######## mpu_i2c_target_flat ########
==> mpu_i2c_target_flat/met1.png <==
Drawn at 2 px/um. Supply wires on this layer in grey.
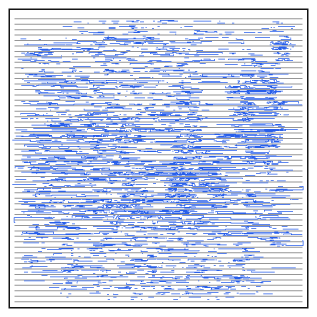
==> mpu_i2c_target_flat/met2.png <==
Drawn at 2 px/um.
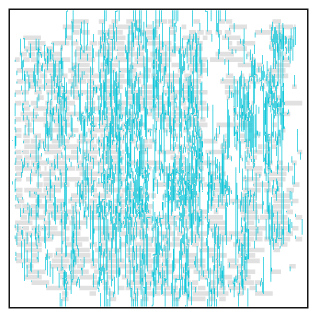
==> src/rtl/mpu_i2c_target_if.sv <==
// Open-drain I2C pad bundle between an I2C master (or bus model) and the MPU-6050 target.
// The master side supplies the resolved SCL/SDA levels and observes the target's pull-down enable.
interface mpu_i2c_target_if;
    logic scl_in;
    logic sda_in;
    logic sda_oe;

    modport master (
        output scl_in,
        output sda_in,
        input  sda_oe
    );

    modport slave (
        input  scl_in,
        input  sda_in,
        output sda_oe
    );
endinterface

==> src/rtl/mpu_i2c_target.sv <==
// I2C target emulating the MPU-6050 register map: oversampled bus decode, pointer auto-increment,
// PWR_MGMT_1 write and coherent accelerometer/gyro sample readout.
module mpu_i2c_target #(
    parameter logic [6:0] DEV_ADDR    = 7'h68,
    parameter logic [7:0] WHOAMI_VAL  = 8'h68,
    parameter logic [7:0] PWR_RST_VAL = 8'h40
) (
    input  logic                   clk,
    input  logic                   resetn,
    mpu_i2c_target_if.slave        bus,
    input  logic                   sample_valid,
    input  logic [15:0]            accX,
    input  logic [15:0]            accY,
    input  logic [15:0]            accZ,
    input  logic [15:0]            gyroX,
    input  logic [15:0]            gyroY,
    input  logic [15:0]            gyroZ,
    output logic [7:0]             pwr_mgmt,
    output logic                   wr_strobe,
    output logic                   busy
);

    typedef enum logic [3:0] {
        S_IDLE,
        S_ADDR,
        S_ADDR_ACK,
        S_REG,
        S_REG_ACK,
        S_WDATA,
        S_WDATA_ACK,
        S_RDATA,
        S_RDATA_MACK,
        S_WAIT
    } state_e;

    localparam logic [6:0] PWR_MGMT_ADDR = 7'h6B;
    localparam logic [6:0] WHOAMI_ADDR   = 7'h75;

    // Synchronisers plus one delayed copy for edge detection.
    logic scl_s1_q, scl_s2_q, scl_d_q;
    logic sda_s1_q, sda_s2_q, sda_d_q;

    // NOTE: sequential state always uses non-blocking assignment so every flop samples pre-edge values.
    always_ff @(posedge clk or negedge resetn) begin
        if (!resetn) begin
            scl_s1_q <= 1'b1;
            scl_s2_q <= 1'b1;
            scl_d_q  <= 1'b1;
            sda_s1_q <= 1'b1;
            sda_s2_q <= 1'b1;
            sda_d_q  <= 1'b1;
        end else begin
            scl_s1_q <= bus.scl_in;
            scl_s2_q <= scl_s1_q;
            scl_d_q  <= scl_s2_q;
            sda_s1_q <= bus.sda_in;
            sda_s2_q <= sda_s1_q;
            sda_d_q  <= sda_s2_q;
        end
    end

    logic scl_rise, scl_fall, bus_start, bus_stop;

    assign scl_rise  =  scl_s2_q & ~scl_d_q;
    assign scl_fall  = ~scl_s2_q &  scl_d_q;
    assign bus_start =  scl_s2_q &  scl_d_q &  sda_d_q & ~sda_s2_q;
    assign bus_stop  =  scl_s2_q &  scl_d_q & ~sda_d_q &  sda_s2_q;

    // Sample coherency: index 0..5 = accX, accY, accZ, gyroX, gyroY, gyroZ.
    logic [5:0][15:0] shadow_q;
    logic [5:0][15:0] live_q;
    logic             pend_q;
    logic             busy_q;

    // NOTE: the sample registers are a handful of flops, not a RAM, so they take the async reset.
    always_ff @(posedge clk or negedge resetn) begin
        if (!resetn) begin
            shadow_q <= '0;
            live_q   <= '0;
            pend_q   <= 1'b0;
        end else begin
            if (!busy_q && pend_q) begin
                live_q <= shadow_q;
                pend_q <= 1'b0;
            end
            if (sample_valid) begin
                shadow_q <= {gyroZ, gyroY, gyroX, accZ, accY, accX};
                pend_q   <= 1'b1;
            end
        end
    end

    state_e     state_q, state_d;
    logic [3:0] cnt_q, cnt_d;
    logic [7:0] rx_q, rx_d;
    logic [7:0] tx_q, tx_d;
    logic [6:0] ptr_q, ptr_d;
    logic       oe_q, oe_d;
    logic [7:0] pwr_q, pwr_d;
    logic       wr_stb_q, wr_stb_d;
    logic       busy_d;
    logic [7:0] rd_byte;
    logic       load_rd;

    // Register read map; sensor bytes come from the live copy only.
    always_comb begin
        rd_byte = 8'h00;
        case (ptr_q)
            7'h3B:         rd_byte = live_q[0][15:8];
            7'h3C:         rd_byte = live_q[0][7:0];
            7'h3D:         rd_byte = live_q[1][15:8];
            7'h3E:         rd_byte = live_q[1][7:0];
            7'h3F:         rd_byte = live_q[2][15:8];
            7'h40:         rd_byte = live_q[2][7:0];
            7'h43:         rd_byte = live_q[3][15:8];
            7'h44:         rd_byte = live_q[3][7:0];
            7'h45:         rd_byte = live_q[4][15:8];
            7'h46:         rd_byte = live_q[4][7:0];
            7'h47:         rd_byte = live_q[5][15:8];
            7'h48:         rd_byte = live_q[5][7:0];
            PWR_MGMT_ADDR: rd_byte = pwr_q;
            WHOAMI_ADDR:   rd_byte = WHOAMI_VAL;
            default:       rd_byte = 8'h00;
        endcase
    end

    // NOTE: every next-state signal gets a default first so no path through the case infers a latch.
    always_comb begin
        state_d  = state_q;
        cnt_d    = cnt_q;
        rx_d     = rx_q;
        tx_d     = tx_q;
        ptr_d    = ptr_q;
        oe_d     = oe_q;
        pwr_d    = pwr_q;
        wr_stb_d = 1'b0;
        busy_d   = busy_q;
        load_rd  = 1'b0;

        if (bus_stop) begin
            oe_d    = 1'b0;
            busy_d  = 1'b0;
            state_d = S_IDLE;
        end else if (bus_start) begin
            oe_d    = 1'b0;
            cnt_d   = 4'd0;
            state_d = S_ADDR;
        end else begin
            case (state_q)
                S_ADDR: begin
                    if (scl_rise) begin
                        rx_d  = {rx_q[6:0], sda_s2_q};
                        cnt_d = cnt_q + 4'd1;
                    end else if (scl_fall && cnt_q == 4'd8) begin
                        if (rx_q[7:1] == DEV_ADDR) begin
                            oe_d    = 1'b1;
                            busy_d  = 1'b1;
                            state_d = S_ADDR_ACK;
                        end else begin
                            state_d = S_IDLE;
                        end
                    end
                end
                S_ADDR_ACK: begin
                    if (scl_fall) begin
                        if (rx_q[0]) begin
                            load_rd = 1'b1;
                        end else begin
                            oe_d    = 1'b0;
                            cnt_d   = 4'd0;
                            state_d = S_REG;
                        end
                    end
                end
                S_REG, S_WDATA: begin
                    if (scl_rise) begin
                        rx_d  = {rx_q[6:0], sda_s2_q};
                        cnt_d = cnt_q + 4'd1;
                    end else if (scl_fall && cnt_q == 4'd8) begin
                        oe_d = 1'b1;
                        if (state_q == S_REG) begin
                            ptr_d   = rx_q[6:0];
                            state_d = S_REG_ACK;
                        end else begin
                            state_d = S_WDATA_ACK;
                        end
                    end
                end
                S_REG_ACK: begin
                    if (scl_fall) begin
                        oe_d    = 1'b0;
                        cnt_d   = 4'd0;
                        state_d = S_WDATA;
                    end
                end
                S_WDATA_ACK: begin
                    if (scl_rise) begin
                        if (ptr_q == PWR_MGMT_ADDR) begin
                            pwr_d = rx_q;
                        end
                        wr_stb_d = 1'b1;
                        ptr_d    = ptr_q + 7'd1;
                    end else if (scl_fall) begin
                        oe_d    = 1'b0;
                        cnt_d   = 4'd0;
                        state_d = S_WDATA;
                    end
                end
                S_RDATA: begin
                    if (scl_rise) begin
                        cnt_d = cnt_q + 4'd1;
                    end else if (scl_fall) begin
                        if (cnt_q == 4'd8) begin
                            oe_d    = 1'b0;
                            state_d = S_RDATA_MACK;
                        end else begin
                            tx_d = {tx_q[6:0], 1'b0};
                            oe_d = ~tx_q[6];
                        end
                    end
                end
                S_RDATA_MACK: begin
                    // rx_q[0] holds the master's acknowledge level sampled on the 9th rise.
                    if (scl_rise) begin
                        rx_d[0] = sda_s2_q;
                    end else if (scl_fall) begin
                        if (!rx_q[0]) begin
                            load_rd = 1'b1;
                        end else begin
                            state_d = S_WAIT;
                        end
                    end
                end
                default: begin
                end
            endcase
        end

        if (load_rd) begin
            tx_d    = rd_byte;
            oe_d    = ~rd_byte[7];
            ptr_d   = ptr_q + 7'd1;
            cnt_d   = 4'd0;
            state_d = S_RDATA;
        end
    end

    always_ff @(posedge clk or negedge resetn) begin
        if (!resetn) begin
            state_q  <= S_IDLE;
            cnt_q    <= 4'd0;
            rx_q     <= 8'h00;
            tx_q     <= 8'h00;
            ptr_q    <= 7'h00;
            oe_q     <= 1'b0;
            pwr_q    <= PWR_RST_VAL;
            wr_stb_q <= 1'b0;
            busy_q   <= 1'b0;
        end else begin
            state_q  <= state_d;
            cnt_q    <= cnt_d;
            rx_q     <= rx_d;
            tx_q     <= tx_d;
            ptr_q    <= ptr_d;
            oe_q     <= oe_d;
            pwr_q    <= pwr_d;
            wr_stb_q <= wr_stb_d;
            busy_q   <= busy_d;
        end
    end

    assign bus.sda_oe = oe_q;
    assign pwr_mgmt   = pwr_q;
    assign wr_strobe  = wr_stb_q;
    assign busy       = busy_q;

endmodule
==> src/flat_wrapper.sv <==
// flat-port wrapper written by rule: the top's interface ports become plain ports
module mpu_i2c_target_flat 
#(
    parameter logic [6:0] DEV_ADDR    = 7'h68,
    parameter logic [7:0] WHOAMI_VAL  = 8'h68,
    parameter logic [7:0] PWR_RST_VAL = 8'h40
)
  (clk, resetn, sample_valid, accX, accY, accZ, gyroX, gyroY, gyroZ, pwr_mgmt, wr_strobe, busy, bus_scl_in, bus_sda_in, bus_sda_oe);
  mpu_i2c_target_if bus_i ();
  input  logic clk;
  input  logic resetn;
  input  logic sample_valid;
  input  logic [15:0] accX;
  input  logic [15:0] accY;
  input  logic [15:0] accZ;
  input  logic [15:0] gyroX;
  input  logic [15:0] gyroY;
  input  logic [15:0] gyroZ;
  output logic [7:0] pwr_mgmt;
  output logic wr_strobe;
  output logic busy;
  input wire logic [$bits(bus_i.scl_in)-1:0] bus_scl_in;
  input wire logic [$bits(bus_i.sda_in)-1:0] bus_sda_in;
  output wire logic [$bits(bus_i.sda_oe)-1:0] bus_sda_oe;
  assign bus_i.scl_in = bus_scl_in;
  assign bus_i.sda_in = bus_sda_in;
  assign bus_sda_oe = bus_i.sda_oe;
  mpu_i2c_target #(.DEV_ADDR(DEV_ADDR), .WHOAMI_VAL(WHOAMI_VAL), .PWR_RST_VAL(PWR_RST_VAL)) u_core (.clk(clk), .resetn(resetn), .bus(bus_i), .sample_valid(sample_valid), .accX(accX), .accY(accY), .accZ(accZ), .gyroX(gyroX), .gyroY(gyroY), .gyroZ(gyroZ), .pwr_mgmt(pwr_mgmt), .wr_strobe(wr_strobe), .busy(busy));
endmodule
==> config.mk <==
export PLATFORM = sky130hd
export DESIGN_NAME = mpu_i2c_target_flat
export DESIGN_NICKNAME = d
export VERILOG_FILES = /design/src/rtl/mpu_i2c_target_if.sv /design/src/rtl/mpu_i2c_target.sv /design/src/flat_wrapper.sv
export SDC_FILE = /design/constraint.sdc
export NUM_CORES = 1
export LEC_CHECK = 0
export CORE_MARGIN = 2
export CORE_UTILIZATION = 50
export DETAILED_ROUTE_END_ITERATION = 10
export PLACE_DENSITY = 0.72
export REMOVE_ABC_BUFFERS = 1
export SLEW_MARGIN = 30
export SYNTH_ARGS = -nofsm -noshare
export SYNTH_HDL_FRONTEND = slang
export SYNTH_SLANG_ARGS = --single-unit
==> constraint.sdc <==
create_clock -name clk -period 3.1 [get_ports clk]
set_clock_uncertainty 0.2 [all_clocks]
set_input_delay 0.31 -clock clk [delete_from_list [all_inputs] [get_ports clk]]
set_output_delay 0.31 -clock clk [all_outputs]
set_load 0.1 [all_outputs]
==> Slide: Implementation Results <==
Implementation Results

Status
  – Status: completed

Synthesis
  – #FFs+latches synth: 240
  – Yosys aoi share: 0.08612

Run
  – Maxcap violations: 0

Timing
  – FMAX: 0.4125 GHz
  – Minimum clock period: 2424 ps
  – Tightest Pin Transition: 653.0 ps

Cells and area
  – Number of clock buffers in the layout: 36
  – Non-clock inverters: 13

Placed design
  – GP Congestion: 0.9179
  – Port Buffers: 111
  – Setup WS pre-CTS: 736.7 ps
  – Dpl cell area: 11,880 um2

Floorplanning
  – IO Pins: 112
  – Die Span Y: 148.5 um

Worst setup path
  – Crit Path Category: flop to flop
  – Startpoint types: flop
  – CP endpoint kind: flop

Route
  – Met3 WL post-DR: 1.241 mm
  – Residual DRC count: 0
  – Iter 0 DRT Violations: 476
  – Uppermost layer routed: met4

Global routing
  – Vias in the first global route: 7,389
  – First-pass GRT wire length: 40.41 mm
  – Most used routing layer: met2

Power
  – Switching power total: 1.772 mW

Clock tree
  – Clock latency (worst-skew pair): 540 ps
About mpu_i2c_target_flat/met1.png:
- nets with wire on the layer: 894
- share of all routed wire: 43%
- longest straight run: 43.2 um
- main direction: horizontal
GR met1 Demand/Resource: 0.3169
via count: 6,853
routed wire length: 24.17 mm

About mpu_i2c_target_flat/met2.png:
- main direction: vertical
- nets with wire on the layer: 921
- longest straight run: 68.8 um
grt met2 use: 0.3810


######## tcam_cmd_driver_flat ########
==> tcam_cmd_driver_flat/met1.png <==
Drawn at 4 px/um. Supply wires on this layer in grey.
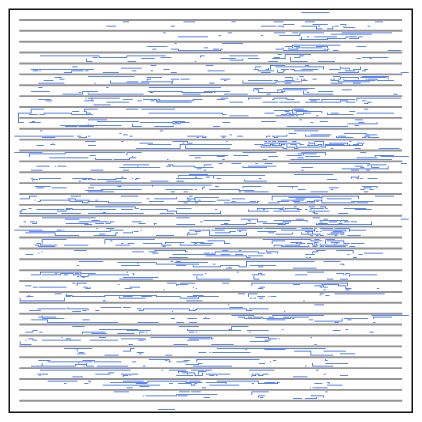
==> tcam_cmd_driver_flat/met2.png <==
Drawn at 3 px/um.
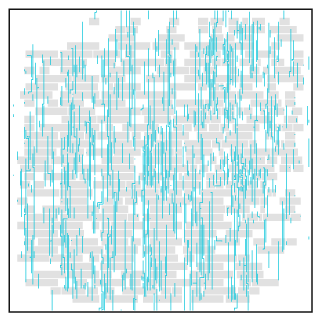
## src/rtl/tcam_cmd_driver_if.sv

```systemverilog
// Bundle of the command, TCAM-facing and response signals of tcam_cmd_driver.
//   cmd_*  : valid/ready command stream {write, addr, data, data_x}
//   tcam_* : drive to / result from the level-sensitive TCAM
//   rsp_*  : registered search response with backpressure
// slave  : the driver itself.
// master : the environment, which is the command source, the TCAM and the
//          response consumer.
interface tcam_cmd_driver_if #(
  parameter int N         = 2,
  parameter int WORD_SIZE = 8
);
  logic                 cmd_valid;
  logic                 cmd_ready;
  logic                 cmd_write;
  logic [N-1:0]         cmd_addr;
  logic [WORD_SIZE-1:0] cmd_data;
  logic [WORD_SIZE-1:0] cmd_data_x;

  logic [WORD_SIZE-1:0] tcam_data;
  logic [WORD_SIZE-1:0] tcam_data_x;
  logic                 tcam_w_r_bar;
  logic [N-1:0]         tcam_write_address;
  logic [N-1:0]         tcam_address;
  logic                 tcam_match_flag;

  logic                 rsp_valid;
  logic                 rsp_ready;
  logic                 rsp_hit;
  logic [N-1:0]         rsp_address;

  modport slave (
    input  cmd_valid, cmd_write, cmd_addr, cmd_data, cmd_data_x,
    output cmd_ready,
    output tcam_data, tcam_data_x, tcam_w_r_bar, tcam_write_address,
    input  tcam_address, tcam_match_flag,
    output rsp_valid, rsp_hit, rsp_address,
    input  rsp_ready
  );

  modport master (
    output cmd_valid, cmd_write, cmd_addr, cmd_data, cmd_data_x,
    input  cmd_ready,
    input  tcam_data, tcam_data_x, tcam_w_r_bar, tcam_write_address,
    output tcam_address, tcam_match_flag,
    input  rsp_valid, rsp_hit, rsp_address,
    output rsp_ready
  );
endinterface

```

## src/rtl/tcam_cmd_driver.sv

```systemverilog
// Clocked command front-end for the level-sensitive TCAM.
// Buffers write/search commands in a small FIFO, sequences the TCAM inputs so
// every operation causes an input event, and captures search results into a
// registered response held under backpressure.
// Ports:
//   clk, rst  : clock (rising edge), asynchronous active-high reset
//   bus       : tcam_cmd_driver_if.slave (cmd_*, tcam_*, rsp_*)
//   busy      : FSM not idle or FIFO not empty
//   hit_count : number of hitting searches, saturating at all-ones
module tcam_cmd_driver #(
  parameter int N         = 2,
  parameter int WORD_SIZE = 8,
  parameter int FIFO_LOG2 = 2,
  parameter int SETTLE    = 1,
  parameter int HIT_W     = 16
) (
  input  logic               clk,
  input  logic               rst,
  tcam_cmd_driver_if.slave   bus,
  output logic               busy,
  output logic [HIT_W-1:0]   hit_count
);

  localparam int DEPTH = 1 << FIFO_LOG2;
  localparam int CW    = (SETTLE < 2) ? 1 : $clog2(SETTLE + 1);

  typedef struct packed {
    logic                 wr;
    logic [N-1:0]         addr;
    logic [WORD_SIZE-1:0] data;
    logic [WORD_SIZE-1:0] x;
  } cmd_t;

  typedef enum logic [2:0] {IDLE, WRITE, WREC, SEARCH, RESP} state_t;

  // FIFO: extra pointer MSB tells full from empty.
  cmd_t               mem [DEPTH];
  logic [FIFO_LOG2:0] wr_ptr, rd_ptr;
  logic               full, empty, push, pop;
  cmd_t               head;

  assign full  = (wr_ptr[FIFO_LOG2] != rd_ptr[FIFO_LOG2]) &&
                 (wr_ptr[FIFO_LOG2-1:0] == rd_ptr[FIFO_LOG2-1:0]);
  assign empty = (wr_ptr == rd_ptr);
  assign push  = bus.cmd_valid && !full;
  assign head  = mem[rd_ptr[FIFO_LOG2-1:0]];

  // Storage needs no reset; flushing is done by the pointers.
  always_ff @(posedge clk) begin
    if (push) mem[wr_ptr[FIFO_LOG2-1:0]] <= '{wr: bus.cmd_write, addr: bus.cmd_addr,
                                               data: bus.cmd_data, x: bus.cmd_data_x};
  end

  always_ff @(posedge clk or posedge rst) begin
    if (rst) wr_ptr <= '0;
    else if (push) wr_ptr <= wr_ptr + 1'b1;
  end

  state_t               state;
  logic [CW-1:0]        cnt;
  logic [WORD_SIZE-1:0] data_q, x_q;
  logic                 wrb_q;
  logic [N-1:0]         waddr_q;
  logic                 rsp_valid_q, rsp_hit_q;
  logic [N-1:0]         rsp_addr_q;
  logic [HIT_W-1:0]     hit_q;

  assign pop = (state == IDLE) && !empty;

  always_ff @(posedge clk or posedge rst) begin
    if (rst) begin
      state       <= IDLE;
      rd_ptr      <= '0;
      cnt         <= '0;
      data_q      <= '0;
      x_q         <= '0;
      wrb_q       <= 1'b0;
      waddr_q     <= '0;
      rsp_valid_q <= 1'b0;
      rsp_hit_q   <= 1'b0;
      rsp_addr_q  <= '0;
      hit_q       <= '0;
    end else begin
      case (state)
        IDLE: begin
          wrb_q <= 1'b0;
          if (pop) begin
            rd_ptr <= rd_ptr + 1'b1;
            data_q <= head.data;
            x_q    <= head.x;
            if (head.wr) begin
              waddr_q <= head.addr;
              wrb_q   <= 1'b1;
              state   <= WRITE;
            end else begin
              cnt   <= CW'(SETTLE);
              state <= SEARCH;
            end
          end
        end
        WRITE: begin
          // Drop w_r_bar for a cycle so back-to-back writes of the same word
          // still present a fresh edge to the TCAM.
          wrb_q <= 1'b0;
          state <= WREC;
        end
        WREC: state <= IDLE;
        SEARCH: begin
          if (cnt == CW'(1)) begin
            rsp_valid_q <= 1'b1;
            rsp_hit_q   <= bus.tcam_match_flag;
            rsp_addr_q  <= bus.tcam_match_flag ? bus.tcam_address : '0;
            if (bus.tcam_match_flag && hit_q != '1) hit_q <= hit_q + 1'b1;
            state <= RESP;
          end else begin
            cnt <= cnt - 1'b1;
          end
        end
        RESP: begin
          if (bus.rsp_ready) begin
            rsp_valid_q <= 1'b0;
            state       <= IDLE;
          end
        end
        default: state <= IDLE;
      endcase
    end
  end

  assign bus.cmd_ready          = !full;
  assign bus.tcam_data          = data_q;
  assign bus.tcam_data_x        = x_q;
  assign bus.tcam_w_r_bar       = wrb_q;
  assign bus.tcam_write_address = waddr_q;
  assign bus.rsp_valid          = rsp_valid_q;
  assign bus.rsp_hit            = rsp_hit_q;
  assign bus.rsp_address        = rsp_addr_q;
  assign busy                   = (state != IDLE) || !empty;
  assign hit_count              = hit_q;

endmodule

```

## src/flat_wrapper.sv

```systemverilog
// flat-port wrapper written by rule: the top's interface ports become plain ports
module tcam_cmd_driver_flat 
#(
  parameter int N         = 2,
  parameter int WORD_SIZE = 8,
  parameter int FIFO_LOG2 = 2,
  parameter int SETTLE    = 1,
  parameter int HIT_W     = 16
)
  (clk, rst, busy, hit_count, bus_cmd_valid, bus_cmd_write, bus_cmd_addr, bus_cmd_data, bus_cmd_data_x, bus_cmd_ready, bus_tcam_data, bus_tcam_data_x, bus_tcam_w_r_bar, bus_tcam_write_address, bus_tcam_address, bus_tcam_match_flag, bus_rsp_valid, bus_rsp_hit, bus_rsp_address, bus_rsp_ready);
  tcam_cmd_driver_if #(.N(N), .WORD_SIZE(WORD_SIZE)) bus_i ();
  input  logic clk;
  input  logic rst;
  output logic busy;
  output logic [HIT_W-1:0] hit_count;
  input wire logic [$bits(bus_i.cmd_valid)-1:0] bus_cmd_valid;
  input wire logic [$bits(bus_i.cmd_write)-1:0] bus_cmd_write;
  input wire logic [$bits(bus_i.cmd_addr)-1:0] bus_cmd_addr;
  input wire logic [$bits(bus_i.cmd_data)-1:0] bus_cmd_data;
  input wire logic [$bits(bus_i.cmd_data_x)-1:0] bus_cmd_data_x;
  output wire logic [$bits(bus_i.cmd_ready)-1:0] bus_cmd_ready;
  output wire logic [$bits(bus_i.tcam_data)-1:0] bus_tcam_data;
  output wire logic [$bits(bus_i.tcam_data_x)-1:0] bus_tcam_data_x;
  output wire logic [$bits(bus_i.tcam_w_r_bar)-1:0] bus_tcam_w_r_bar;
  output wire logic [$bits(bus_i.tcam_write_address)-1:0] bus_tcam_write_address;
  input wire logic [$bits(bus_i.tcam_address)-1:0] bus_tcam_address;
  input wire logic [$bits(bus_i.tcam_match_flag)-1:0] bus_tcam_match_flag;
  output wire logic [$bits(bus_i.rsp_valid)-1:0] bus_rsp_valid;
  output wire logic [$bits(bus_i.rsp_hit)-1:0] bus_rsp_hit;
  output wire logic [$bits(bus_i.rsp_address)-1:0] bus_rsp_address;
  input wire logic [$bits(bus_i.rsp_ready)-1:0] bus_rsp_ready;
  assign bus_i.cmd_valid = bus_cmd_valid;
  assign bus_i.cmd_write = bus_cmd_write;
  assign bus_i.cmd_addr = bus_cmd_addr;
  assign bus_i.cmd_data = bus_cmd_data;
  assign bus_i.cmd_data_x = bus_cmd_data_x;
  assign bus_cmd_ready = bus_i.cmd_ready;
  assign bus_tcam_data = bus_i.tcam_data;
  assign bus_tcam_data_x = bus_i.tcam_data_x;
  assign bus_tcam_w_r_bar = bus_i.tcam_w_r_bar;
  assign bus_tcam_write_address = bus_i.tcam_write_address;
  assign bus_i.tcam_address = bus_tcam_address;
  assign bus_i.tcam_match_flag = bus_tcam_match_flag;
  assign bus_rsp_valid = bus_i.rsp_valid;
  assign bus_rsp_hit = bus_i.rsp_hit;
  assign bus_rsp_address = bus_i.rsp_address;
  assign bus_i.rsp_ready = bus_rsp_ready;
  tcam_cmd_driver #(.N(N), .WORD_SIZE(WORD_SIZE), .FIFO_LOG2(FIFO_LOG2), .SETTLE(SETTLE), .HIT_W(HIT_W)) u_core (.clk(clk), .rst(rst), .bus(bus_i), .busy(busy), .hit_count(hit_count));
endmodule
```

## config.mk

```make
export PLATFORM = sky130hd
export DESIGN_NAME = tcam_cmd_driver_flat
export DESIGN_NICKNAME = d
export VERILOG_FILES = /design/src/rtl/tcam_cmd_driver_if.sv /design/src/rtl/tcam_cmd_driver.sv /design/src/flat_wrapper.sv
export SDC_FILE = /design/constraint.sdc
export NUM_CORES = 1
export LEC_CHECK = 0
export CORE_MARGIN = 2
export CORE_UTILIZATION = 54
export CTS_CLUSTER_DIAMETER = 50
export DETAILED_ROUTE_END_ITERATION = 8
export MAX_ROUTING_LAYER = met4
export PLACE_DENSITY_LB_ADDON = 0.25
export SLEW_MARGIN = 40
export SYNTH_ARGS = -nofsm -noshare
export SYNTH_HDL_FRONTEND = slang
export SYNTH_SLANG_ARGS = --single-unit
```

## constraint.sdc

```tcl
create_clock -name clk -period 2.2 [get_ports clk]
set_input_delay 0.33 -clock clk [delete_from_list [all_inputs] [get_ports clk]]
set_output_delay 0.33 -clock clk [all_outputs]
set_load 0.05 [all_outputs]
```

==> Slide: Implementation Results <==
Implementation Results

Cells and area
  – Non-filler cells, final: 505
  – Flop share of the area: 0.5356
  – Non-clock inverters: 7
  – Register area: 3512 um2
  – Layout area overhead: 30.67%
  – Number of clock buffers in the layout: 17
  – Diode count: 0
  – Logic share of the area: 0.2208
  – Most frequent cells in the layout: edfxtp_1, clkdlybuf4s50_1, dfrtp_1, nand2_1, mux4_2
  – Clk cell area share: 0.08205
  – Post-route cell area: 6558 um2

Status
  – Status: completed

Synthesis
  – Area leader share: 0.4547
  – Post-synthesis sequential area ratio: 0.6991
  – Adder-Cell Fraction of Synth Area: 0.01496
  – Count leader, synth: edfxtp_1
  – Comb area leader: multiplexers

Clock tree
  – Post-CTS sizing: 4
  – Htree depth: 4
  – CTS Buf Count: 17

Route
  – Residual DRC count: 0
  – Uppermost layer routed: met4
  – Routed length per instance: 17.62 um
  – DR vias/cell: 5.501
  – Iter 0 DRT Violations: 117

Placed design
  – Post-DP HPWL: 5.681 mm
  – GP Congestion: 0.7793
  – Dpl cell area: 5961 um2

Worst setup path
  – CP endpoint kind: primary output
  – CP Cell Sequence: or3_1 -> or3_4 -> buf_6
  – Crit path required time: 1870 ps

Global routing
  – Vias in the first global route: 2,913
  – First-pass GRT wire length: 14.51 mm

Floorplanning
  – # rows: 35
  – Area of the core: 9109 um2

Timing
  – Tightest Pin Transition: 538.6 ps
  – Unrepaired setup endpoints after global routing: no
  – Setup violations, final: 0

Power
  – Internal: 6.461 mW
About tcam_cmd_driver_flat/met1.png:
- main direction: horizontal
- nets with wire on the layer: 367
- longest straight run: 30.4 um
- wire length on this layer: 3,780 um
- share of all routed wire: 43%
GR met1 Demand/Resource: 0.2574
via count: 2,778
routed wire length: 8.896 mm

About tcam_cmd_driver_flat/met2.png:
- longest straight run: 36.2 um
- main direction: vertical
grt met2 use: 0.3180


######## c_wait_merge_n_flat ########
==> c_wait_merge_n_flat/pins.png <==
Drawn at 6 px/um. Pins as bars across the die edge, other pins in grey.
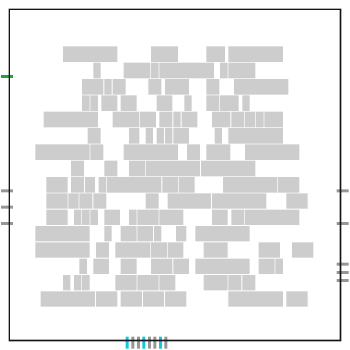
==> c_wait_merge_n_flat/met2.png <==
Drawn at 4 px/um.
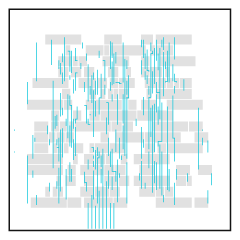
==> c_wait_merge_n_flat/met3.png <==
Drawn at 6 px/um.
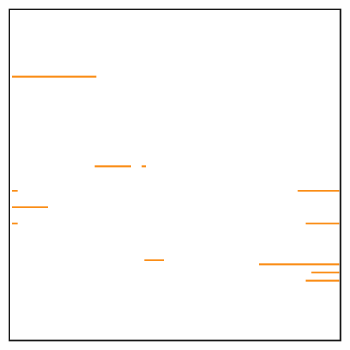
<file path="config.mk">
export PLATFORM = sky130hd
export DESIGN_NAME = c_wait_merge_n_flat
export DESIGN_NICKNAME = d
export VERILOG_FILES = /design/src/rtl/c_wait_merge_n_if.sv /design/src/rtl/c_wait_merge_n.sv /design/src/flat_wrapper.sv
export SDC_FILE = /design/constraint.sdc
export NUM_CORES = 1
export LEC_CHECK = 0
export CORE_MARGIN = 4
export CORE_UTILIZATION = 46
export CTS_CLUSTER_DIAMETER = 150
export DETAILED_ROUTE_END_ITERATION = 8
export PLACE_DENSITY = 0.73
export REMOVE_ABC_BUFFERS = 1
export SKIP_CTS_REPAIR_TIMING = 1
export SYNTH_ARGS = -nofsm -noshare
export SYNTH_HDL_FRONTEND = slang
export SYNTH_SLANG_ARGS = --single-unit
</file>
<file path="constraint.sdc">
create_clock -name clk -period 1.7 [get_ports clk]
set_input_delay 0.17 -clock clk [delete_from_list [all_inputs] [get_ports clk]]
set_output_delay 0.17 -clock clk [all_outputs]
set_load 0.01 [all_outputs]
</file>
<file path="src/rtl/c_wait_merge_n_if.sv">
// c_wait_merge_n_if: handshake bundle for the N-input wait-merge join.
// CWAITMERGE_PROTOCOL_CHECK_EN adds the sticky protocol-error vector.
`default_nettype none

interface c_wait_merge_n_if #(
  parameter int NUM_CH = 3
);
  logic [NUM_CH-1:0] i_chanMask;
  logic [NUM_CH-1:0] i_drive;
  logic [NUM_CH-1:0] o_free;
  logic              o_driveNext;
  logic              i_freeNext;
  logic [NUM_CH-1:0] o_pending;
  logic              o_busy;
`ifdef CWAITMERGE_PROTOCOL_CHECK_EN
  logic [NUM_CH-1:0] o_protoErr;

  modport slave (
    input  i_chanMask, i_drive, i_freeNext,
    output o_free, o_driveNext, o_pending, o_busy, o_protoErr
  );
  modport master (
    output i_chanMask, i_drive, i_freeNext,
    input  o_free, o_driveNext, o_pending, o_busy, o_protoErr
  );
`else
  modport slave (
    input  i_chanMask, i_drive, i_freeNext,
    output o_free, o_driveNext, o_pending, o_busy
  );
  modport master (
    output i_chanMask, i_drive, i_freeNext,
    input  o_free, o_driveNext, o_pending, o_busy
  );
`endif
endinterface

`default_nettype wire

</file>
<file path="src/rtl/c_wait_merge_n.sv">
// ============================================================================
// c_wait_merge_n: N-channel clocked wait-merge join with programmable settle
// delay. Optional macro CWAITMERGE_PROTOCOL_CHECK_EN adds o_protoErr.
// Revision: 1.0
// ============================================================================
`default_nettype none

module c_wait_merge_n #(
  parameter int NUM_CH = 3,
  parameter int DELAY  = 1
) (
  input  logic              clk,
  input  logic              rst,
  c_wait_merge_n_if.slave   bus
);
  typedef enum logic [1:0] {
    S_COLLECT = 2'd0,
    S_DELAY   = 2'd1,
    S_WAIT    = 2'd2
  } state_t;

  localparam logic       ZERO_DELAY = (DELAY == 0);
  localparam logic [7:0] DELAY_LOAD = 8'(DELAY);

  state_t            state, state_n;
  logic [NUM_CH-1:0] pend, pend_n;
  logic [NUM_CH-1:0] r_mask, mask_n;
  logic [7:0]        cnt, cnt_n;
  logic [NUM_CH-1:0] free_q, free_n;
  logic              drive_next_q, drive_next_n;
  logic              busy_q;
  logic [NUM_CH-1:0] arrived;
  logic              done;

  assign arrived = pend | (bus.i_drive & bus.i_chanMask);
  assign done    = (|bus.i_chanMask) & (&(arrived | ~bus.i_chanMask));

  always_comb begin
    state_n      = state;
    pend_n       = pend;
    mask_n       = r_mask;
    cnt_n        = cnt;
    free_n       = '0;
    drive_next_n = 1'b0;
    case (state)
      S_COLLECT: begin
        pend_n = arrived;
        if (done) begin
          mask_n = bus.i_chanMask;
          cnt_n  = DELAY_LOAD;
          if (ZERO_DELAY) begin
            state_n      = S_WAIT;
            drive_next_n = 1'b1;
          end else begin
            state_n = S_DELAY;
          end
        end
      end
      S_DELAY: begin
        cnt_n = cnt - 8'd1;
        if (cnt <= 8'd1) begin
          drive_next_n = 1'b1;
          state_n      = S_WAIT;
        end
      end
      S_WAIT: begin
        // A free arriving alongside our own drive pulse is premature and ignored.
        if (bus.i_freeNext && !drive_next_q) begin
          free_n  = r_mask;
          pend_n  = bus.i_drive & bus.i_chanMask;
          state_n = S_COLLECT;
        end
      end
      default: state_n = S_COLLECT;
    endcase
  end

  always_ff @(posedge clk or posedge rst) begin
    if (rst) begin
      state        <= S_COLLECT;
      pend         <= '0;
      r_mask       <= '0;
      cnt          <= '0;
      free_q       <= '0;
      drive_next_q <= 1'b0;
      busy_q       <= 1'b0;
    end else begin
      state        <= state_n;
      pend         <= pend_n;
      r_mask       <= mask_n;
      cnt          <= cnt_n;
      free_q       <= free_n;
      drive_next_q <= drive_next_n;
      busy_q       <= (state_n != S_COLLECT);
    end
  end

  assign bus.o_free      = free_q;
  assign bus.o_driveNext = drive_next_q;
  assign bus.o_pending   = pend;
  assign bus.o_busy      = busy_q;

`ifdef CWAITMERGE_PROTOCOL_CHECK_EN
  logic [NUM_CH-1:0] proto_err, proto_err_n;

  always_comb begin
    proto_err_n = proto_err
                | (bus.i_drive & pend)
                | (bus.i_drive & {NUM_CH{state != S_COLLECT}})
                | (bus.i_drive & free_n);
  end

  always_ff @(posedge clk or posedge rst) begin
    if (rst) begin
      proto_err <= '0;
    end else begin
      proto_err <= proto_err_n;
    end
  end

  assign bus.o_protoErr = proto_err;
`endif

endmodule

`default_nettype wire

</file>
<file path="src/flat_wrapper.sv">
// flat-port wrapper written by rule: the top's interface ports become plain ports
module c_wait_merge_n_flat 
#(
  parameter int NUM_CH = 3,
  parameter int DELAY  = 1
)
  (clk, rst, bus_i_chanMask, bus_i_drive, bus_i_freeNext, bus_o_free, bus_o_driveNext, bus_o_pending, bus_o_busy);
  c_wait_merge_n_if #(.NUM_CH(NUM_CH)) bus_i ();
  input  logic clk;
  input  logic rst;
  input wire logic [$bits(bus_i.i_chanMask)-1:0] bus_i_chanMask;
  input wire logic [$bits(bus_i.i_drive)-1:0] bus_i_drive;
  input wire logic [$bits(bus_i.i_freeNext)-1:0] bus_i_freeNext;
  output wire logic [$bits(bus_i.o_free)-1:0] bus_o_free;
  output wire logic [$bits(bus_i.o_driveNext)-1:0] bus_o_driveNext;
  output wire logic [$bits(bus_i.o_pending)-1:0] bus_o_pending;
  output wire logic [$bits(bus_i.o_busy)-1:0] bus_o_busy;
  assign bus_i.i_chanMask = bus_i_chanMask;
  assign bus_i.i_drive = bus_i_drive;
  assign bus_i.i_freeNext = bus_i_freeNext;
  assign bus_o_free = bus_i.o_free;
  assign bus_o_driveNext = bus_i.o_driveNext;
  assign bus_o_pending = bus_i.o_pending;
  assign bus_o_busy = bus_i.o_busy;
  c_wait_merge_n #(.NUM_CH(NUM_CH), .DELAY(DELAY)) u_core (.clk(clk), .rst(rst), .bus(bus_i));
endmodule
</file>
==> Slide: Implementation Results <==
Implementation Results

Synthesis
  – Yosys chip area: 1015 um2
  – Comb area leader: simple AND/OR/NAND/NOR gates
  – Count leader, synth: dfrtp_1
  – Syn avg cell area: 10.68 um2
  – Cell taking the most area after synthesis: dfrtp_1
  – Area leader share: 0.5179
  – XOR Share, Synth: 0.03453
  – Post-synthesis sequential area ratio: 0.5179
  – # Cells Yosys: 95

Timing
  – Fin. max-slew vios: 0
  – Unrepaired setup endpoints after global routing: no
  – Final setup margin: 127.2 ps

Cells and area
  – Post-route cell area: 1299 um2
  – Diode count: 0
  – Non-clock inverters: 5
  – Clk cell area share: 0.02023
  – Nonclk buf count: 25
  – Number of clock buffers in the layout: 4
  – Leading cell kind: flip-flops and latches

Floorplanning
  – Full die area: 3021 um2

Global routing
  – Vias in the first global route: 850
  – Largest net degree at the start of global routing: 22

Worst setup path
  – Slowest CP cell: or4_4
  – Startpoint types: flop
  – CP delay by family, top: simple AND/OR/NAND/NOR gates
  – Crit Path Category: flop to flop
  – Arrival @ worst endpoint: 1770 ps
  – Worst R2R End: u_core.r_mask[2]
  – Worst Path Buf+Inv: 0

Status
  – Status: completed

Clock tree
  – Clk root buf: clkbuf_4
  – Clk pin slew, worst setup/hold paths: 120 ps
  – Clk buf depth: 2

Route
  – Uppermost layer routed: met4

Power
  – P_seq: 0.799 mW
  – Switching Share: 0.3649
  – Internal: 1.064 mW
  – Pwr Density: 1290 nW/um2

Min path
  – Type of the worst min-delay path: primary input to asynchronous set/reset pin

Placed design
  – GP Congestion: 0.7448
Notes on c_wait_merge_n_flat/pins.png above:
- cyan: bus_i_drive (pins 3; direction input; edge south)
- green: clk (pins 1; direction input; edge west)
Die Span Y: 54.97 um
Port Buffers: 16

Notes on c_wait_merge_n_flat/met2.png above:
- wire length on this layer: 969 um
- main direction: vertical
- nets with wire on the layer: 116
via count: 799
routed wire length: 2.008 mm

Notes on c_wait_merge_n_flat/met3.png above:
- share of all routed wire: 3.2%
- nets with wire on the layer: 10
- wire length on this layer: 64.6 um
- longest straight run: 13.8 um
met3 capacity usage during global routing: 0.01609


######## fpu_mul_pipe ########
==> fpu_mul_pipe/met1.png <==
Drawn at 1.5 px/um. Supply wires on this layer in grey.
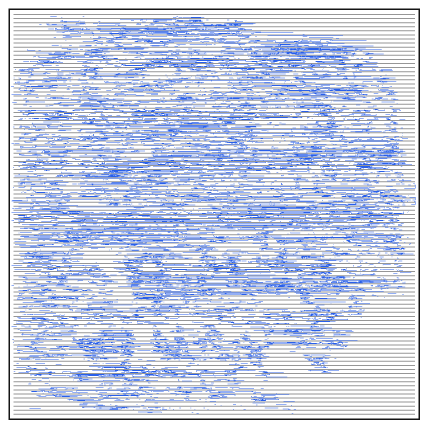
==> fpu_mul_pipe/met2.png <==
Drawn at 1 px/um.
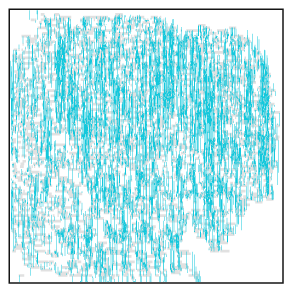
### config.mk
export PLATFORM = sky130hd
export DESIGN_NAME = fpu_mul_pipe
export DESIGN_NICKNAME = d
export VERILOG_FILES = /design/src/rtl/fpu_mul_pipe.sv
export SDC_FILE = /design/constraint.sdc
export NUM_CORES = 2
export LEC_CHECK = 0
export CAP_MARGIN = 20
export CORE_MARGIN = 2
export CORE_UTILIZATION = 41
export CTS_BUF_LIST = sky130_fd_sc_hd__clkbuf_8
export CTS_CLUSTER_SIZE = 10
export DETAILED_ROUTE_END_ITERATION = 8
export MAX_ROUTING_LAYER = met4
export PLACE_DENSITY = 0.53
export SLEW_MARGIN = 20
export SYNTH_ARGS = -nofsm -noshare
export SYNTH_HDL_FRONTEND = slang
export SYNTH_SLANG_ARGS = --single-unit
### constraint.sdc
create_clock -name i_clk -period 12.1 [get_ports i_clk]
set_clock_uncertainty 0.15 [all_clocks]
set_input_delay 1.21 -clock i_clk [delete_from_list [all_inputs] [get_ports i_clk]]
set_output_delay 1.21 -clock i_clk [all_outputs]
set_load 0.005 [all_outputs]
### src/rtl/fpu_mul_pipe.sv
// fpu_mul_pipe: pipelined IEEE-754 multiplier, generic exponent/fraction width.
// Flush-to-zero on subnormal inputs and outputs, round-to-nearest-even,
// canonical quiet NaN on invalid operations.
//
// Pipeline: input register -> S1 unpack/classify/exponent -> S2 significand
// product -> S3 normalise/round/pack into the output register.
// A single enable stalls every stage, so backpressure never drops data.
//
// Ports:
//   i_clk, i_rst_n     clock (rising edge), async active-low reset
//   i_valid, o_ready   operand handshake (o_ready is combinational)
//   i_a, i_b           operands, DW bits
//   o_valid, i_ready   result handshake
//   o_m                product, DW bits
//   o_flags            {invalid, overflow, underflow, inexact}, aligned with o_m
module fpu_mul_pipe #(
    parameter int EXP_W = 8,
    parameter int MAN_W = 23,
    localparam int DW = 1 + EXP_W + MAN_W
) (
    input  logic          i_clk,
    input  logic          i_rst_n,
    input  logic          i_valid,
    output logic          o_ready,
    input  logic [DW-1:0] i_a,
    input  logic [DW-1:0] i_b,
    output logic          o_valid,
    input  logic          i_ready,
    output logic [DW-1:0] o_m,
    output logic [3:0]    o_flags
);

    localparam int EW2 = EXP_W + 2;
    localparam int PW  = 2 * (MAN_W + 1);
    localparam logic signed [EW2-1:0] BIAS   = EW2'((2 ** (EXP_W - 1)) - 1);
    localparam logic signed [EW2-1:0] EMAX   = EW2'((2 ** EXP_W) - 1);
    localparam logic signed [EW2-1:0] ONE_E  = EW2'(1);
    localparam logic signed [EW2-1:0] ZERO_E = '0;

    logic en;
    assign en      = !o_valid || i_ready;
    assign o_ready = en;

    // input register
    logic          v0;
    logic [DW-1:0] a0, b0;

    // S1 classification (combinational from input register)
    logic [EXP_W-1:0] ea, eb;
    logic [MAN_W-1:0] ma, mb;
    logic a_nan, a_inf, a_zero, b_nan, b_inf, b_zero;
    logic c_nan, c_inf, c_zero;
    logic signed [EW2-1:0] e_sum;

    assign ea = a0[DW-2 -: EXP_W];
    assign eb = b0[DW-2 -: EXP_W];
    assign ma = a0[MAN_W-1:0];
    assign mb = b0[MAN_W-1:0];

    // exponent field zero covers true zeros and subnormals (flushed)
    assign a_zero = (ea == '0);
    assign b_zero = (eb == '0);
    assign a_nan  = (&ea) && (|ma);
    assign b_nan  = (&eb) && (|mb);
    assign a_inf  = (&ea) && !(|ma);
    assign b_inf  = (&eb) && !(|mb);

    assign c_nan  = a_nan || b_nan || (a_inf && b_zero) || (a_zero && b_inf);
    assign c_inf  = !c_nan && (a_inf || b_inf);
    assign c_zero = !c_nan && !c_inf && (a_zero || b_zero);
    assign e_sum  = $signed({2'b00, ea}) + $signed({2'b00, eb}) - BIAS;

    logic                  v1, sign1, nan1, inf1, zero1;
    logic signed [EW2-1:0] e1;
    logic [MAN_W-1:0]      ma1, mb1;

    logic                  v2, sign2, nan2, inf2, zero2;
    logic signed [EW2-1:0] e2;
    logic [PW-1:0]         p2;

    // S3 normalise and round
    logic                  hi, guard, sticky, rup;
    logic [MAN_W-1:0]      frac;
    logic [MAN_W:0]        frac_r;
    logic signed [EW2-1:0] e_n, e_r;
    logic [DW-1:0]         res_m;
    logic [3:0]            res_f;

    assign hi     = p2[PW-1];
    assign frac   = hi ? p2[PW-2 -: MAN_W] : p2[PW-3 -: MAN_W];
    assign guard  = hi ? p2[MAN_W] : p2[MAN_W-1];
    assign sticky = hi ? (|p2[MAN_W-1:0]) : (|p2[MAN_W-2:0]);
    assign e_n    = hi ? (e2 + ONE_E) : e2;
    assign rup    = guard && (sticky || frac[0]);
    assign frac_r = {1'b0, frac} + {{MAN_W{1'b0}}, rup};
    // a carry out leaves frac_r[MAN_W-1:0] all zero, which is already 1.000 after the shift
    assign e_r    = e_n + $signed({{(EW2-1){1'b0}}, frac_r[MAN_W]});

    always_comb begin
        res_m = {sign2, e_r[EXP_W-1:0], frac_r[MAN_W-1:0]};
        res_f = {3'b000, guard || sticky};
        if (nan2) begin
            res_m = {1'b0, {EXP_W{1'b1}}, 1'b1, {(MAN_W-1){1'b0}}};
            res_f = 4'b1000;
        end else if (inf2) begin
            res_m = {sign2, {EXP_W{1'b1}}, {MAN_W{1'b0}}};
            res_f = 4'b0000;
        end else if (zero2) begin
            res_m = {sign2, {(DW-1){1'b0}}};
            res_f = 4'b0000;
        end else if (e_r >= EMAX) begin
            res_m = {sign2, {EXP_W{1'b1}}, {MAN_W{1'b0}}};
            res_f = 4'b0101;
        end else if (e_r <= ZERO_E) begin
            res_m = {sign2, {(DW-1){1'b0}}};
            res_f = 4'b0011;
        end
    end

    always_ff @(posedge i_clk or negedge i_rst_n) begin
        if (!i_rst_n) begin
            v0      <= 1'b0;
            a0      <= '0;
            b0      <= '0;
            v1      <= 1'b0;
            sign1   <= 1'b0;
            nan1    <= 1'b0;
            inf1    <= 1'b0;
            zero1   <= 1'b0;
            e1      <= '0;
            ma1     <= '0;
            mb1     <= '0;
            v2      <= 1'b0;
            sign2   <= 1'b0;
            nan2    <= 1'b0;
            inf2    <= 1'b0;
            zero2   <= 1'b0;
            e2      <= '0;
            p2      <= '0;
            o_valid <= 1'b0;
            o_m     <= '0;
            o_flags <= '0;
        end else if (en) begin
            v0      <= i_valid;
            a0      <= i_a;
            b0      <= i_b;
            v1      <= v0;
            sign1   <= a0[DW-1] ^ b0[DW-1];
            nan1    <= c_nan;
            inf1    <= c_inf;
            zero1   <= c_zero;
            e1      <= e_sum;
            ma1     <= ma;
            mb1     <= mb;
            v2      <= v1;
            sign2   <= sign1;
            nan2    <= nan1;
            inf2    <= inf1;
            zero2   <= zero1;
            e2      <= e1;
            p2      <= PW'({1'b1, ma1}) * PW'({1'b1, mb1});
            o_valid <= v2;
            o_m     <= res_m;
            o_flags <= res_f;
        end
    end

endmodule

==> Slide: Implementation Results <==
Implementation Results

Cells and area
  – Comb gates: 2,341
  – Share of layout cells above drive strength 1: 0.04368
  – Flop share of the area: 0.1754
  – Register area: 5659 um2
  – Logic area: 20,930 um2

Worst setup path
  – Slowest stage delay, CP: 990 ps
  – Startpoint types: flop
  – Worst r2r path cells: 20
  – Crit path required time: 12,410 ps
  – Arrival @ worst endpoint: 8570 ps
  – Most used cell, CP: fa_1
  – Critical Path Fanout Max: 18

Synthesis
  – Post-synth area hogs: fa_1, dfrtp_1, nand2_1
  – Syn nets: 4,078
  – Yosys aoi share: 0.07012
  – Fraction of registers with async set/reset: 1.000
  – Adder-Cell Fraction of Synth Area: 0.4094
  – Count leader, synth: nand2_1
  – Yosys chip area: 29,510 um2

Clock tree
  – Htree depth: 2

Route
  – DR vias/cell: 5.165
  – Met2 wire len: 42.11 mm
  – Initial DRT Pass Iterations: 5

Floorplanning
  – # rows: 98
  – Full die area: 74,140 um2

Placed design
  – Port Buffers: 105
  – GP Congestion: 0.8788

Timing
  – Fin. max-slew vios: 0
  – Hold WS: 308.4 ps

Global routing
  – Most used routing layer: met2
  – Initial antenna violation count: 1
  – First-pass GRT wire length: 136.2 mm
  – GR Overflow Total: 0

Run
  – Maxcap violations: 0

Status
  – Status: completed

Min path
  – Hold Path Origin: v2
About fpu_mul_pipe/met1.png:
- longest straight run: 136 um
- main direction: horizontal
- share of all routed wire: 43%
- wire length on this layer: 36.0 mm
via count: 22,406
GR met1 Demand/Resource: 0.3147

About fpu_mul_pipe/met2.png:
- longest straight run: 78.2 um
- main direction: vertical
routed wire length: 84.50 mm
grt met2 use: 0.4091


######## video_char_gen_flat ########
==> video_char_gen_flat/met1.png <==
Drawn at 3 px/um. Supply wires on this layer in grey.
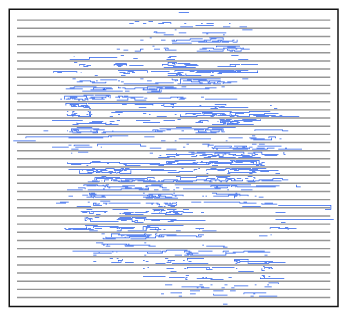
==> video_char_gen_flat/met2.png <==
Drawn at 2 px/um.
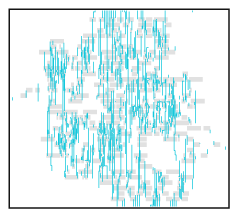
File: config.mk
export PLATFORM = sky130hd
export DESIGN_NAME = video_char_gen_flat
export DESIGN_NICKNAME = d
export VERILOG_FILES = /design/src/rtl/video_char_gen_if.sv /design/src/rtl/video_char_gen.sv /design/src/flat_wrapper.sv
export SDC_FILE = /design/constraint.sdc
export NUM_CORES = 1
export LEC_CHECK = 0
export CORE_ASPECT_RATIO = 0.9
export CORE_MARGIN = 2
export CORE_UTILIZATION = 30
export DETAILED_ROUTE_END_ITERATION = 8
export SLEW_MARGIN = 20
export SYNTH_ARGS = -nofsm -noshare
export SYNTH_HDL_FRONTEND = slang
export SYNTH_SLANG_ARGS = --single-unit
File: constraint.sdc
create_clock -name clk -period 5.1 [get_ports clk]
set_input_delay 0.51 -clock clk [delete_from_list [all_inputs] [get_ports clk]]
set_output_delay 0.51 -clock clk [all_outputs]
set_load 0.02 [all_outputs]
File: src/rtl/video_char_gen_if.sv
// Bus between the text-mode video generator and its video RAM, font ROM and output pads.
// The master side is the generator; the slave side is the memories/pads.
interface video_char_gen_if;
    logic [9:0]  vid_addr;
    logic [7:0]  vid_data;
    logic [10:0] font_addr;
    logic [7:0]  font_data;
    logic        luma;
    logic        sync;
    logic        frame_pulse;

    modport master (
        output vid_addr,
        output font_addr,
        output luma,
        output sync,
        output frame_pulse,
        input  vid_data,
        input  font_data
    );

    modport slave (
        input  vid_addr,
        input  font_addr,
        input  luma,
        input  sync,
        input  frame_pulse,
        output vid_data,
        output font_data
    );
endinterface

File: src/rtl/video_char_gen.sv
// Text-mode composite video generator: raster counters, H/V sync, a char/glyph fetch
// pipeline against registered-read video RAM and font ROM, and a 2 clk/px luma shifter.
module video_char_gen #(
    parameter int H_TOTAL     = 1016,
    parameter int HSYNC_LEN   = 75,
    parameter int H_ACT_START = 160,
    parameter int V_TOTAL     = 262,
    parameter int VSYNC_LINES = 3,
    parameter int V_ACT_START = 40,
    parameter int COLS        = 32,
    parameter int ROWS        = 25
) (
    input  logic              clk,
    input  logic              reset,
    video_char_gen_if.master  vbus
);

    localparam int HCNT_W  = $clog2(H_TOTAL + 1);
    localparam int VCNT_W  = $clog2(V_TOTAL + 1);
    localparam int ACT_PIX = COLS * 16;

    localparam logic [HCNT_W-1:0] H_LAST_C        = HCNT_W'(H_TOTAL - 1);
    localparam logic [HCNT_W-1:0] H_SYNC_END_C    = HCNT_W'(HSYNC_LEN);
    localparam logic [HCNT_W-1:0] H_VSYNC_HI_C    = HCNT_W'(H_TOTAL - HSYNC_LEN);
    localparam logic [HCNT_W-1:0] H_ACT_FIRST_C   = HCNT_W'(H_ACT_START);
    localparam logic [HCNT_W-1:0] H_ACT_END_C     = HCNT_W'(H_ACT_START + ACT_PIX);
    localparam logic [HCNT_W-1:0] H_FETCH_FIRST_C = HCNT_W'(H_ACT_START - 5);
    localparam logic [HCNT_W-1:0] H_FETCH_END_C   = HCNT_W'(H_ACT_START - 5 + ACT_PIX);

    localparam logic [VCNT_W-1:0] V_LAST_C        = VCNT_W'(V_TOTAL - 1);
    localparam logic [VCNT_W-1:0] V_VSYNC_END_C   = VCNT_W'(VSYNC_LINES);
    localparam logic [VCNT_W-1:0] V_ACT_FIRST_C   = VCNT_W'(V_ACT_START);
    localparam logic [VCNT_W-1:0] V_ACT_END_C     = VCNT_W'(V_ACT_START + ROWS * 8);

    localparam logic [9:0]        ROW_STEP_C      = 10'(COLS);

    // Registered state
    logic [HCNT_W-1:0] hcnt_reg, hcnt_next;
    logic [VCNT_W-1:0] vcnt_reg, vcnt_next;
    logic [9:0]        row_base_reg, row_base_next;
    logic [9:0]        vid_addr_reg, vid_addr_next;
    logic [10:0]       font_addr_reg, font_addr_next;
    logic [7:0]        shift_reg, shift_next;
    logic              luma_reg, luma_next;
    logic              sync_reg, sync_next;
    logic              frame_pulse_reg, frame_pulse_next;

    // Decode of the current raster position
    logic              line_active;
    logic [2:0]        glyph_row;
    logic              in_fetch;
    logic [HCNT_W-1:0] fetch_rel;
    logic [3:0]        fetch_phase;
    logic [9:0]        char_idx;
    logic              in_pix;
    logic              shift_load;
    logic              shift_step;
    logic [7:0]        shift_in;

    assign line_active = (vcnt_reg >= V_ACT_FIRST_C) && (vcnt_reg < V_ACT_END_C);
    assign glyph_row   = vcnt_reg[2:0] - V_ACT_FIRST_C[2:0];

    // Fetch slot k starts at A-5 (A = first pixel cycle of char k); phases 0/2/4
    // launch the RAM address, the ROM address and the shifter load respectively.
    assign in_fetch    = line_active && (hcnt_reg >= H_FETCH_FIRST_C) && (hcnt_reg < H_FETCH_END_C);
    assign fetch_rel   = hcnt_reg - H_FETCH_FIRST_C;
    assign fetch_phase = fetch_rel[3:0];
    assign char_idx    = 10'(fetch_rel >> 4);

    assign in_pix      = line_active && (hcnt_reg >= H_ACT_FIRST_C) && (hcnt_reg < H_ACT_END_C);
    assign shift_load  = in_fetch && (fetch_phase == 4'd4);
    assign shift_step  = in_pix && (hcnt_reg[0] ^ H_ACT_FIRST_C[0]);

    genvar gi;
    generate
        for (gi = 0; gi < 8; gi++) begin : g_shift_in
            if (gi == 0) begin : g_lsb
                assign shift_in[gi] = 1'b0;
            end else begin : g_upper
                assign shift_in[gi] = shift_reg[gi-1];
            end
        end
    endgenerate

    // Raster counters, frame pulse and character-row base
    always_comb begin
        hcnt_next        = hcnt_reg + 1'b1;
        vcnt_next        = vcnt_reg;
        frame_pulse_next = 1'b0;
        row_base_next    = row_base_reg;
        if (hcnt_reg == H_LAST_C) begin
            hcnt_next = '0;
            if (vcnt_reg == V_LAST_C) begin
                vcnt_next        = '0;
                frame_pulse_next = 1'b1;
            end else begin
                vcnt_next = vcnt_reg + 1'b1;
            end
            // Base advances on the first line of each new char row; no multiplier needed.
            if (vcnt_next == V_ACT_FIRST_C) begin
                row_base_next = '0;
            end else if ((vcnt_next > V_ACT_FIRST_C) && (vcnt_next < V_ACT_END_C) &&
                         ((vcnt_next[2:0] - V_ACT_FIRST_C[2:0]) == 3'd0)) begin
                row_base_next = row_base_reg + ROW_STEP_C;
            end
        end
    end

    // Fetch pipeline, shifter and pad outputs
    always_comb begin
        vid_addr_next  = vid_addr_reg;
        font_addr_next = font_addr_reg;
        if (in_fetch && (fetch_phase == 4'd0)) begin
            vid_addr_next = row_base_reg + char_idx;
        end
        if (in_fetch && (fetch_phase == 4'd2)) begin
            font_addr_next = {vbus.vid_data, glyph_row};
        end

        if (shift_load) begin
            shift_next = vbus.font_data;
        end else if (shift_step) begin
            shift_next = shift_in;
        end else begin
            shift_next = shift_reg;
        end

        luma_next = in_pix ? shift_reg[7] : 1'b0;

        // Vertical-sync lines carry inverted (broad) pulses.
        if (vcnt_reg < V_VSYNC_END_C) begin
            sync_next = (hcnt_reg >= H_VSYNC_HI_C);
        end else begin
            sync_next = (hcnt_reg >= H_SYNC_END_C);
        end
    end

    always_ff @(posedge clk) begin
        if (reset) begin
            hcnt_reg        <= '0;
            vcnt_reg        <= '0;
            row_base_reg    <= '0;
            vid_addr_reg    <= '0;
            font_addr_reg   <= '0;
            shift_reg       <= '0;
            luma_reg        <= 1'b0;
            sync_reg        <= 1'b1;
            frame_pulse_reg <= 1'b0;
        end else begin
            hcnt_reg        <= hcnt_next;
            vcnt_reg        <= vcnt_next;
            row_base_reg    <= row_base_next;
            vid_addr_reg    <= vid_addr_next;
            font_addr_reg   <= font_addr_next;
            shift_reg       <= shift_next;
            luma_reg        <= luma_next;
            sync_reg        <= sync_next;
            frame_pulse_reg <= frame_pulse_next;
        end
    end

    assign vbus.vid_addr    = vid_addr_reg;
    assign vbus.font_addr   = font_addr_reg;
    assign vbus.luma        = luma_reg;
    assign vbus.sync        = sync_reg;
    assign vbus.frame_pulse = frame_pulse_reg;

endmodule
File: src/flat_wrapper.sv
// flat-port wrapper written by rule: the top's interface ports become plain ports
module video_char_gen_flat 
#(
    parameter int H_TOTAL     = 1016,
    parameter int HSYNC_LEN   = 75,
    parameter int H_ACT_START = 160,
    parameter int V_TOTAL     = 262,
    parameter int VSYNC_LINES = 3,
    parameter int V_ACT_START = 40,
    parameter int COLS        = 32,
    parameter int ROWS        = 25
)
  (clk, reset, vbus_vid_addr, vbus_font_addr, vbus_luma, vbus_sync, vbus_frame_pulse, vbus_vid_data, vbus_font_data);
  video_char_gen_if vbus_i ();
  input  logic clk;
  input  logic reset;
  output wire logic [$bits(vbus_i.vid_addr)-1:0] vbus_vid_addr;
  output wire logic [$bits(vbus_i.font_addr)-1:0] vbus_font_addr;
  output wire logic [$bits(vbus_i.luma)-1:0] vbus_luma;
  output wire logic [$bits(vbus_i.sync)-1:0] vbus_sync;
  output wire logic [$bits(vbus_i.frame_pulse)-1:0] vbus_frame_pulse;
  input wire logic [$bits(vbus_i.vid_data)-1:0] vbus_vid_data;
  input wire logic [$bits(vbus_i.font_data)-1:0] vbus_font_data;
  assign vbus_vid_addr = vbus_i.vid_addr;
  assign vbus_font_addr = vbus_i.font_addr;
  assign vbus_luma = vbus_i.luma;
  assign vbus_sync = vbus_i.sync;
  assign vbus_frame_pulse = vbus_i.frame_pulse;
  assign vbus_i.vid_data = vbus_vid_data;
  assign vbus_i.font_data = vbus_font_data;
  video_char_gen #(.H_TOTAL(H_TOTAL), .HSYNC_LEN(HSYNC_LEN), .H_ACT_START(H_ACT_START), .V_TOTAL(V_TOTAL), .VSYNC_LINES(VSYNC_LINES), .V_ACT_START(V_ACT_START), .COLS(COLS), .ROWS(ROWS)) u_core (.clk(clk), .reset(reset), .vbus(vbus_i));
endmodule
==> Slide: Implementation Results <==
Implementation Results

Synthesis
  – Post-synth EDFFs: 0
  – Yosys Warn Count: 0
  – Adder-Cell Fraction of Synth Area: 0.04196
  – Yosys cell types: 59
  – Syn avg cell area: 8.900 um2
  – Cell taking the most area after synthesis: dfxtp_1

Worst setup path
  – CP Cell Sequence: ha_1 -> o211a_1 -> o21ai_1 -> nand3_2 -> a2111oi_4 -> mux2i_1 -> nor2_1
  – FF-to-FF Start: u_core.hcnt_reg[0]
  – CP endpoint kind: flop
  – Slowest CP cell: a2111oi_4
  – Crit. Startpoint: u_core.hcnt_reg[0]

Power
  – Clk. pwr: 0.253 mW
  – Register share of total power: 0.606
  – P_leak: 1.217 nW
  – P_seq: 0.443 mW

Route
  – Post-DRT Antenna Nets: 0
  – Uppermost layer routed: met4
  – Iter 0 DRT Violations: 76

Cells and area
  – Share of layout cells above drive strength 1: 0.05000
  – Nonclk buf count: 42
  – # fillers: 966
  – Most frequent cells in the layout: dfxtp_1, nor2_1, clkdlybuf4s50_1, mux2i_1
  – Non-clock inverters: 12

Global routing
  – Met3 capacity usage during global routing: 0.02381
  – First-pass GRT wire length: 10.70 mm

Placed design
  – Post-DP HPWL: 4.641 mm

Timing
  – Max_slew headroom: 0.3018
  – Final setup margin: 2234 ps
  – Hold WS: 485.5 ps

Floorplanning
  – Well Taps: 126

Status
  – Status: completed
About video_char_gen_flat/met1.png:
- longest straight run: 38.6 um
- main direction: horizontal
- wire length on this layer: 3,070 um
- nets with wire on the layer: 345
GR met1 Demand/Resource: 0.1646
routed wire length: 6.420 mm
via count: 2,406

About video_char_gen_flat/met2.png:
- main direction: vertical
- nets with wire on the layer: 319
- longest straight run: 45.9 um
- share of all routed wire: 47%
- wire length on this layer: 3,040 um
grt met2 use: 0.1954


######## micro_ucr_nonce_ctrl ########
==> micro_ucr_nonce_ctrl/met1.png <==
Drawn at 2 px/um. Supply wires on this layer in grey.
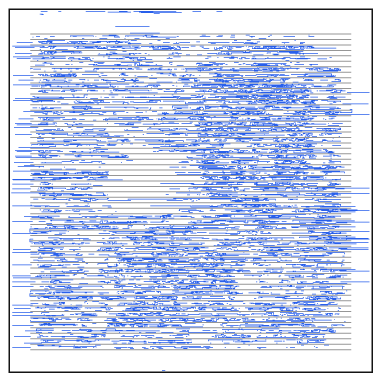
==> micro_ucr_nonce_ctrl/met2.png <==
Drawn at 1.5 px/um.
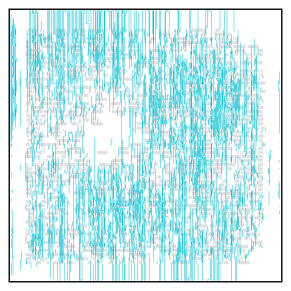
==> micro_ucr_nonce_ctrl/met3.png <==
Drawn at 2 px/um.
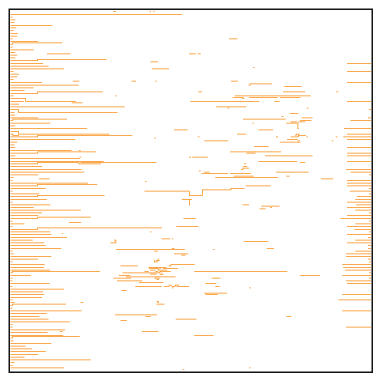
$ cat src/rtl/micro_ucr_hash_pkg.sv
// Shared definitions for the micro_ucr nonce-search slice.
// Holds the controller state encoding, the byte layout of the 16-byte block
// presented to the hash core, the default hash latency, and a helper that
// packs {header, nonce} into that block.
package micro_ucr_hash_pkg;

  typedef enum logic [2:0] {
    ST_IDLE  = 3'd0,
    ST_LOAD  = 3'd1,
    ST_HASH  = 3'd2,
    ST_CHECK = 3'd3,
    ST_DONE  = 3'd4
  } state_t;

  localparam int unsigned HASH_LAT_DEF  = 4;
  localparam int unsigned HDR_BYTES     = 12;
  localparam int unsigned NONCE_BYTES   = 4;
  // Block byte that carries nonce[31:24]; following bytes carry lower nonce bytes.
  localparam int unsigned NONCE_BYTE_LO = HDR_BYTES;
  localparam int unsigned BLOCK_BYTES   = HDR_BYTES + NONCE_BYTES;

  // Byte i of the block lands on array_numbers i of the core. Header bytes
  // map straight through; the nonce is placed most-significant byte first.
  function automatic logic [8*BLOCK_BYTES-1:0] build_block(
    input logic [8*HDR_BYTES-1:0]   hdr,
    input logic [8*NONCE_BYTES-1:0] nonce
  );
    logic [8*BLOCK_BYTES-1:0] blk;
    blk = '0;
    blk[8*HDR_BYTES-1:0] = hdr;
    for (int unsigned i = 0; i < NONCE_BYTES; i++) begin
      blk[8*(NONCE_BYTE_LO+i) +: 8] = nonce[8*(NONCE_BYTES-1-i) +: 8];
    end
    return blk;
  endfunction

endpackage

$ cat src/rtl/micro_ucr_wait_timer.sv
// Clear-able up-counter used to wait out the hash core latency.
// Counts while enabled and stops at HASH_LAT-1, where o_tc is raised.
// Ports:
//   clk      in  clock, rising edge
//   reset    in  synchronous active-high reset
//   i_clear  in  return the count to zero
//   i_en     in  advance the count (ignored once terminal count is reached)
//   o_tc     out count == HASH_LAT-1
module micro_ucr_wait_timer #(
  parameter int unsigned HASH_LAT = 4,
  parameter int unsigned CNT_W    = $clog2(HASH_LAT + 1)
) (
  input  logic clk,
  input  logic reset,
  input  logic i_clear,
  input  logic i_en,
  output logic o_tc
);

  localparam logic [CNT_W-1:0] TC_VAL = CNT_W'(HASH_LAT - 1);

  logic [CNT_W-1:0] r_count;

  always_ff @(posedge clk) begin
    if (reset || i_clear) begin
      r_count <= '0;
    end else if (i_en && (r_count != TC_VAL)) begin
      r_count <= r_count + 1'b1;
    end
  end

  assign o_tc = (r_count == TC_VAL);

endmodule

$ cat src/rtl/micro_ucr_nonce_ctrl.sv
// Nonce-search sequencer for the micro_ucr hash core.
// Latches a 96-bit header and 8-bit target on start, then for each nonce
// presents {nonce, header} to the core, pulses core_ready, waits HASH_LAT
// cycles and evaluates the hash. Stops on the first nonce whose hash bytes
// 0 and 1 are both below target, or after NONCE_LIMIT has been tried.
// Ports:
//   clk, reset        clock and synchronous active-high reset
//   start             one-cycle request, honoured in IDLE or DONE
//   abort             return to IDLE from any state
//   header, target    search inputs, latched when start is accepted
//   hash_array0..2    core result bytes
//   core_ready        one-cycle start pulse to the core
//   core_block        16-byte block to the core (header bytes 0..11, nonce 12..15)
//   busy, done, found search status
//   nonce_out         winning nonce, or last nonce tried on exhaustion
//   hash_out          {hash_array2, hash_array1, hash_array0} of nonce_out
//   attempts          hashes evaluated in the current search (saturating)
module micro_ucr_nonce_ctrl
  import micro_ucr_hash_pkg::*;
#(
  parameter int unsigned HASH_LAT    = HASH_LAT_DEF,
  parameter logic [31:0] NONCE_LIMIT = 32'hFFFF_FFFF
) (
  input  logic         clk,
  input  logic         reset,
  input  logic         start,
  input  logic         abort,
  input  logic [95:0]  header,
  input  logic [7:0]   target,
  input  logic [7:0]   hash_array0,
  input  logic [7:0]   hash_array1,
  input  logic [7:0]   hash_array2,
  output logic         core_ready,
  output logic [127:0] core_block,
  output logic         busy,
  output logic         done,
  output logic         found,
  output logic [31:0]  nonce_out,
  output logic [23:0]  hash_out,
  output logic [31:0]  attempts
);

  state_t r_state;
  state_t w_state_nxt;

  logic [95:0] r_header;
  logic [7:0]  r_target;
  logic [31:0] r_nonce;
  logic        r_found;
  logic [31:0] r_nonce_out;
  logic [23:0] r_hash_out;
  logic [31:0] r_attempts;

  logic w_accept;
  logic w_timer_clear;
  logic w_timer_en;
  logic w_timer_tc;
  logic w_hit;
  logic w_last;

  micro_ucr_wait_timer #(
    .HASH_LAT (HASH_LAT)
  ) u_wait_timer (
    .clk     (clk),
    .reset   (reset),
    .i_clear (w_timer_clear),
    .i_en    (w_timer_en),
    .o_tc    (w_timer_tc)
  );

  always_ff @(posedge clk) begin
    if (reset) begin
      r_state <= ST_IDLE;
    end else begin
      r_state <= w_state_nxt;
    end
  end

  always_comb begin
    w_state_nxt   = r_state;
    w_accept      = 1'b0;
    w_timer_clear = 1'b0;
    w_timer_en    = 1'b0;
    w_hit         = (hash_array0 < r_target) && (hash_array1 < r_target);
    w_last        = (r_nonce == NONCE_LIMIT);
    if (abort) begin
      w_state_nxt = ST_IDLE;
    end else begin
      case (r_state)
        ST_IDLE, ST_DONE: begin
          if (start) begin
            w_accept    = 1'b1;
            w_state_nxt = ST_LOAD;
          end
        end
        ST_LOAD: begin
          w_timer_clear = 1'b1;
          w_state_nxt   = ST_HASH;
        end
        ST_HASH: begin
          w_timer_en = 1'b1;
          if (w_timer_tc) begin
            w_state_nxt = ST_CHECK;
          end
        end
        ST_CHECK: begin
          if (w_hit || w_last) begin
            w_state_nxt = ST_DONE;
          end else begin
            w_state_nxt = ST_LOAD;
          end
        end
        default: begin
          w_state_nxt = ST_IDLE;
        end
      endcase
    end
  end

  // Abort leaves nonce_out/hash_out/attempts untouched and only drops found;
  // the result latches are written solely on the terminal CHECK.
  always_ff @(posedge clk) begin
    if (reset) begin
      r_header    <= '0;
      r_target    <= '0;
      r_nonce     <= '0;
      r_found     <= 1'b0;
      r_nonce_out <= '0;
      r_hash_out  <= '0;
      r_attempts  <= '0;
    end else if (abort) begin
      r_found <= 1'b0;
    end else begin
      if (w_accept) begin
        r_header   <= header;
        r_target   <= target;
        r_nonce    <= '0;
        r_attempts <= '0;
        r_found    <= 1'b0;
      end
      if (r_state == ST_CHECK) begin
        if (r_attempts != '1) begin
          r_attempts <= r_attempts + 32'd1;
        end
        if (w_hit) begin
          r_found     <= 1'b1;
          r_nonce_out <= r_nonce;
          r_hash_out  <= {hash_array2, hash_array1, hash_array0};
        end else if (w_last) begin
          r_found     <= 1'b0;
          r_nonce_out <= r_nonce;
          r_hash_out  <= {hash_array2, hash_array1, hash_array0};
        end else begin
          r_nonce <= r_nonce + 32'd1;
        end
      end
    end
  end

  // The block is a pure function of latched header and current nonce, which
  // only change on accept or CHECK, so it is stable through LOAD and HASH.
  assign core_block = build_block(r_header, r_nonce);
  assign core_ready = (r_state == ST_LOAD);
  assign busy       = (r_state == ST_LOAD) || (r_state == ST_HASH) || (r_state == ST_CHECK);
  assign done       = (r_state == ST_DONE);
  assign found      = r_found;
  assign nonce_out  = r_nonce_out;
  assign hash_out   = r_hash_out;
  assign attempts   = r_attempts;

endmodule
$ cat config.mk
export PLATFORM = sky130hd
export DESIGN_NAME = micro_ucr_nonce_ctrl
export DESIGN_NICKNAME = d
export VERILOG_FILES = /design/src/rtl/micro_ucr_hash_pkg.sv /design/src/rtl/micro_ucr_wait_timer.sv /design/src/rtl/micro_ucr_nonce_ctrl.sv
export SDC_FILE = /design/constraint.sdc
export NUM_CORES = 1
export LEC_CHECK = 0
export ABC_AREA = 1
export CAP_MARGIN = 20
export CORE_MARGIN = 10
export CORE_UTILIZATION = 44
export CTS_BUF_LIST = sky130_fd_sc_hd__clkbuf_2
export CTS_CLUSTER_DIAMETER = 100
export CTS_CLUSTER_SIZE = 24
export DETAILED_ROUTE_END_ITERATION = 7
export GPL_ROUTABILITY_DRIVEN = 0
export PLACE_DENSITY_LB_ADDON = 0.08
export SYNTH_ARGS = -nofsm -noshare
export SYNTH_HDL_FRONTEND = slang
export SYNTH_SLANG_ARGS = --single-unit
$ cat constraint.sdc
create_clock -name clk -period 2.24 [get_ports clk]
set_input_delay 0.672 -clock clk [delete_from_list [all_inputs] [get_ports clk]]
set_output_delay 0.672 -clock clk [all_outputs]
set_load 0.01 [all_outputs]
==> Slide: Implementation Results <==
Implementation Results

Clock tree
  – Post-CTS Hold Buffers: 1
  – Clk root buf: clkbuf_2
  – Htree depth: 1

Synthesis
  – Syn Std Cell Area: 11,360 um2
  – Cell taking the most area after synthesis: dfxtp_1

Floorplanning
  – Area of the core: 25,330 um2
  – IO Pins: 352
  – Fp_density: 0.4486
  – # rows: 58

Worst setup path
  – Slowest stage delay, CP: 430 ps

Timing
  – Tightest Pin Transition: 614.9 ps
  – Fin crit share: 1.105
  – Final setup margin: -235.4 ps
  – Setup violations, final: 4

Status
  – Failing checks: negative setup slack
  – Status: finished with violations

Placed design
  – Setup WS pre-CTS: -554.5 ps
## Picture notes: micro_ucr_nonce_ctrl/met1.png
- longest straight run: 35.9 um
- wire length on this layer: 16,500 um
- main direction: horizontal
- share of all routed wire: 39%
- nets with wire on the layer: 2,136
via count: 12,537
routed wire length: 42.44 mm
GR met1 Demand/Resource: 0.2681

## Picture notes: micro_ucr_nonce_ctrl/met2.png
- share of all routed wire: 49%
- wire length on this layer: 20.7 mm
- main direction: vertical
- nets with wire on the layer: 1,784
- longest straight run: 87.9 um
grt met2 use: 0.4068

## Picture notes: micro_ucr_nonce_ctrl/met3.png
- share of all routed wire: 9.2%
- wire length on this layer: 3,890 um
- nets with wire on the layer: 286
- longest straight run: 85.6 um
- main direction: horizontal
met3 capacity usage during global routing: 0.08172


######## spi_slave_core ########
==> spi_slave_core/pins.png <==
Drawn at 6 px/um. Pins as bars across the die edge, other pins in grey.
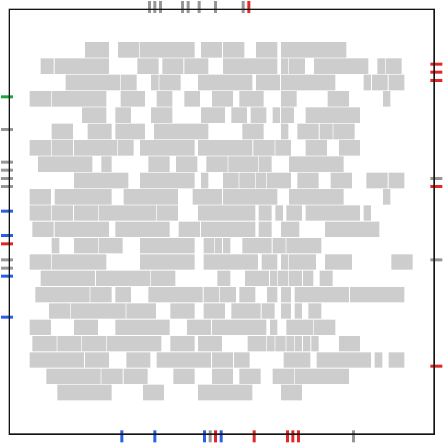
==> spi_slave_core/final_placement.png <==
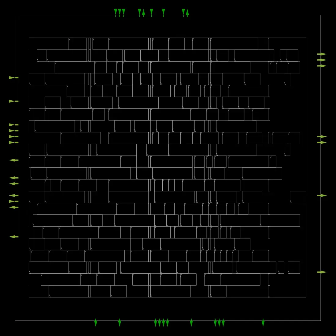
==> src/rtl/spi_pkg.sv <==
// Shared SPI definitions: mode encoding, edge-role helpers, core FSM state and debug view.
package spi_pkg;
  localparam int SPI_DATA_WIDTH = 8;

  typedef enum logic [1:0] {
    SPI_MODE0 = 2'd0,
    SPI_MODE1 = 2'd1,
    SPI_MODE2 = 2'd2,
    SPI_MODE3 = 2'd3
  } spi_mode_e;

  typedef enum logic {
    IDLE   = 1'b0,
    ACTIVE = 1'b1
  } spi_state_e;

  typedef struct packed {
    spi_state_e state;
    logic [7:0] bit_cnt;
    logic       hold_full;
    logic       sclk_lvl;
    logic       cs_n_lvl;
  } spi_dbg_t;

  function automatic spi_mode_e spi_mode(input logic cpol, input logic cpha);
    return spi_mode_e'({cpol, cpha});
  endfunction

  // Modes 0 and 3 sample on the rising SCLK edge, modes 1 and 2 on the falling edge.
  function automatic logic is_sampling_edge(input spi_mode_e mode, input logic rise, input logic fall);
    return (mode == SPI_MODE0 || mode == SPI_MODE3) ? rise : fall;
  endfunction

  function automatic logic is_change_edge(input spi_mode_e mode, input logic rise, input logic fall);
    return (mode == SPI_MODE0 || mode == SPI_MODE3) ? fall : rise;
  endfunction
endpackage

==> src/rtl/spi_sync_edge.sv <==
// Two-flop synchronizer for an asynchronous pin plus a delayed copy for edge detection.
module spi_sync_edge #(
  parameter logic RESET_VAL = 1'b0
) (
  input  logic clk,
  input  logic reset,
  input  logic din,
  output logic level,
  output logic rise,
  output logic fall
);
  logic meta, sync, dly;

  always_ff @(posedge clk or posedge reset) begin
    if (reset) begin
      meta <= RESET_VAL;
      sync <= RESET_VAL;
      dly  <= RESET_VAL;
    end else begin
      meta <= din;
      sync <= meta;
      dly  <= sync;
    end
  end

  assign level = sync;
  assign rise  = sync & ~dly;
  assign fall  = ~sync & dly;
endmodule

==> src/rtl/spi_slave_core.sv <==
// SPI responder: oversamples SCLK/CS_n/MOSI on clk, assembles rx words, shifts tx words out on MISO.
// Handshake: tx_data is captured on any clk edge where tx_valid && tx_ready; tx_ready is high while the holding register is empty.
module spi_slave_core
  import spi_pkg::*;
#(
  parameter logic CPOL       = 1'b0,
  parameter logic CPHA       = 1'b0,
  parameter int   DATA_WIDTH = SPI_DATA_WIDTH,
  parameter logic MSB_FIRST  = 1'b1
) (
  input  logic                  clk,
  input  logic                  reset,
  input  logic                  sclk,
  input  logic                  cs_n,
  input  logic                  mosi,
  output logic                  miso,
  output logic                  miso_oe,
  input  logic [DATA_WIDTH-1:0] tx_data,
  input  logic                  tx_valid,
  output logic                  tx_ready,
  output logic [DATA_WIDTH-1:0] rx_data,
  output logic                  rx_valid,
  output logic                  tx_underrun,
  output logic                  frame_err,
  output spi_dbg_t              dbg
);
  localparam spi_mode_e       MODE     = spi_mode(CPOL, CPHA);
  localparam int              CW       = $clog2(DATA_WIDTH);
  localparam logic [CW-1:0]   LAST_BIT = CW'(DATA_WIDTH - 1);

  spi_state_e state, state_next;
  logic sclk_lvl, sclk_rise, sclk_fall;
  logic cs_lvl, cs_rise, cs_fall;
  logic mosi_meta, mosi_s;
  logic samp_edge, chg_edge;
  logic load, do_sample, do_shift, frame_end;
  logic [CW-1:0]         bit_cnt;
  logic [DATA_WIDTH-1:0] shift_out, shift_in, shift_in_next, hold;
  logic                  hold_full, underrun_pend;

  spi_sync_edge #(.RESET_VAL(CPOL)) u_sclk_sync (
    .clk(clk), .reset(reset), .din(sclk), .level(sclk_lvl), .rise(sclk_rise), .fall(sclk_fall)
  );
  spi_sync_edge #(.RESET_VAL(1'b1)) u_cs_sync (
    .clk(clk), .reset(reset), .din(cs_n), .level(cs_lvl), .rise(cs_rise), .fall(cs_fall)
  );

  always_ff @(posedge clk or posedge reset) begin
    if (reset) begin
      mosi_meta <= 1'b0;
      mosi_s    <= 1'b0;
    end else begin
      mosi_meta <= mosi;
      mosi_s    <= mosi_meta;
    end
  end

  assign samp_edge     = is_sampling_edge(MODE, sclk_rise, sclk_fall);
  assign chg_edge      = is_change_edge(MODE, sclk_rise, sclk_fall);
  assign shift_in_next = MSB_FIRST ? {shift_in[DATA_WIDTH-2:0], mosi_s}
                                   : {mosi_s, shift_in[DATA_WIDTH-1:1]};

  always_ff @(posedge clk or posedge reset) begin
    if (reset) state <= IDLE;
    else       state <= state_next;
  end

  // A change edge only advances MISO once the current word has been sampled at least once;
  // this keeps the freshly reloaded word's first bit on the line in both CPHA settings.
  always_comb begin
    state_next = state;
    load       = 1'b0;
    do_sample  = 1'b0;
    do_shift   = 1'b0;
    frame_end  = 1'b0;
    unique case (state)
      IDLE: begin
        if (cs_fall) begin
          state_next = ACTIVE;
          load       = 1'b1;
        end
      end
      ACTIVE: begin
        if (cs_rise) begin
          state_next = IDLE;
          frame_end  = 1'b1;
        end else begin
          do_sample = samp_edge;
          do_shift  = chg_edge && (bit_cnt != '0);
          load      = samp_edge && (bit_cnt == LAST_BIT);
        end
      end
    endcase
  end

  // Underrun is reported when a word that was loaded empty actually starts shifting,
  // so the reload after a frame's final word never raises a spurious strobe.
  always_ff @(posedge clk or posedge reset) begin
    if (reset) begin
      bit_cnt       <= '0;
      shift_out     <= '0;
      shift_in      <= '0;
      hold          <= '0;
      hold_full     <= 1'b0;
      underrun_pend <= 1'b0;
      rx_data       <= '0;
      rx_valid      <= 1'b0;
      tx_underrun   <= 1'b0;
      frame_err     <= 1'b0;
    end else begin
      rx_valid    <= 1'b0;
      tx_underrun <= 1'b0;
      frame_err   <= 1'b0;
      if (load) begin
        if (hold_full) begin
          shift_out     <= hold;
          hold_full     <= 1'b0;
          underrun_pend <= 1'b0;
        end else if (tx_valid) begin
          shift_out     <= tx_data;
          underrun_pend <= 1'b0;
        end else begin
          shift_out     <= '0;
          underrun_pend <= 1'b1;
        end
      end else begin
        if (tx_valid && tx_ready) begin
          hold      <= tx_data;
          hold_full <= 1'b1;
        end
        if (do_shift) shift_out <= MSB_FIRST ? (shift_out << 1) : (shift_out >> 1);
      end
      if (do_sample) begin
        shift_in <= shift_in_next;
        if (bit_cnt == '0 && underrun_pend) begin
          tx_underrun   <= 1'b1;
          underrun_pend <= 1'b0;
        end
        if (bit_cnt == LAST_BIT) begin
          bit_cnt  <= '0;
          rx_data  <= shift_in_next;
          rx_valid <= 1'b1;
        end else begin
          bit_cnt <= bit_cnt + 1'b1;
        end
      end
      if (frame_end) begin
        frame_err     <= (bit_cnt != '0);
        bit_cnt       <= '0;
        underrun_pend <= 1'b0;
      end
    end
  end

  assign miso      = MSB_FIRST ? shift_out[DATA_WIDTH-1] : shift_out[0];
  assign miso_oe   = (state == ACTIVE);
  assign tx_ready  = ~hold_full;

  assign dbg.state     = state;
  assign dbg.bit_cnt   = 8'(bit_cnt);
  assign dbg.hold_full = hold_full;
  assign dbg.sclk_lvl  = sclk_lvl;
  assign dbg.cs_n_lvl  = cs_lvl;
endmodule

==> config.mk <==
export PLATFORM = sky130hd
export DESIGN_NAME = spi_slave_core
export DESIGN_NICKNAME = d
export VERILOG_FILES = /design/src/rtl/spi_pkg.sv /design/src/rtl/spi_sync_edge.sv /design/src/rtl/spi_slave_core.sv
export SDC_FILE = /design/constraint.sdc
export NUM_CORES = 1
export LEC_CHECK = 0
export CAP_MARGIN = 20
export CORE_MARGIN = 3
export CORE_UTILIZATION = 50
export DETAILED_ROUTE_END_ITERATION = 7
export GPL_TIMING_DRIVEN = 0
export MAX_ROUTING_LAYER = met4
export PLACE_DENSITY = 0.77
export SKIP_LAST_GASP = 1
export SLEW_MARGIN = 40
export SYNTH_ARGS = -nofsm -noshare
export SYNTH_HDL_FRONTEND = slang
export SYNTH_SLANG_ARGS = --single-unit
==> constraint.sdc <==
create_clock -name clk -period 2.4 [get_ports clk]
set_input_delay 0.6 -clock clk [delete_from_list [all_inputs] [get_ports clk]]
set_output_delay 0.6 -clock clk [all_outputs]
set_load 0.03 [all_outputs]
==> Slide: Implementation Results <==
Implementation Results

Cells and area
  – Flip-flops: 48
  – Flop share of the area: 0.4575
  – Comb gates: 94
  – Clk cell area share: 0.04228
  – Diode count: 0
  – Nonclk buf count: 49

Route
  – Iter 0 DRT Violations: 56
  – Met2 wire len: 1.872 mm
  – Met3 WL post-DR: 157 um

Run
  – Maxcap violations: 0

Min path
  – Hold EP: mosi_s

Global routing
  – Largest net degree at the start of global routing: 33

Synthesis
  – Top_reg_cell synth: dfrtp_1
  – Comb area leader: multiplexers
  – Count leader, synth: dfrtp_1

Power
  – Top pwr grp: registers
  – Switching Share: 0.2847

Timing
  – FMAX: 0.4315 GHz

Clock tree
  – CTS tree: yes
  – Post-CTS sizing: 0
  – Htree depth: 2

Status
  – Status: completed

Floorplanning
  – Full die area: 4979 um2

Worst setup path
  – Startpoint types: flop
About spi_slave_core/pins.png:
- green: clk (pins 1; direction input; edge west)
- red: dbg (pins 12; direction output; edge 5 east, 5 south, 1 west, 1 north)
- blue: rx_data (pins 8; direction output; edge 4 west, 4 south)
Port Buffers: 34
Die X: 70.57 um

About spi_slave_core/final_placement.png:
area of the core: 3826 um2
non-filler cells, final: 253


######## ifu_fetch_queue ########
==> ifu_fetch_queue/met1.png <==
Drawn at 2 px/um. Supply wires on this layer in grey.
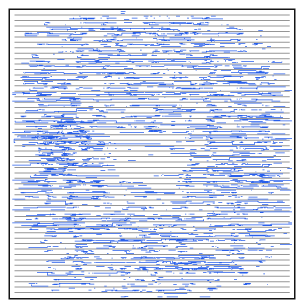
==> ifu_fetch_queue/met2.png <==
Drawn at 2 px/um.
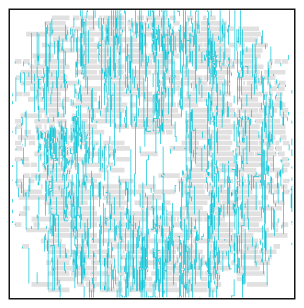
===== config.mk =====
export PLATFORM = sky130hd
export DESIGN_NAME = ifu_fetch_queue
export DESIGN_NICKNAME = d
export VERILOG_FILES = /design/src/rtl/ifu_fetch_queue.sv
export SDC_FILE = /design/constraint.sdc
export NUM_CORES = 1
export LEC_CHECK = 0
export CAP_MARGIN = 20
export CORE_AREA = 2 2 140 142
export CTS_CLUSTER_SIZE = 10
export DETAILED_ROUTE_END_ITERATION = 12
export DIE_AREA = 0 0 142 144
export HOLD_SLACK_MARGIN = 0.12
export MAX_ROUTING_LAYER = met4
export PLACE_DENSITY = 0.86
export SLEW_MARGIN = 20
export SYNTH_ARGS = -nofsm -noshare
export SYNTH_HDL_FRONTEND = slang
export SYNTH_SLANG_ARGS = --single-unit

===== constraint.sdc =====
create_clock -name clk -period 3.73 [get_ports clk]
set_clock_uncertainty 0.05 [all_clocks]
set_input_delay 0.5595 -clock clk [delete_from_list [all_inputs] [get_ports clk]]
set_output_delay 0.5595 -clock clk [all_outputs]
set_load 0.03 [all_outputs]

===== src/rtl/ifu_fetch_queue.sv =====
// Instruction fetch queue: FIFO of {pc, inst} pairs between the IFU and decode,
// with flush on redirect and sticky overflow. Optional zero-latency bypass: IFQ_BYPASS_EN.
module ifu_fetch_queue #(
  parameter int PC_WIDTH   = 32,
  parameter int INST_WIDTH = 32,
  parameter int DEPTH      = 4
) (
  input  logic                      clk,
  input  logic                      rst_n,
  input  logic                      ifu_valid,
  input  logic [PC_WIDTH-1:0]       ifu_pc,
  input  logic [INST_WIDTH-1:0]     ifu_inst,
  output logic                      ifq_ready,
  input  logic                      flush,
  output logic                      dec_valid,
  output logic [PC_WIDTH-1:0]       dec_pc,
  output logic [INST_WIDTH-1:0]     dec_inst,
  input  logic                      dec_ready,
  output logic [$clog2(DEPTH):0]    ifq_count,
  output logic                      ifq_overflow
);

  localparam int PTR_W = $clog2(DEPTH);
  localparam int CNT_W = PTR_W + 1;
  localparam logic [CNT_W-1:0] FULL_CNT = CNT_W'(DEPTH);

  logic [PTR_W-1:0]      r_rd_ptr;
  logic [PTR_W-1:0]      r_wr_ptr;
  logic [CNT_W-1:0]      r_count;
  logic                  r_overflow;
  logic [PC_WIDTH-1:0]   r_pc_mem   [DEPTH];
  logic [INST_WIDTH-1:0] r_inst_mem [DEPTH];

  logic w_empty;
  logic w_full;
  logic w_pop;
  logic w_push;
  logic w_drop;
  logic w_bypass;
  logic w_bypass_take;

  // NOTE: every always_comb output gets a default first so no path can infer a latch.
  always_comb begin
    w_empty       = (r_count == '0);
    w_full        = (r_count == FULL_CNT);
    w_pop         = ~w_empty & dec_ready;
`ifdef IFQ_BYPASS_EN
    w_bypass      = w_empty & ifu_valid & ~flush;
    w_bypass_take = w_bypass & dec_ready;
`else
    w_bypass      = 1'b0;
    w_bypass_take = 1'b0;
`endif
    // A bypassed entry consumed in the same cycle never touches the storage.
    w_push        = ifu_valid & (~w_full | w_pop) & ~w_bypass_take;
    w_drop        = ifu_valid & w_full & ~w_pop;
  end

  always_comb begin
    dec_valid = ~w_empty;
    dec_pc    = '0;
    dec_inst  = '0;
    if (!w_empty) begin
      dec_pc   = r_pc_mem[r_rd_ptr];
      dec_inst = r_inst_mem[r_rd_ptr];
    end
`ifdef IFQ_BYPASS_EN
    else if (w_bypass) begin
      dec_valid = 1'b1;
      dec_pc    = ifu_pc;
      dec_inst  = ifu_inst;
    end
`endif
  end

  assign ifq_ready    = ~w_full;
  assign ifq_count    = r_count;
  assign ifq_overflow = r_overflow;

  // NOTE: sequential state uses non-blocking assignments so all registers update from pre-edge values.
  always_ff @(posedge clk or negedge rst_n) begin
    if (!rst_n) begin
      r_rd_ptr <= '0;
      r_wr_ptr <= '0;
      r_count  <= '0;
    end else if (flush) begin
      r_rd_ptr <= '0;
      r_wr_ptr <= '0;
      r_count  <= '0;
    end else begin
      if (w_push) r_wr_ptr <= r_wr_ptr + 1'b1;
      if (w_pop)  r_rd_ptr <= r_rd_ptr + 1'b1;
      case ({w_push, w_pop})
        2'b10:   r_count <= r_count + 1'b1;
        2'b01:   r_count <= r_count - 1'b1;
        default: r_count <= r_count;
      endcase
    end
  end

  // Sticky drop flag; only reset clears it, flush leaves it alone.
  always_ff @(posedge clk or negedge rst_n) begin
    if (!rst_n)      r_overflow <= 1'b0;
    else if (w_drop) r_overflow <= 1'b1;
  end

  // NOTE: storage is deliberately not reset; entries are only observed when qualified by r_count.
  always_ff @(posedge clk) begin
    if (w_push && !flush) begin
      r_pc_mem[r_wr_ptr]   <= ifu_pc;
      r_inst_mem[r_wr_ptr] <= ifu_inst;
    end
  end

endmodule

==> Slide: Implementation Results <==
Implementation Results

Global routing
  – Total GRT Usage: 0.1937
  – Largest net degree at the start of global routing: 65
  – Met3 capacity usage during global routing: 0.03510
  – First-pass GRT wire length: 29.08 mm

Synthesis
  – Syn nets: 546
  – Top_reg_cell synth: edfxtp_1
  – Area fraction in and, or, nand and nor cells: 0.05236
  – Post-synthesis sequential area ratio: 0.7677
  – Post-synthesis cell count: 472
  – Yosys Warn Count: 0

Power
  – Internal: 5.530 mW
  – Power after layout: 7.317 mW
  – Maximum VDD drop: 0.0003703 V
  – Logic gate share of total power: 0.182

Cells and area
  – Flop share of the area: 0.6145
  – Number of clock buffers in the layout: 55
  – Clk cell area share: 0.06797
  – Diode count: 1
  – Top cell excl fill/tap: edfxtp_1
  – Most frequent cells in the layout: edfxtp_1, clkdlybuf4s50_1, mux4_2, and2_1, clkbuf_16
  – Comb gates: 177
  – Post-route cell area: 12,850 um2
  – Buffering overhead: 0.1198
  – Nonclk buf count: 149
  – Flip-flops: 264

Route
  – Iter 0 DRT Violations: 300
  – Initial DRT Pass Iterations: 4

Timing
  – Sum of negative setup slack: 0 ps
  – Max_slew headroom: 0.6218
  – Final hold viol count: 0
  – Setup violations, final: 0
  – Fin. max-slew vios: 0

Worst setup path
  – Worst Path Buf+Inv: 2
  – Startpoint types: flop
  – Worst R2R End: ifq_count[1]
  – CP delay by family, top: buffers and inverters
  – CP endpoint kind: primary output
  – Slowest stage delay, CP: 710 ps
  – Critical Path End: dec_inst[24]

Clock tree
  – CTS Buf Count: 30
  – Clock net sink count: 264
  – Setup Fix Bufs, Post-CTS: 0

Status
  – Status: completed

Floorplanning
  – Die X: 142 um
Notes on ifu_fetch_queue/met1.png above:
- longest straight run: 49.7 um
- main direction: horizontal
GR met1 Demand/Resource: 0.2504
via count: 5,054
routed wire length: 19.01 mm

Notes on ifu_fetch_queue/met2.png above:
- longest straight run: 60.7 um
- wire length on this layer: 9,950 um
- main direction: vertical
- nets with wire on the layer: 637
grt met2 use: 0.3227


######## plc_ton_timer ########
==> plc_ton_timer/met1.png <==
Drawn at 4 px/um. Supply wires on this layer in grey.
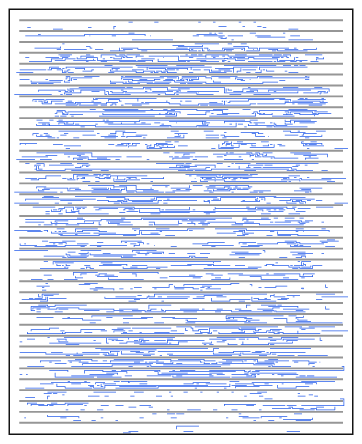
==> plc_ton_timer/met2.png <==
Drawn at 2 px/um.
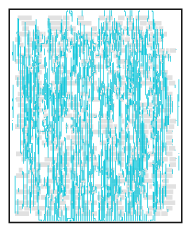
[src/rtl/plc_ton_timer.sv]
// PLC on-delay timer (TON) with tick time base, RES clear and loadable preset.
// Define PLC_TON_RETENTIVE_EN to build the retentive variant (RTO) instead.
module plc_ton_timer (
  input  logic        clk,
  input  logic        rst,
  input  logic        tick,
  input  logic        rung_in,
  input  logic        res_in,
  input  logic        pre_load,
  input  logic [31:0] pre_in,
  output logic        en,
  output logic        tt,
  output logic        dn,
  output logic [31:0] acc,
  output logic [31:0] pre
);

  localparam int unsigned W = 32;

  typedef enum logic [1:0] {
    S_IDLE   = 2'd0,
    S_TIMING = 2'd1,
    S_DONE   = 2'd2
  } state_t;

  state_t         r_state;
  state_t         w_state_nxt;
  logic [W-1:0]   r_acc;
  logic [W-1:0]   r_pre;
  logic           r_en;
  logic           r_tt;
  logic           r_dn;
  logic [W-1:0]   w_acc_nxt;
  logic [W-1:0]   w_pre_eff;
  logic [W-1:0]   w_acc_inc;
  logic           w_en_nxt;
  logic           w_tt_nxt;
  logic           w_dn_nxt;

  // A preset loaded this cycle already governs this cycle's compare.
  assign w_pre_eff = pre_load ? pre_in : r_pre;

  // Ticks only count while timing; saturate rather than wrap.
  assign w_acc_inc = (r_state == S_TIMING && tick && r_acc != {W{1'b1}})
                     ? r_acc + W'(1) : r_acc;

  // Next state, accumulator and registered status bits.
  always_comb begin
    w_state_nxt = r_state;
    w_acc_nxt   = r_acc;
    w_en_nxt    = rung_in;
    w_tt_nxt    = 1'b0;
    w_dn_nxt    = 1'b0;

    if (res_in) begin
      w_acc_nxt = '0;
      if (!rung_in)
        w_state_nxt = S_IDLE;
      else if (w_pre_eff == '0)
        w_state_nxt = S_DONE;
      else
        w_state_nxt = S_TIMING;
    end else if (!rung_in) begin
`ifdef PLC_TON_RETENTIVE_EN
      w_acc_nxt = (r_acc > w_pre_eff) ? w_pre_eff : r_acc;
      if (r_state == S_DONE && r_acc >= w_pre_eff)
        w_state_nxt = S_DONE;
      else
        w_state_nxt = S_IDLE;
`else
      w_acc_nxt   = '0;
      w_state_nxt = S_IDLE;
`endif
    end else begin
      // Rung true: reaching or passing the preset pins acc at PRE.
      if (w_acc_inc >= w_pre_eff) begin
        w_acc_nxt   = w_pre_eff;
        w_state_nxt = S_DONE;
      end else begin
        w_acc_nxt   = w_acc_inc;
        w_state_nxt = S_TIMING;
      end
    end

    w_tt_nxt = (w_state_nxt == S_TIMING);
    w_dn_nxt = (w_state_nxt == S_DONE);
  end

  // State and output registers.
  always_ff @(posedge clk) begin
    if (!rst) begin
      r_state <= S_IDLE;
      r_acc   <= '0;
      r_pre   <= '0;
      r_en    <= 1'b0;
      r_tt    <= 1'b0;
      r_dn    <= 1'b0;
    end else begin
      r_state <= w_state_nxt;
      r_acc   <= w_acc_nxt;
      r_pre   <= w_pre_eff;
      r_en    <= w_en_nxt;
      r_tt    <= w_tt_nxt;
      r_dn    <= w_dn_nxt;
    end
  end

  assign en  = r_en;
  assign tt  = r_tt;
  assign dn  = r_dn;
  assign acc = r_acc;
  assign pre = r_pre;

endmodule

[config.mk]
export PLATFORM = sky130hd
export DESIGN_NAME = plc_ton_timer
export DESIGN_NICKNAME = d
export VERILOG_FILES = /design/src/rtl/plc_ton_timer.sv
export SDC_FILE = /design/constraint.sdc
export NUM_CORES = 1
export LEC_CHECK = 0
export ABC_CLOCK_PERIOD_IN_PS = 8000
export CORE_ASPECT_RATIO = 1.25
export CORE_MARGIN = 2
export CORE_UTILIZATION = 50
export DETAILED_ROUTE_END_ITERATION = 8
export GPL_TIMING_DRIVEN = 0
export PLACE_DENSITY_LB_ADDON = 0.25
export SLEW_MARGIN = 30
export SYNTH_ARGS = -nofsm -noshare
export SYNTH_HDL_FRONTEND = slang
export SYNTH_SLANG_ARGS = --single-unit
[constraint.sdc]
create_clock -name clk -period 8 [get_ports clk]
set_input_delay 1.6 -clock clk [delete_from_list [all_inputs] [get_ports clk]]
set_output_delay 1.6 -clock clk [all_outputs]
set_load 0.02 [all_outputs]
==> Slide: Implementation Results <==
Implementation Results

Route
  – Uppermost layer routed: met4
  – Routed length per instance: 21.53 um
  – Iter 0 DRT Violations: 302
  – DR vias/cell: 6.239
  – Met3 WL post-DR: 706 um

Timing
  – Max_slew headroom: 0.4673
  – Final setup margin: 1757 ps
  – Minimum clock period: 6243 ps
  – Unrepaired setup endpoints after global routing: no
  – Hold WS: 661.3 ps

Global routing
  – First-pass GRT wire length: 22.09 mm
  – Largest net degree at the start of global routing: 14

Power
  – Clock power frac: 0.348
  – Clk. pwr: 0.261 mW
  – Switching Share: 0.3003
  – P_seq: 0.363 mW

Floorplanning
  – Area of the core: 8148 um2
  – Fp_density: 0.5098
  – IO Pins: 105
  – Die Span Y: 105.9 um

Cells and area
  – Flip-flops: 69
  – Flop share of the area: 0.2513
  – Final core utilization: 0.6746
  – # fillers: 703
  – Diode count: 0
  – Layout area overhead: 32.32%
  – Logic share of the area: 0.4869

Clock tree
  – Setup Fix Bufs, Post-CTS: 0
  – CTS Buf Count: 9

Min path
  – Hold EP: pre[23]

Status
  – Status: completed

Worst setup path
  – CP delay by family, top: simple AND/OR/NAND/NOR gates
  – Crit path required time: 8220 ps
  – Worst Path Buf+Inv: 3
  – Slowest stage delay, CP: 570 ps
  – Critical Path End: acc[28]

Synthesis
  – Post-synthesis cell count: 457
  – Syn Std Cell Area: 4154 um2
  – Syn nets: 528
  – XOR Share, Synth: 0.05482
  – Fraction of registers with async set/reset: 0

Placed design
  – Post-DP HPWL: 11.62 mm
Notes on plc_ton_timer/met1.png above:
- share of all routed wire: 40%
- wire length on this layer: 5,790 um
- main direction: horizontal
GR met1 Demand/Resource: 0.3839
routed wire length: 14.51 mm

Notes on plc_ton_timer/met2.png above:
- share of all routed wire: 50%
- longest straight run: 56.1 um
- wire length on this layer: 7,330 um
- main direction: vertical
- nets with wire on the layer: 572
via count: 4,205
grt met2 use: 0.5586


######## fetch_unit ########
<file path="src/rtl/fetch_unit.sv">
// fetch_unit: instruction-fetch stage with PC register, next-PC select
// (sequential / branch / jump / register jump), IF/ID pipeline register and a
// BOOT/RUN/HOLD control FSM. Redirects take priority over stalls and flush
// IF/ID with a bubble.
// Optional build macro FETCH_PERF_COUNTERS_EN adds the fetch_count and
// stall_count performance counters; without it both ports are tied to 0.
module fetch_unit #(
  parameter logic [31:0] RESET_PC = 32'h0000_0000
) (
  input  logic        clk,
  input  logic        rst,
  input  logic        stall,
  input  logic [1:0]  pc_src,
  input  logic [31:0] branch_target,
  input  logic [25:0] jump_index,
  input  logic [31:0] jr_target,
  output logic [31:0] imem_addr,
  input  logic [31:0] imem_inst,
  output logic [31:0] if_id_inst,
  output logic [31:0] if_id_pc4,
  output logic        if_id_valid,
  output logic [31:0] fetch_count,
  output logic [31:0] stall_count
);

  typedef enum logic [1:0] {
    BOOT = 2'd0,
    RUN  = 2'd1,
    HOLD = 2'd2
  } state_e;

  localparam logic [1:0] SRC_SEQ    = 2'b00;
  localparam logic [1:0] SRC_BRANCH = 2'b01;
  localparam logic [1:0] SRC_JUMP   = 2'b10;
  localparam logic [31:0] WORD_MASK = 32'hFFFF_FFFC;

  state_e      state_q, state_d;
  logic [31:0] pc_q, pc_d;
  logic [31:0] inst_q, inst_d;
  logic [31:0] pc4_q, pc4_d;
  logic        valid_q, valid_d;

  logic [31:0] pc4;
  logic [31:0] redirect_target;
  logic        redirect;

  // Sequential successor wraps naturally at 2^32; redirect targets are word-aligned.
  always_comb begin
    pc4      = pc_q + 32'd4;
    redirect = (pc_src != SRC_SEQ);
    case (pc_src)
      SRC_BRANCH: redirect_target = branch_target & WORD_MASK;
      SRC_JUMP:   redirect_target = {pc4[31:28], jump_index, 2'b00};
      default:    redirect_target = jr_target & WORD_MASK;
    endcase
  end

  // Next-state and IF/ID load decisions: redirect beats stall, stall holds.
  always_comb begin
    // NOTE: every output of this block gets a default first so no path leaves
    // a signal unassigned, which would otherwise infer a latch.
    state_d = state_q;
    pc_d    = pc_q;
    inst_d  = inst_q;
    pc4_d   = pc4_q;
    valid_d = valid_q;
    case (state_q)
      BOOT: state_d = RUN;
      RUN, HOLD: begin
        if (redirect) begin
          pc_d    = redirect_target;
          inst_d  = 32'd0;
          valid_d = 1'b0;
          state_d = RUN;
        end else if (stall) begin
          state_d = HOLD;
        end else begin
          pc_d    = pc4;
          inst_d  = imem_inst;
          pc4_d   = pc4;
          valid_d = 1'b1;
          state_d = RUN;
        end
      end
      default: state_d = BOOT;
    endcase
  end

  // PC, FSM state and IF/ID register with asynchronous clear.
  always_ff @(posedge clk or posedge rst) begin
    // NOTE: sequential state uses non-blocking assignments so every register
    // samples pre-edge values regardless of statement order.
    if (rst) begin
      state_q <= BOOT;
      pc_q    <= RESET_PC;
      inst_q  <= 32'd0;
      pc4_q   <= 32'd0;
      valid_q <= 1'b0;
    end else begin
      state_q <= state_d;
      pc_q    <= pc_d;
      inst_q  <= inst_d;
      pc4_q   <= pc4_d;
      valid_q <= valid_d;
    end
  end

  assign imem_addr   = pc_q;
  assign if_id_inst  = inst_q;
  assign if_id_pc4   = pc4_q;
  assign if_id_valid = valid_q;

`ifdef FETCH_PERF_COUNTERS_EN
  logic [31:0] fetch_count_q, stall_count_q;
  logic        accept;
  logic        in_hold;

  assign accept  = (state_q != BOOT) && !redirect && !stall;
  assign in_hold = (state_q == HOLD);

  // Performance counters: accepted fetches and cycles spent in HOLD, wrapping silently.
  always_ff @(posedge clk or posedge rst) begin
    if (rst) begin
      fetch_count_q <= 32'd0;
      stall_count_q <= 32'd0;
    end else begin
      if (accept)  fetch_count_q <= fetch_count_q + 32'd1;
      if (in_hold) stall_count_q <= stall_count_q + 32'd1;
    end
  end

  assign fetch_count = fetch_count_q;
  assign stall_count = stall_count_q;
`else
  assign fetch_count = 32'd0;
  assign stall_count = 32'd0;
`endif

endmodule

</file>
<file path="config.mk">
export PLATFORM = sky130hd
export DESIGN_NAME = fetch_unit
export DESIGN_NICKNAME = d
export VERILOG_FILES = /design/src/rtl/fetch_unit.sv
export SDC_FILE = /design/constraint.sdc
export NUM_CORES = 1
export LEC_CHECK = 0
export CAP_MARGIN = 15
export CORE_MARGIN = 1.5
export CORE_UTILIZATION = 41
export CTS_BUF_LIST = sky130_fd_sc_hd__clkbuf_4 sky130_fd_sc_hd__clkbuf_8 sky130_fd_sc_hd__clkbuf_16
export CTS_CLUSTER_DIAMETER = 200
export DETAILED_ROUTE_END_ITERATION = 8
export PLACE_DENSITY = 0.81
export SYNTH_ARGS = -nofsm -noshare
export SYNTH_HDL_FRONTEND = slang
export SYNTH_SLANG_ARGS = --single-unit
export TNS_END_PERCENT = 1
</file>
<file path="constraint.sdc">
create_clock -name clk -period 4.26 [get_ports clk]
set_clock_uncertainty 0.15 [all_clocks]
set_input_delay 0.639 -clock clk [delete_from_list [all_inputs] [get_ports clk]]
set_output_delay 0.639 -clock clk [all_outputs]
set_load 0.01 [all_outputs]
</file>
==> fetch_unit/met1.png <==
Drawn at 3 px/um. Supply wires on this layer in grey.
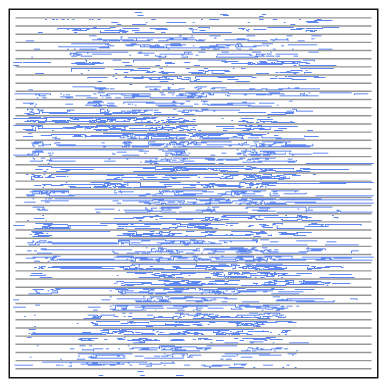
- nets with wire on the layer: 802
- share of all routed wire: 44%
- wire length on this layer: 7,890 um
GR met1 Demand/Resource: 0.3444
routed wire length: 18.02 mm
via count: 5,582

==> fetch_unit/met2.png <==
Drawn at 2 px/um.
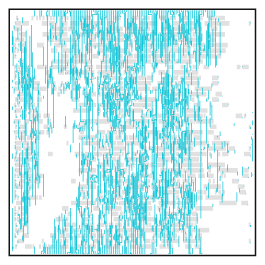
- longest straight run: 51.2 um
- wire length on this layer: 8,540 um
grt met2 use: 0.3691

==> fetch_unit/met3.png <==
Drawn at 3 px/um.
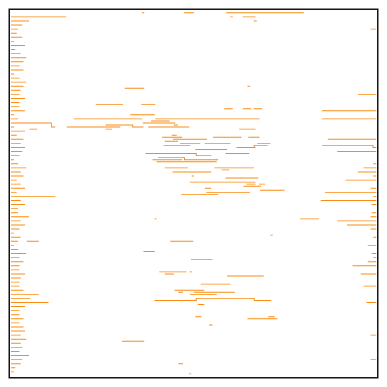
- share of all routed wire: 6.4%
- wire length on this layer: 1,160 um
met3 capacity usage during global routing: 0.03253

==> Slide: Implementation Results <==
Implementation Results

Status
  – Status: completed

Worst setup path
  – Crit path required time: 4390 ps
  – Crit Path Category: primary input to flop

Clock tree
  – Clk root buf: clkbuf_16
  – Clock latency (worst-skew pair): 350 ps

Cells and area
  – Most frequent cells in the layout: clkdlybuf4s50_1, dfrtp_1, conb_1, nand2_1, a21oi_1
  – Number of clock buffers in the layout: 10
  – Top cell excl fill/tap: clkdlybuf4s50_1
  – Final #Nets: 966
  – Diode count: 0
  – Clk cell area share: 0.03733
  – Layout area overhead: 38.95%

Placed design
  – Port Buffers: 215

Route
  – Met2 wire len: 8.544 mm

Synthesis
  – Post-synthesis sequential area ratio: 0.4073
  – #FFs+latches synth: 95
  – Adder-Cell Fraction of Synth Area: 0.01286

Power
  – Switching power total: 1.813 mW

Min path
  – Hold EP: if_id_pc4[2]

Floorplanning
  – Area of the core: 13,880 um2

Global routing
  – Most used routing layer: met2

Timing
  – Final hold viol count: 0

######## grid_sequencer ########
==> config.mk <==
export PLATFORM = sky130hd
export DESIGN_NAME = grid_sequencer
export DESIGN_NICKNAME = d
export VERILOG_FILES = /design/src/rtl/grid_sequencer.sv
export SDC_FILE = /design/constraint.sdc
export NUM_CORES = 1
export LEC_CHECK = 0
export CAP_MARGIN = 10
export CORE_ASPECT_RATIO = 0.6
export CORE_MARGIN = 1.5
export CORE_UTILIZATION = 50
export DETAILED_ROUTE_END_ITERATION = 10
export HOLD_SLACK_MARGIN = 0.08
export PLACE_DENSITY = 0.88
export SYNTH_ARGS = -nofsm -noshare
export SYNTH_HDL_FRONTEND = slang
export SYNTH_SLANG_ARGS = --single-unit
==> constraint.sdc <==
create_clock -name clk -period 9.1 [get_ports clk]
set_input_delay 1.365 -clock clk [delete_from_list [all_inputs] [get_ports clk]]
set_output_delay 1.365 -clock clk [all_outputs]
set_load 0.02 [all_outputs]
==> src/rtl/grid_sequencer.sv <==
// grid_sequencer
//   Controls a cellular-automaton grid. It shifts a serial bit stream into the
//   grid memories, then steps generations. It can free-run on a fixed period or
//   advance one step at a time while paused.
//
// Ports
//   clk, reset          : system clock; asynchronous active-high reset
//   load_start          : begin a serial load of GRID_CELLS bits
//   bit_valid/bit_data  : serial bit offer; bit_ready accepts it (only in LOAD)
//   run_start/run_stop  : start / pause free-running generations
//   step_req            : single generation step while paused (LOADED)
//   max_gens            : generation limit, 0 = unlimited
//   load_mode           : registered shift-enable, one cycle per accepted bit
//   serial_out          : registered serial bit, held when load_mode is 0
//   run_mode            : registered one-cycle next-generation enable
//   gen_count           : generations applied since the last load
//   state               : IDLE=0, LOAD=1, LOADED=2, RUN=3, DONE=4
module grid_sequencer #(
  parameter int GRID_CELLS  = 25,
  parameter int STEP_PERIOD = 4,
  parameter int GEN_WIDTH   = 16
) (
  input  logic                 clk,
  input  logic                 reset,
  input  logic                 load_start,
  input  logic                 bit_valid,
  input  logic                 bit_data,
  output logic                 bit_ready,
  input  logic                 run_start,
  input  logic                 run_stop,
  input  logic                 step_req,
  input  logic [GEN_WIDTH-1:0] max_gens,
  output logic                 load_mode,
  output logic                 serial_out,
  output logic                 run_mode,
  output logic [GEN_WIDTH-1:0] gen_count,
  output logic [2:0]           state
);

  localparam int BIT_W = $clog2(GRID_CELLS + 1);
  localparam int PER_W = (STEP_PERIOD > 1) ? $clog2(STEP_PERIOD) : 1;

  typedef enum logic [2:0] {
    ST_IDLE   = 3'd0,
    ST_LOAD   = 3'd1,
    ST_LOADED = 3'd2,
    ST_RUN    = 3'd3,
    ST_DONE   = 3'd4
  } state_t;

  state_t             cur_state;
  logic [BIT_W-1:0]   bit_cnt;
  logic [PER_W-1:0]   period_cnt;
  logic [GEN_WIDTH-1:0] gen_next;
  logic               hit_max;
  logic               last_bit;
  logic               wrap;

  assign state     = cur_state;
  assign bit_ready = (cur_state == ST_LOAD);

  // The counter sticks at all-ones instead of wrapping back to zero.
  assign gen_next = (gen_count == '1) ? gen_count : gen_count + 1'b1;
  assign hit_max  = (max_gens != '0) && (gen_next == max_gens);
  assign last_bit = (bit_cnt == BIT_W'(GRID_CELLS - 1));
  assign wrap     = (period_cnt == PER_W'(STEP_PERIOD - 1));

  // NOTE: every register, the state included, goes to a known value on the
  // asynchronous reset, so an aborted load or run leaves no pulse pending.
  always_ff @(posedge clk or posedge reset) begin
    if (reset) begin
      cur_state  <= ST_IDLE;
      bit_cnt    <= '0;
      period_cnt <= '0;
      gen_count  <= '0;
      load_mode  <= 1'b0;
      serial_out <= 1'b0;
      run_mode   <= 1'b0;
    end else begin
      // NOTE: non-blocking defaults make both enables single-cycle pulses; a
      // later assignment in the same block overrides them for this edge only.
      load_mode <= 1'b0;
      run_mode  <= 1'b0;

      case (cur_state)
        ST_IDLE, ST_DONE: begin
          if (load_start) begin
            cur_state <= ST_LOAD;
            gen_count <= '0;
            bit_cnt   <= '0;
          end
        end

        ST_LOAD: begin
          if (bit_valid) begin
            load_mode  <= 1'b1;
            serial_out <= bit_data;
            bit_cnt    <= bit_cnt + 1'b1;
            if (last_bit) cur_state <= ST_LOADED;
          end
        end

        ST_LOADED: begin
          // load_start takes priority over run_start and step_req.
          if (load_start) begin
            cur_state <= ST_LOAD;
            gen_count <= '0;
            bit_cnt   <= '0;
          end else if (run_start) begin
            cur_state  <= ST_RUN;
            period_cnt <= '0;
          end else if (step_req) begin
            run_mode  <= 1'b1;
            gen_count <= gen_next;
            if (hit_max) cur_state <= ST_DONE;
          end
        end

        ST_RUN: begin
          if (wrap) begin
            // A stop on the wrap edge still lets this generation through.
            period_cnt <= '0;
            run_mode   <= 1'b1;
            gen_count  <= gen_next;
            if (hit_max)       cur_state <= ST_DONE;
            else if (run_stop) cur_state <= ST_LOADED;
          end else begin
            period_cnt <= period_cnt + 1'b1;
            if (run_stop) cur_state <= ST_LOADED;
          end
        end

        default: cur_state <= ST_IDLE;
      endcase
    end
  end

endmodule

==> grid_sequencer/met1.png <==
Drawn at 6 px/um. Supply wires on this layer in grey.
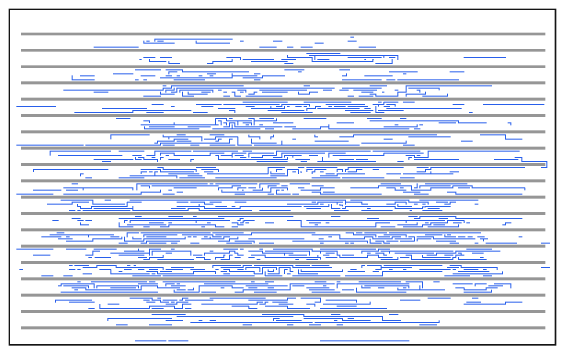
- main direction: horizontal
- share of all routed wire: 45%
- wire length on this layer: 3,210 um
GR met1 Demand/Resource: 0.4276
routed wire length: 7.140 mm
via count: 2,503

==> grid_sequencer/met2.png <==
Drawn at 4 px/um.
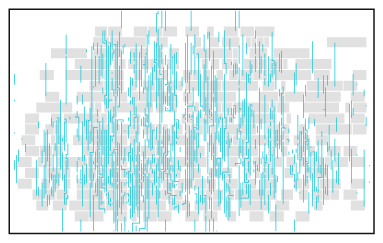
- nets with wire on the layer: 294
- wire length on this layer: 2,920 um
grt met2 use: 0.4092

==> Slide: Implementation Results <==
Implementation Results

Status
  – Status: completed

Min path
  – Hold Path Origin: period_cnt[1]
  – Min-Delay Path Depth: 1

Power
  – Power after layout: 0.5289 mW
  – Switching Share: 0.4100

Worst setup path
  – Critical Path End: gen_count[4]
  – Worst r2r path cells: 9
  – Startpoint types: primary input
  – Crit path required time: 9250 ps
  – Slowest stage delay, CP: 720 ps

Timing
  – Final hold viol count: 0
  – Final setup margin: 4860 ps
  – Fin. max-slew vios: 0

Cells and area
  – Top cell excl fill/tap: clkdlybuf4s50_1
  – Max reg flops: 16
  – # fillers: 362
  – Logic area: 1480 um2
  – Comb gates: 230

Synthesis
  – Count leader, synth: dfrtp_1
  – Post-synth area hogs: dfrtp_1, o21ai_0, nand2_1
  – #FFs+latches synth: 29
  – Yosys chip area: 2312 um2
  – Adder-Cell Fraction of Synth Area: 0.02165
  – Post-synthesis sequential area ratio: 0.3139
  – XOR Share, Synth: 0.05682

Floorplanning
  – Die X: 90.79 um
  – # rows: 18

Route
  – Met2 wire len: 2.923 mm

Clock tree
  – CTS tree: yes

Global routing
  – Most used routing layer: met1

Run
  – OpenROAD warnings: 27
==> grid_sequencer/met3.png <==
Drawn at 6 px/um.
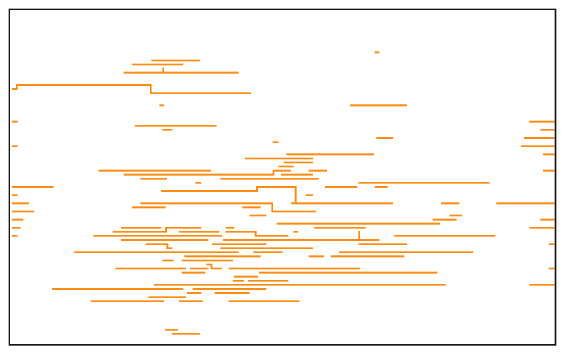
- main direction: horizontal
- wire length on this layer: 885 um
met3 capacity usage during global routing: 0.1025


######## dmem_arbiter ########
$ cat src/rtl/dmem_arbiter.sv
// Two-requester data-memory arbiter for an RV64 core.
// Round-robin grant, legality check, one-cycle access, one-cycle response.
module dmem_arbiter #(
    parameter int unsigned MEM_BYTES = 8192
) (
    input  logic        clk,
    input  logic        rst_n,
    input  logic        req0,
    input  logic        req1,
    input  logic        we0,
    input  logic        we1,
    input  logic [2:0]  funct3_0,
    input  logic [2:0]  funct3_1,
    input  logic [63:0] addr0,
    input  logic [63:0] addr1,
    input  logic [63:0] wdata0,
    input  logic [63:0] wdata1,
    output logic        gnt0,
    output logic        gnt1,
    output logic        rsp_valid0,
    output logic        rsp_valid1,
    output logic        rsp_err,
    output logic [63:0] rsp_rdata,
    output logic        mem_read,
    output logic        mem_write,
    output logic [2:0]  mem_funct3,
    output logic [63:0] mem_addr,
    output logic [63:0] mem_wdata,
    input  logic [63:0] mem_rdata
);

    typedef enum logic [1:0] {
        IDLE   = 2'd0,
        ACCESS = 2'd1,
        RESP   = 2'd2
    } state_t;

    state_t      state;
    state_t      state_nx;

    // 1 means requester 1 was granted most recently
    logic        last_gnt;
    logic        win;
    logic        grant;

    logic        sel_we;
    logic [2:0]  sel_f3;
    logic [63:0] sel_addr;
    logic [63:0] sel_wdata;
    logic        sel_bad;

    logic        l_we;
    logic [2:0]  l_f3;
    logic [63:0] l_addr;
    logic [63:0] l_wdata;
    logic        l_id;
    logic        l_err;
    logic [63:0] rsp_data;

    // End address is computed in 65 bits so addresses near 2^64 cannot wrap
    function automatic logic illegal_req(
        input logic        we,
        input logic [2:0]  f3,
        input logic [63:0] addr
    );
        logic [3:0]  size;
        logic [2:0]  mask;
        logic [64:0] last;
        logic        bad;
        size = 4'd1 << f3[1:0];
        mask = size[2:0] - 3'd1;
        last = {1'b0, addr} + {61'd0, size};
        bad  = 1'b0;
        if (we && f3[2])
            bad = 1'b1;
        if (!we && (f3 == 3'b111))
            bad = 1'b1;
        if ((addr[2:0] & mask) != 3'd0)
            bad = 1'b1;
        if (last > 65'(MEM_BYTES))
            bad = 1'b1;
        return bad;
    endfunction

    // Round-robin winner: lone requester wins, ties go to the one not served last
    always_comb begin
        win = 1'b0;
        if (req0 && req1)
            win = ~last_gnt;
        else
            win = req1;
    end

    // Winner's request fields and their legality
    always_comb begin
        sel_we    = win ? we1 : we0;
        sel_f3    = win ? funct3_1 : funct3_0;
        sel_addr  = win ? addr1 : addr0;
        sel_wdata = win ? wdata1 : wdata0;
        sel_bad   = illegal_req(sel_we, sel_f3, sel_addr);
    end

    // Next state and grants; grants only leave IDLE
    always_comb begin
        state_nx = state;
        gnt0     = 1'b0;
        gnt1     = 1'b0;
        unique case (state)
            IDLE: begin
                if (rst_n && (req0 || req1)) begin
                    gnt0     = ~win;
                    gnt1     = win;
                    state_nx = sel_bad ? RESP : ACCESS;
                end
            end
            ACCESS:  state_nx = RESP;
            RESP:    state_nx = IDLE;
            default: state_nx = IDLE;
        endcase
    end

    assign grant = gnt0 | gnt1;

    // State register
    always_ff @(posedge clk or negedge rst_n) begin
        if (!rst_n)
            state <= IDLE;
        else
            state <= state_nx;
    end

    // Latch the winning request on its grant cycle
    always_ff @(posedge clk or negedge rst_n) begin
        if (!rst_n) begin
            last_gnt <= 1'b1;
            l_we     <= 1'b0;
            l_f3     <= 3'd0;
            l_addr   <= 64'd0;
            l_wdata  <= 64'd0;
            l_id     <= 1'b0;
            l_err    <= 1'b0;
        end else if (grant) begin
            last_gnt <= win;
            l_we     <= sel_we;
            l_f3     <= sel_f3;
            l_addr   <= sel_addr;
            l_wdata  <= sel_wdata;
            l_id     <= win;
            l_err    <= sel_bad;
        end
    end

    // Response data: cleared at grant, loaded from memory at end of a load access
    always_ff @(posedge clk or negedge rst_n) begin
        if (!rst_n)
            rsp_data <= 64'd0;
        else if (grant)
            rsp_data <= 64'd0;
        else if ((state == ACCESS) && !l_we)
            rsp_data <= mem_rdata;
    end

    // Memory and response outputs, forced to zero while reset is low
    always_comb begin
        mem_read   = 1'b0;
        mem_write  = 1'b0;
        mem_funct3 = 3'd0;
        mem_addr   = 64'd0;
        mem_wdata  = 64'd0;
        rsp_valid0 = 1'b0;
        rsp_valid1 = 1'b0;
        rsp_err    = 1'b0;
        rsp_rdata  = 64'd0;
        if (rst_n && (state == ACCESS)) begin
            mem_read   = ~l_we;
            mem_write  = l_we;
            mem_funct3 = l_f3;
            mem_addr   = l_addr;
            mem_wdata  = l_wdata;
        end
        if (rst_n && (state == RESP)) begin
            rsp_valid0 = ~l_id;
            rsp_valid1 = l_id;
            rsp_err    = l_err;
            rsp_rdata  = (l_err || l_we) ? 64'd0 : rsp_data;
        end
    end

endmodule

$ cat config.mk
export PLATFORM = sky130hd
export DESIGN_NAME = dmem_arbiter
export DESIGN_NICKNAME = d
export VERILOG_FILES = /design/src/rtl/dmem_arbiter.sv
export SDC_FILE = /design/constraint.sdc
export NUM_CORES = 1
export LEC_CHECK = 0
export ABC_AREA = 1
export CORE_AREA = 2 2 210 212
export CTS_CLUSTER_DIAMETER = 150
export DETAILED_ROUTE_END_ITERATION = 12
export DIE_AREA = 0 0 212 214
export SLEW_MARGIN = 30
export SYNTH_ARGS = -nofsm -noshare
export SYNTH_HDL_FRONTEND = slang
export SYNTH_SLANG_ARGS = --single-unit
$ cat constraint.sdc
create_clock -name clk -period 3.75 [get_ports clk]
set_input_delay 0.75 -clock clk [delete_from_list [all_inputs] [get_ports clk]]
set_output_delay 0.75 -clock clk [all_outputs]
set_load 0.02 [all_outputs]
==> dmem_arbiter/met1.png <==
Drawn at 2 px/um. Supply wires on this layer in grey.
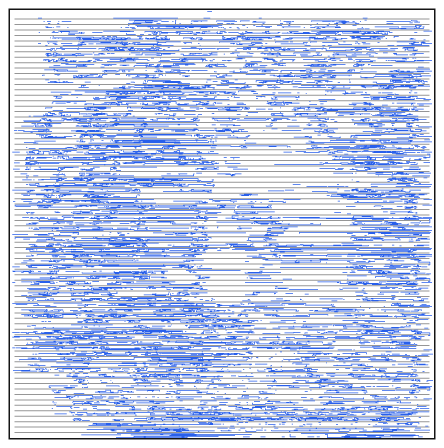
- nets with wire on the layer: 2,859
- share of all routed wire: 42%
- main direction: horizontal
GR met1 Demand/Resource: 0.3134
routed wire length: 60.44 mm

==> Slide: Implementation Results <==
Implementation Results

Route
  – Met3 WL post-DR: 4.066 mm
  – Routed length per instance: 17.87 um
  – Residual DRC count: 0

Power
  – P_leak: 10.06 nW
  – P_seq: 2.70 mW

Floorplanning
  – Full die area: 45,370 um2
  – Fp_density: 0.3143
  – Area of the core: 42,890 um2

Timing
  – Hold WS: 185.3 ps

Synthesis
  – Mux share: 0
  – Adder-Cell Fraction of Synth Area: 0.006126
  – Yosys aoi share: 0.1041
  – Syn avg cell area: 6.431 um2

Status
  – Status: completed

Worst setup path
  – Startpoint types: primary input

Clock tree
  – Clk pin slew, worst setup/hold paths: 70 ps

Cells and area
  – Top cell excl fill/tap: nand2_1


==> screenshots <==
Cell placement.
Plate I
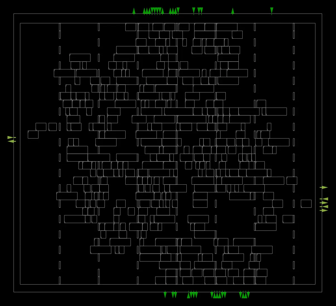
Plate II
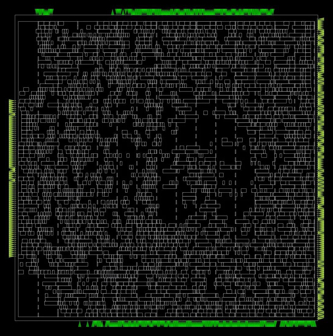
Plate III
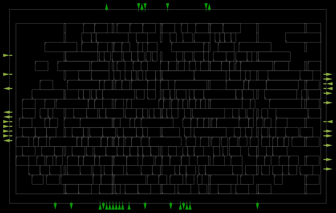
Plate IV
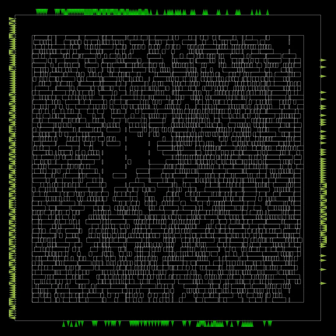
Plate V
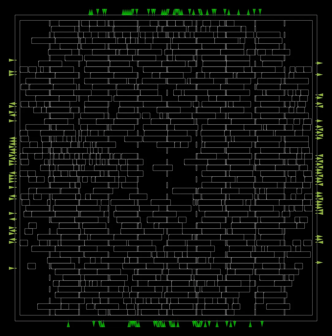
Plate VI
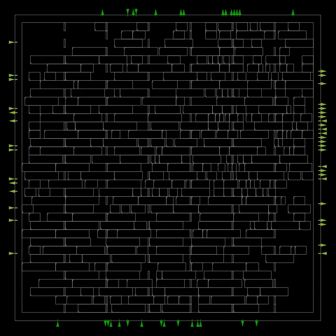
- fewest sequential cells: Plate III
- lowest utilization: Plate I
Plate II: dmem_arbiter
Plate III: grid_sequencer
Plate V: ifu_fetch_queue
Plate IV: micro_ucr_nonce_ctrl
Plate I: video_char_gen_flat
Plate VI: tcam_cmd_driver_flat


==> screenshots <==
Signal wires on met3.
panel A
Drawn at 2 px/um.
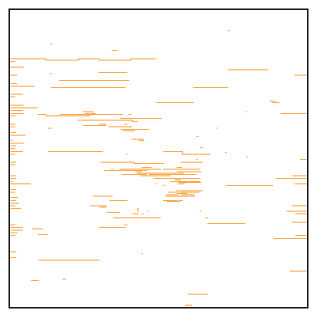
panel B
Drawn at 4 px/um.
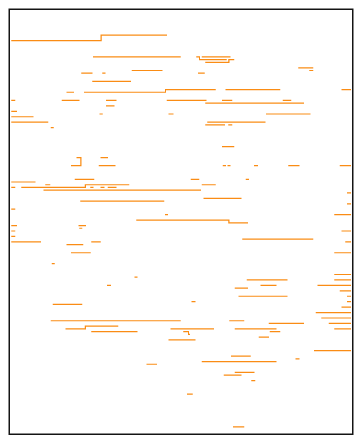
panel C
Drawn at 3 px/um.
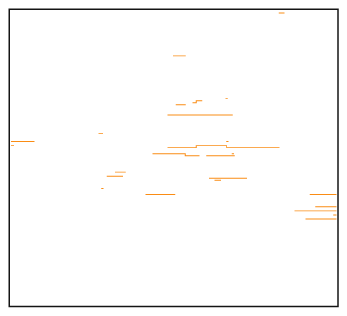
panel D
Drawn at 6 px/um.
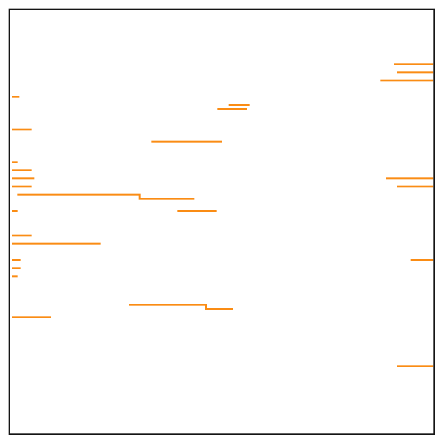
panel E
Drawn at 2 px/um.
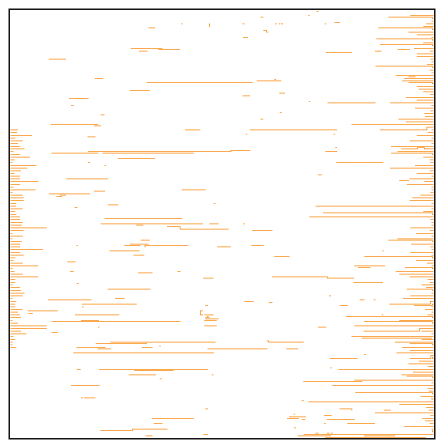
panel F
Drawn at 1.5 px/um.
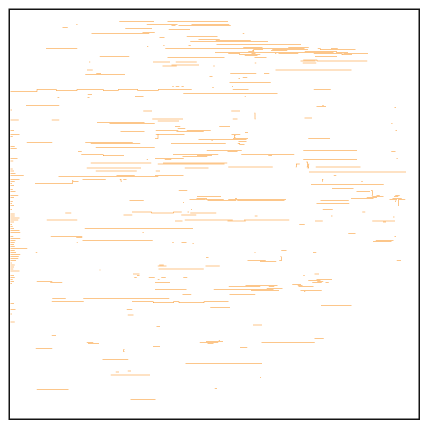
- largest die: panel F
- smallest die: panel D
For video_char_gen_flat, see panel C.
For fpu_mul_pipe, see panel F.
For dmem_arbiter, see panel E.
For plc_ton_timer, see panel B.
For mpu_i2c_target_flat, see panel A.
For spi_slave_core, see panel D.

Power is estimated from default activity; no workload was simulated.
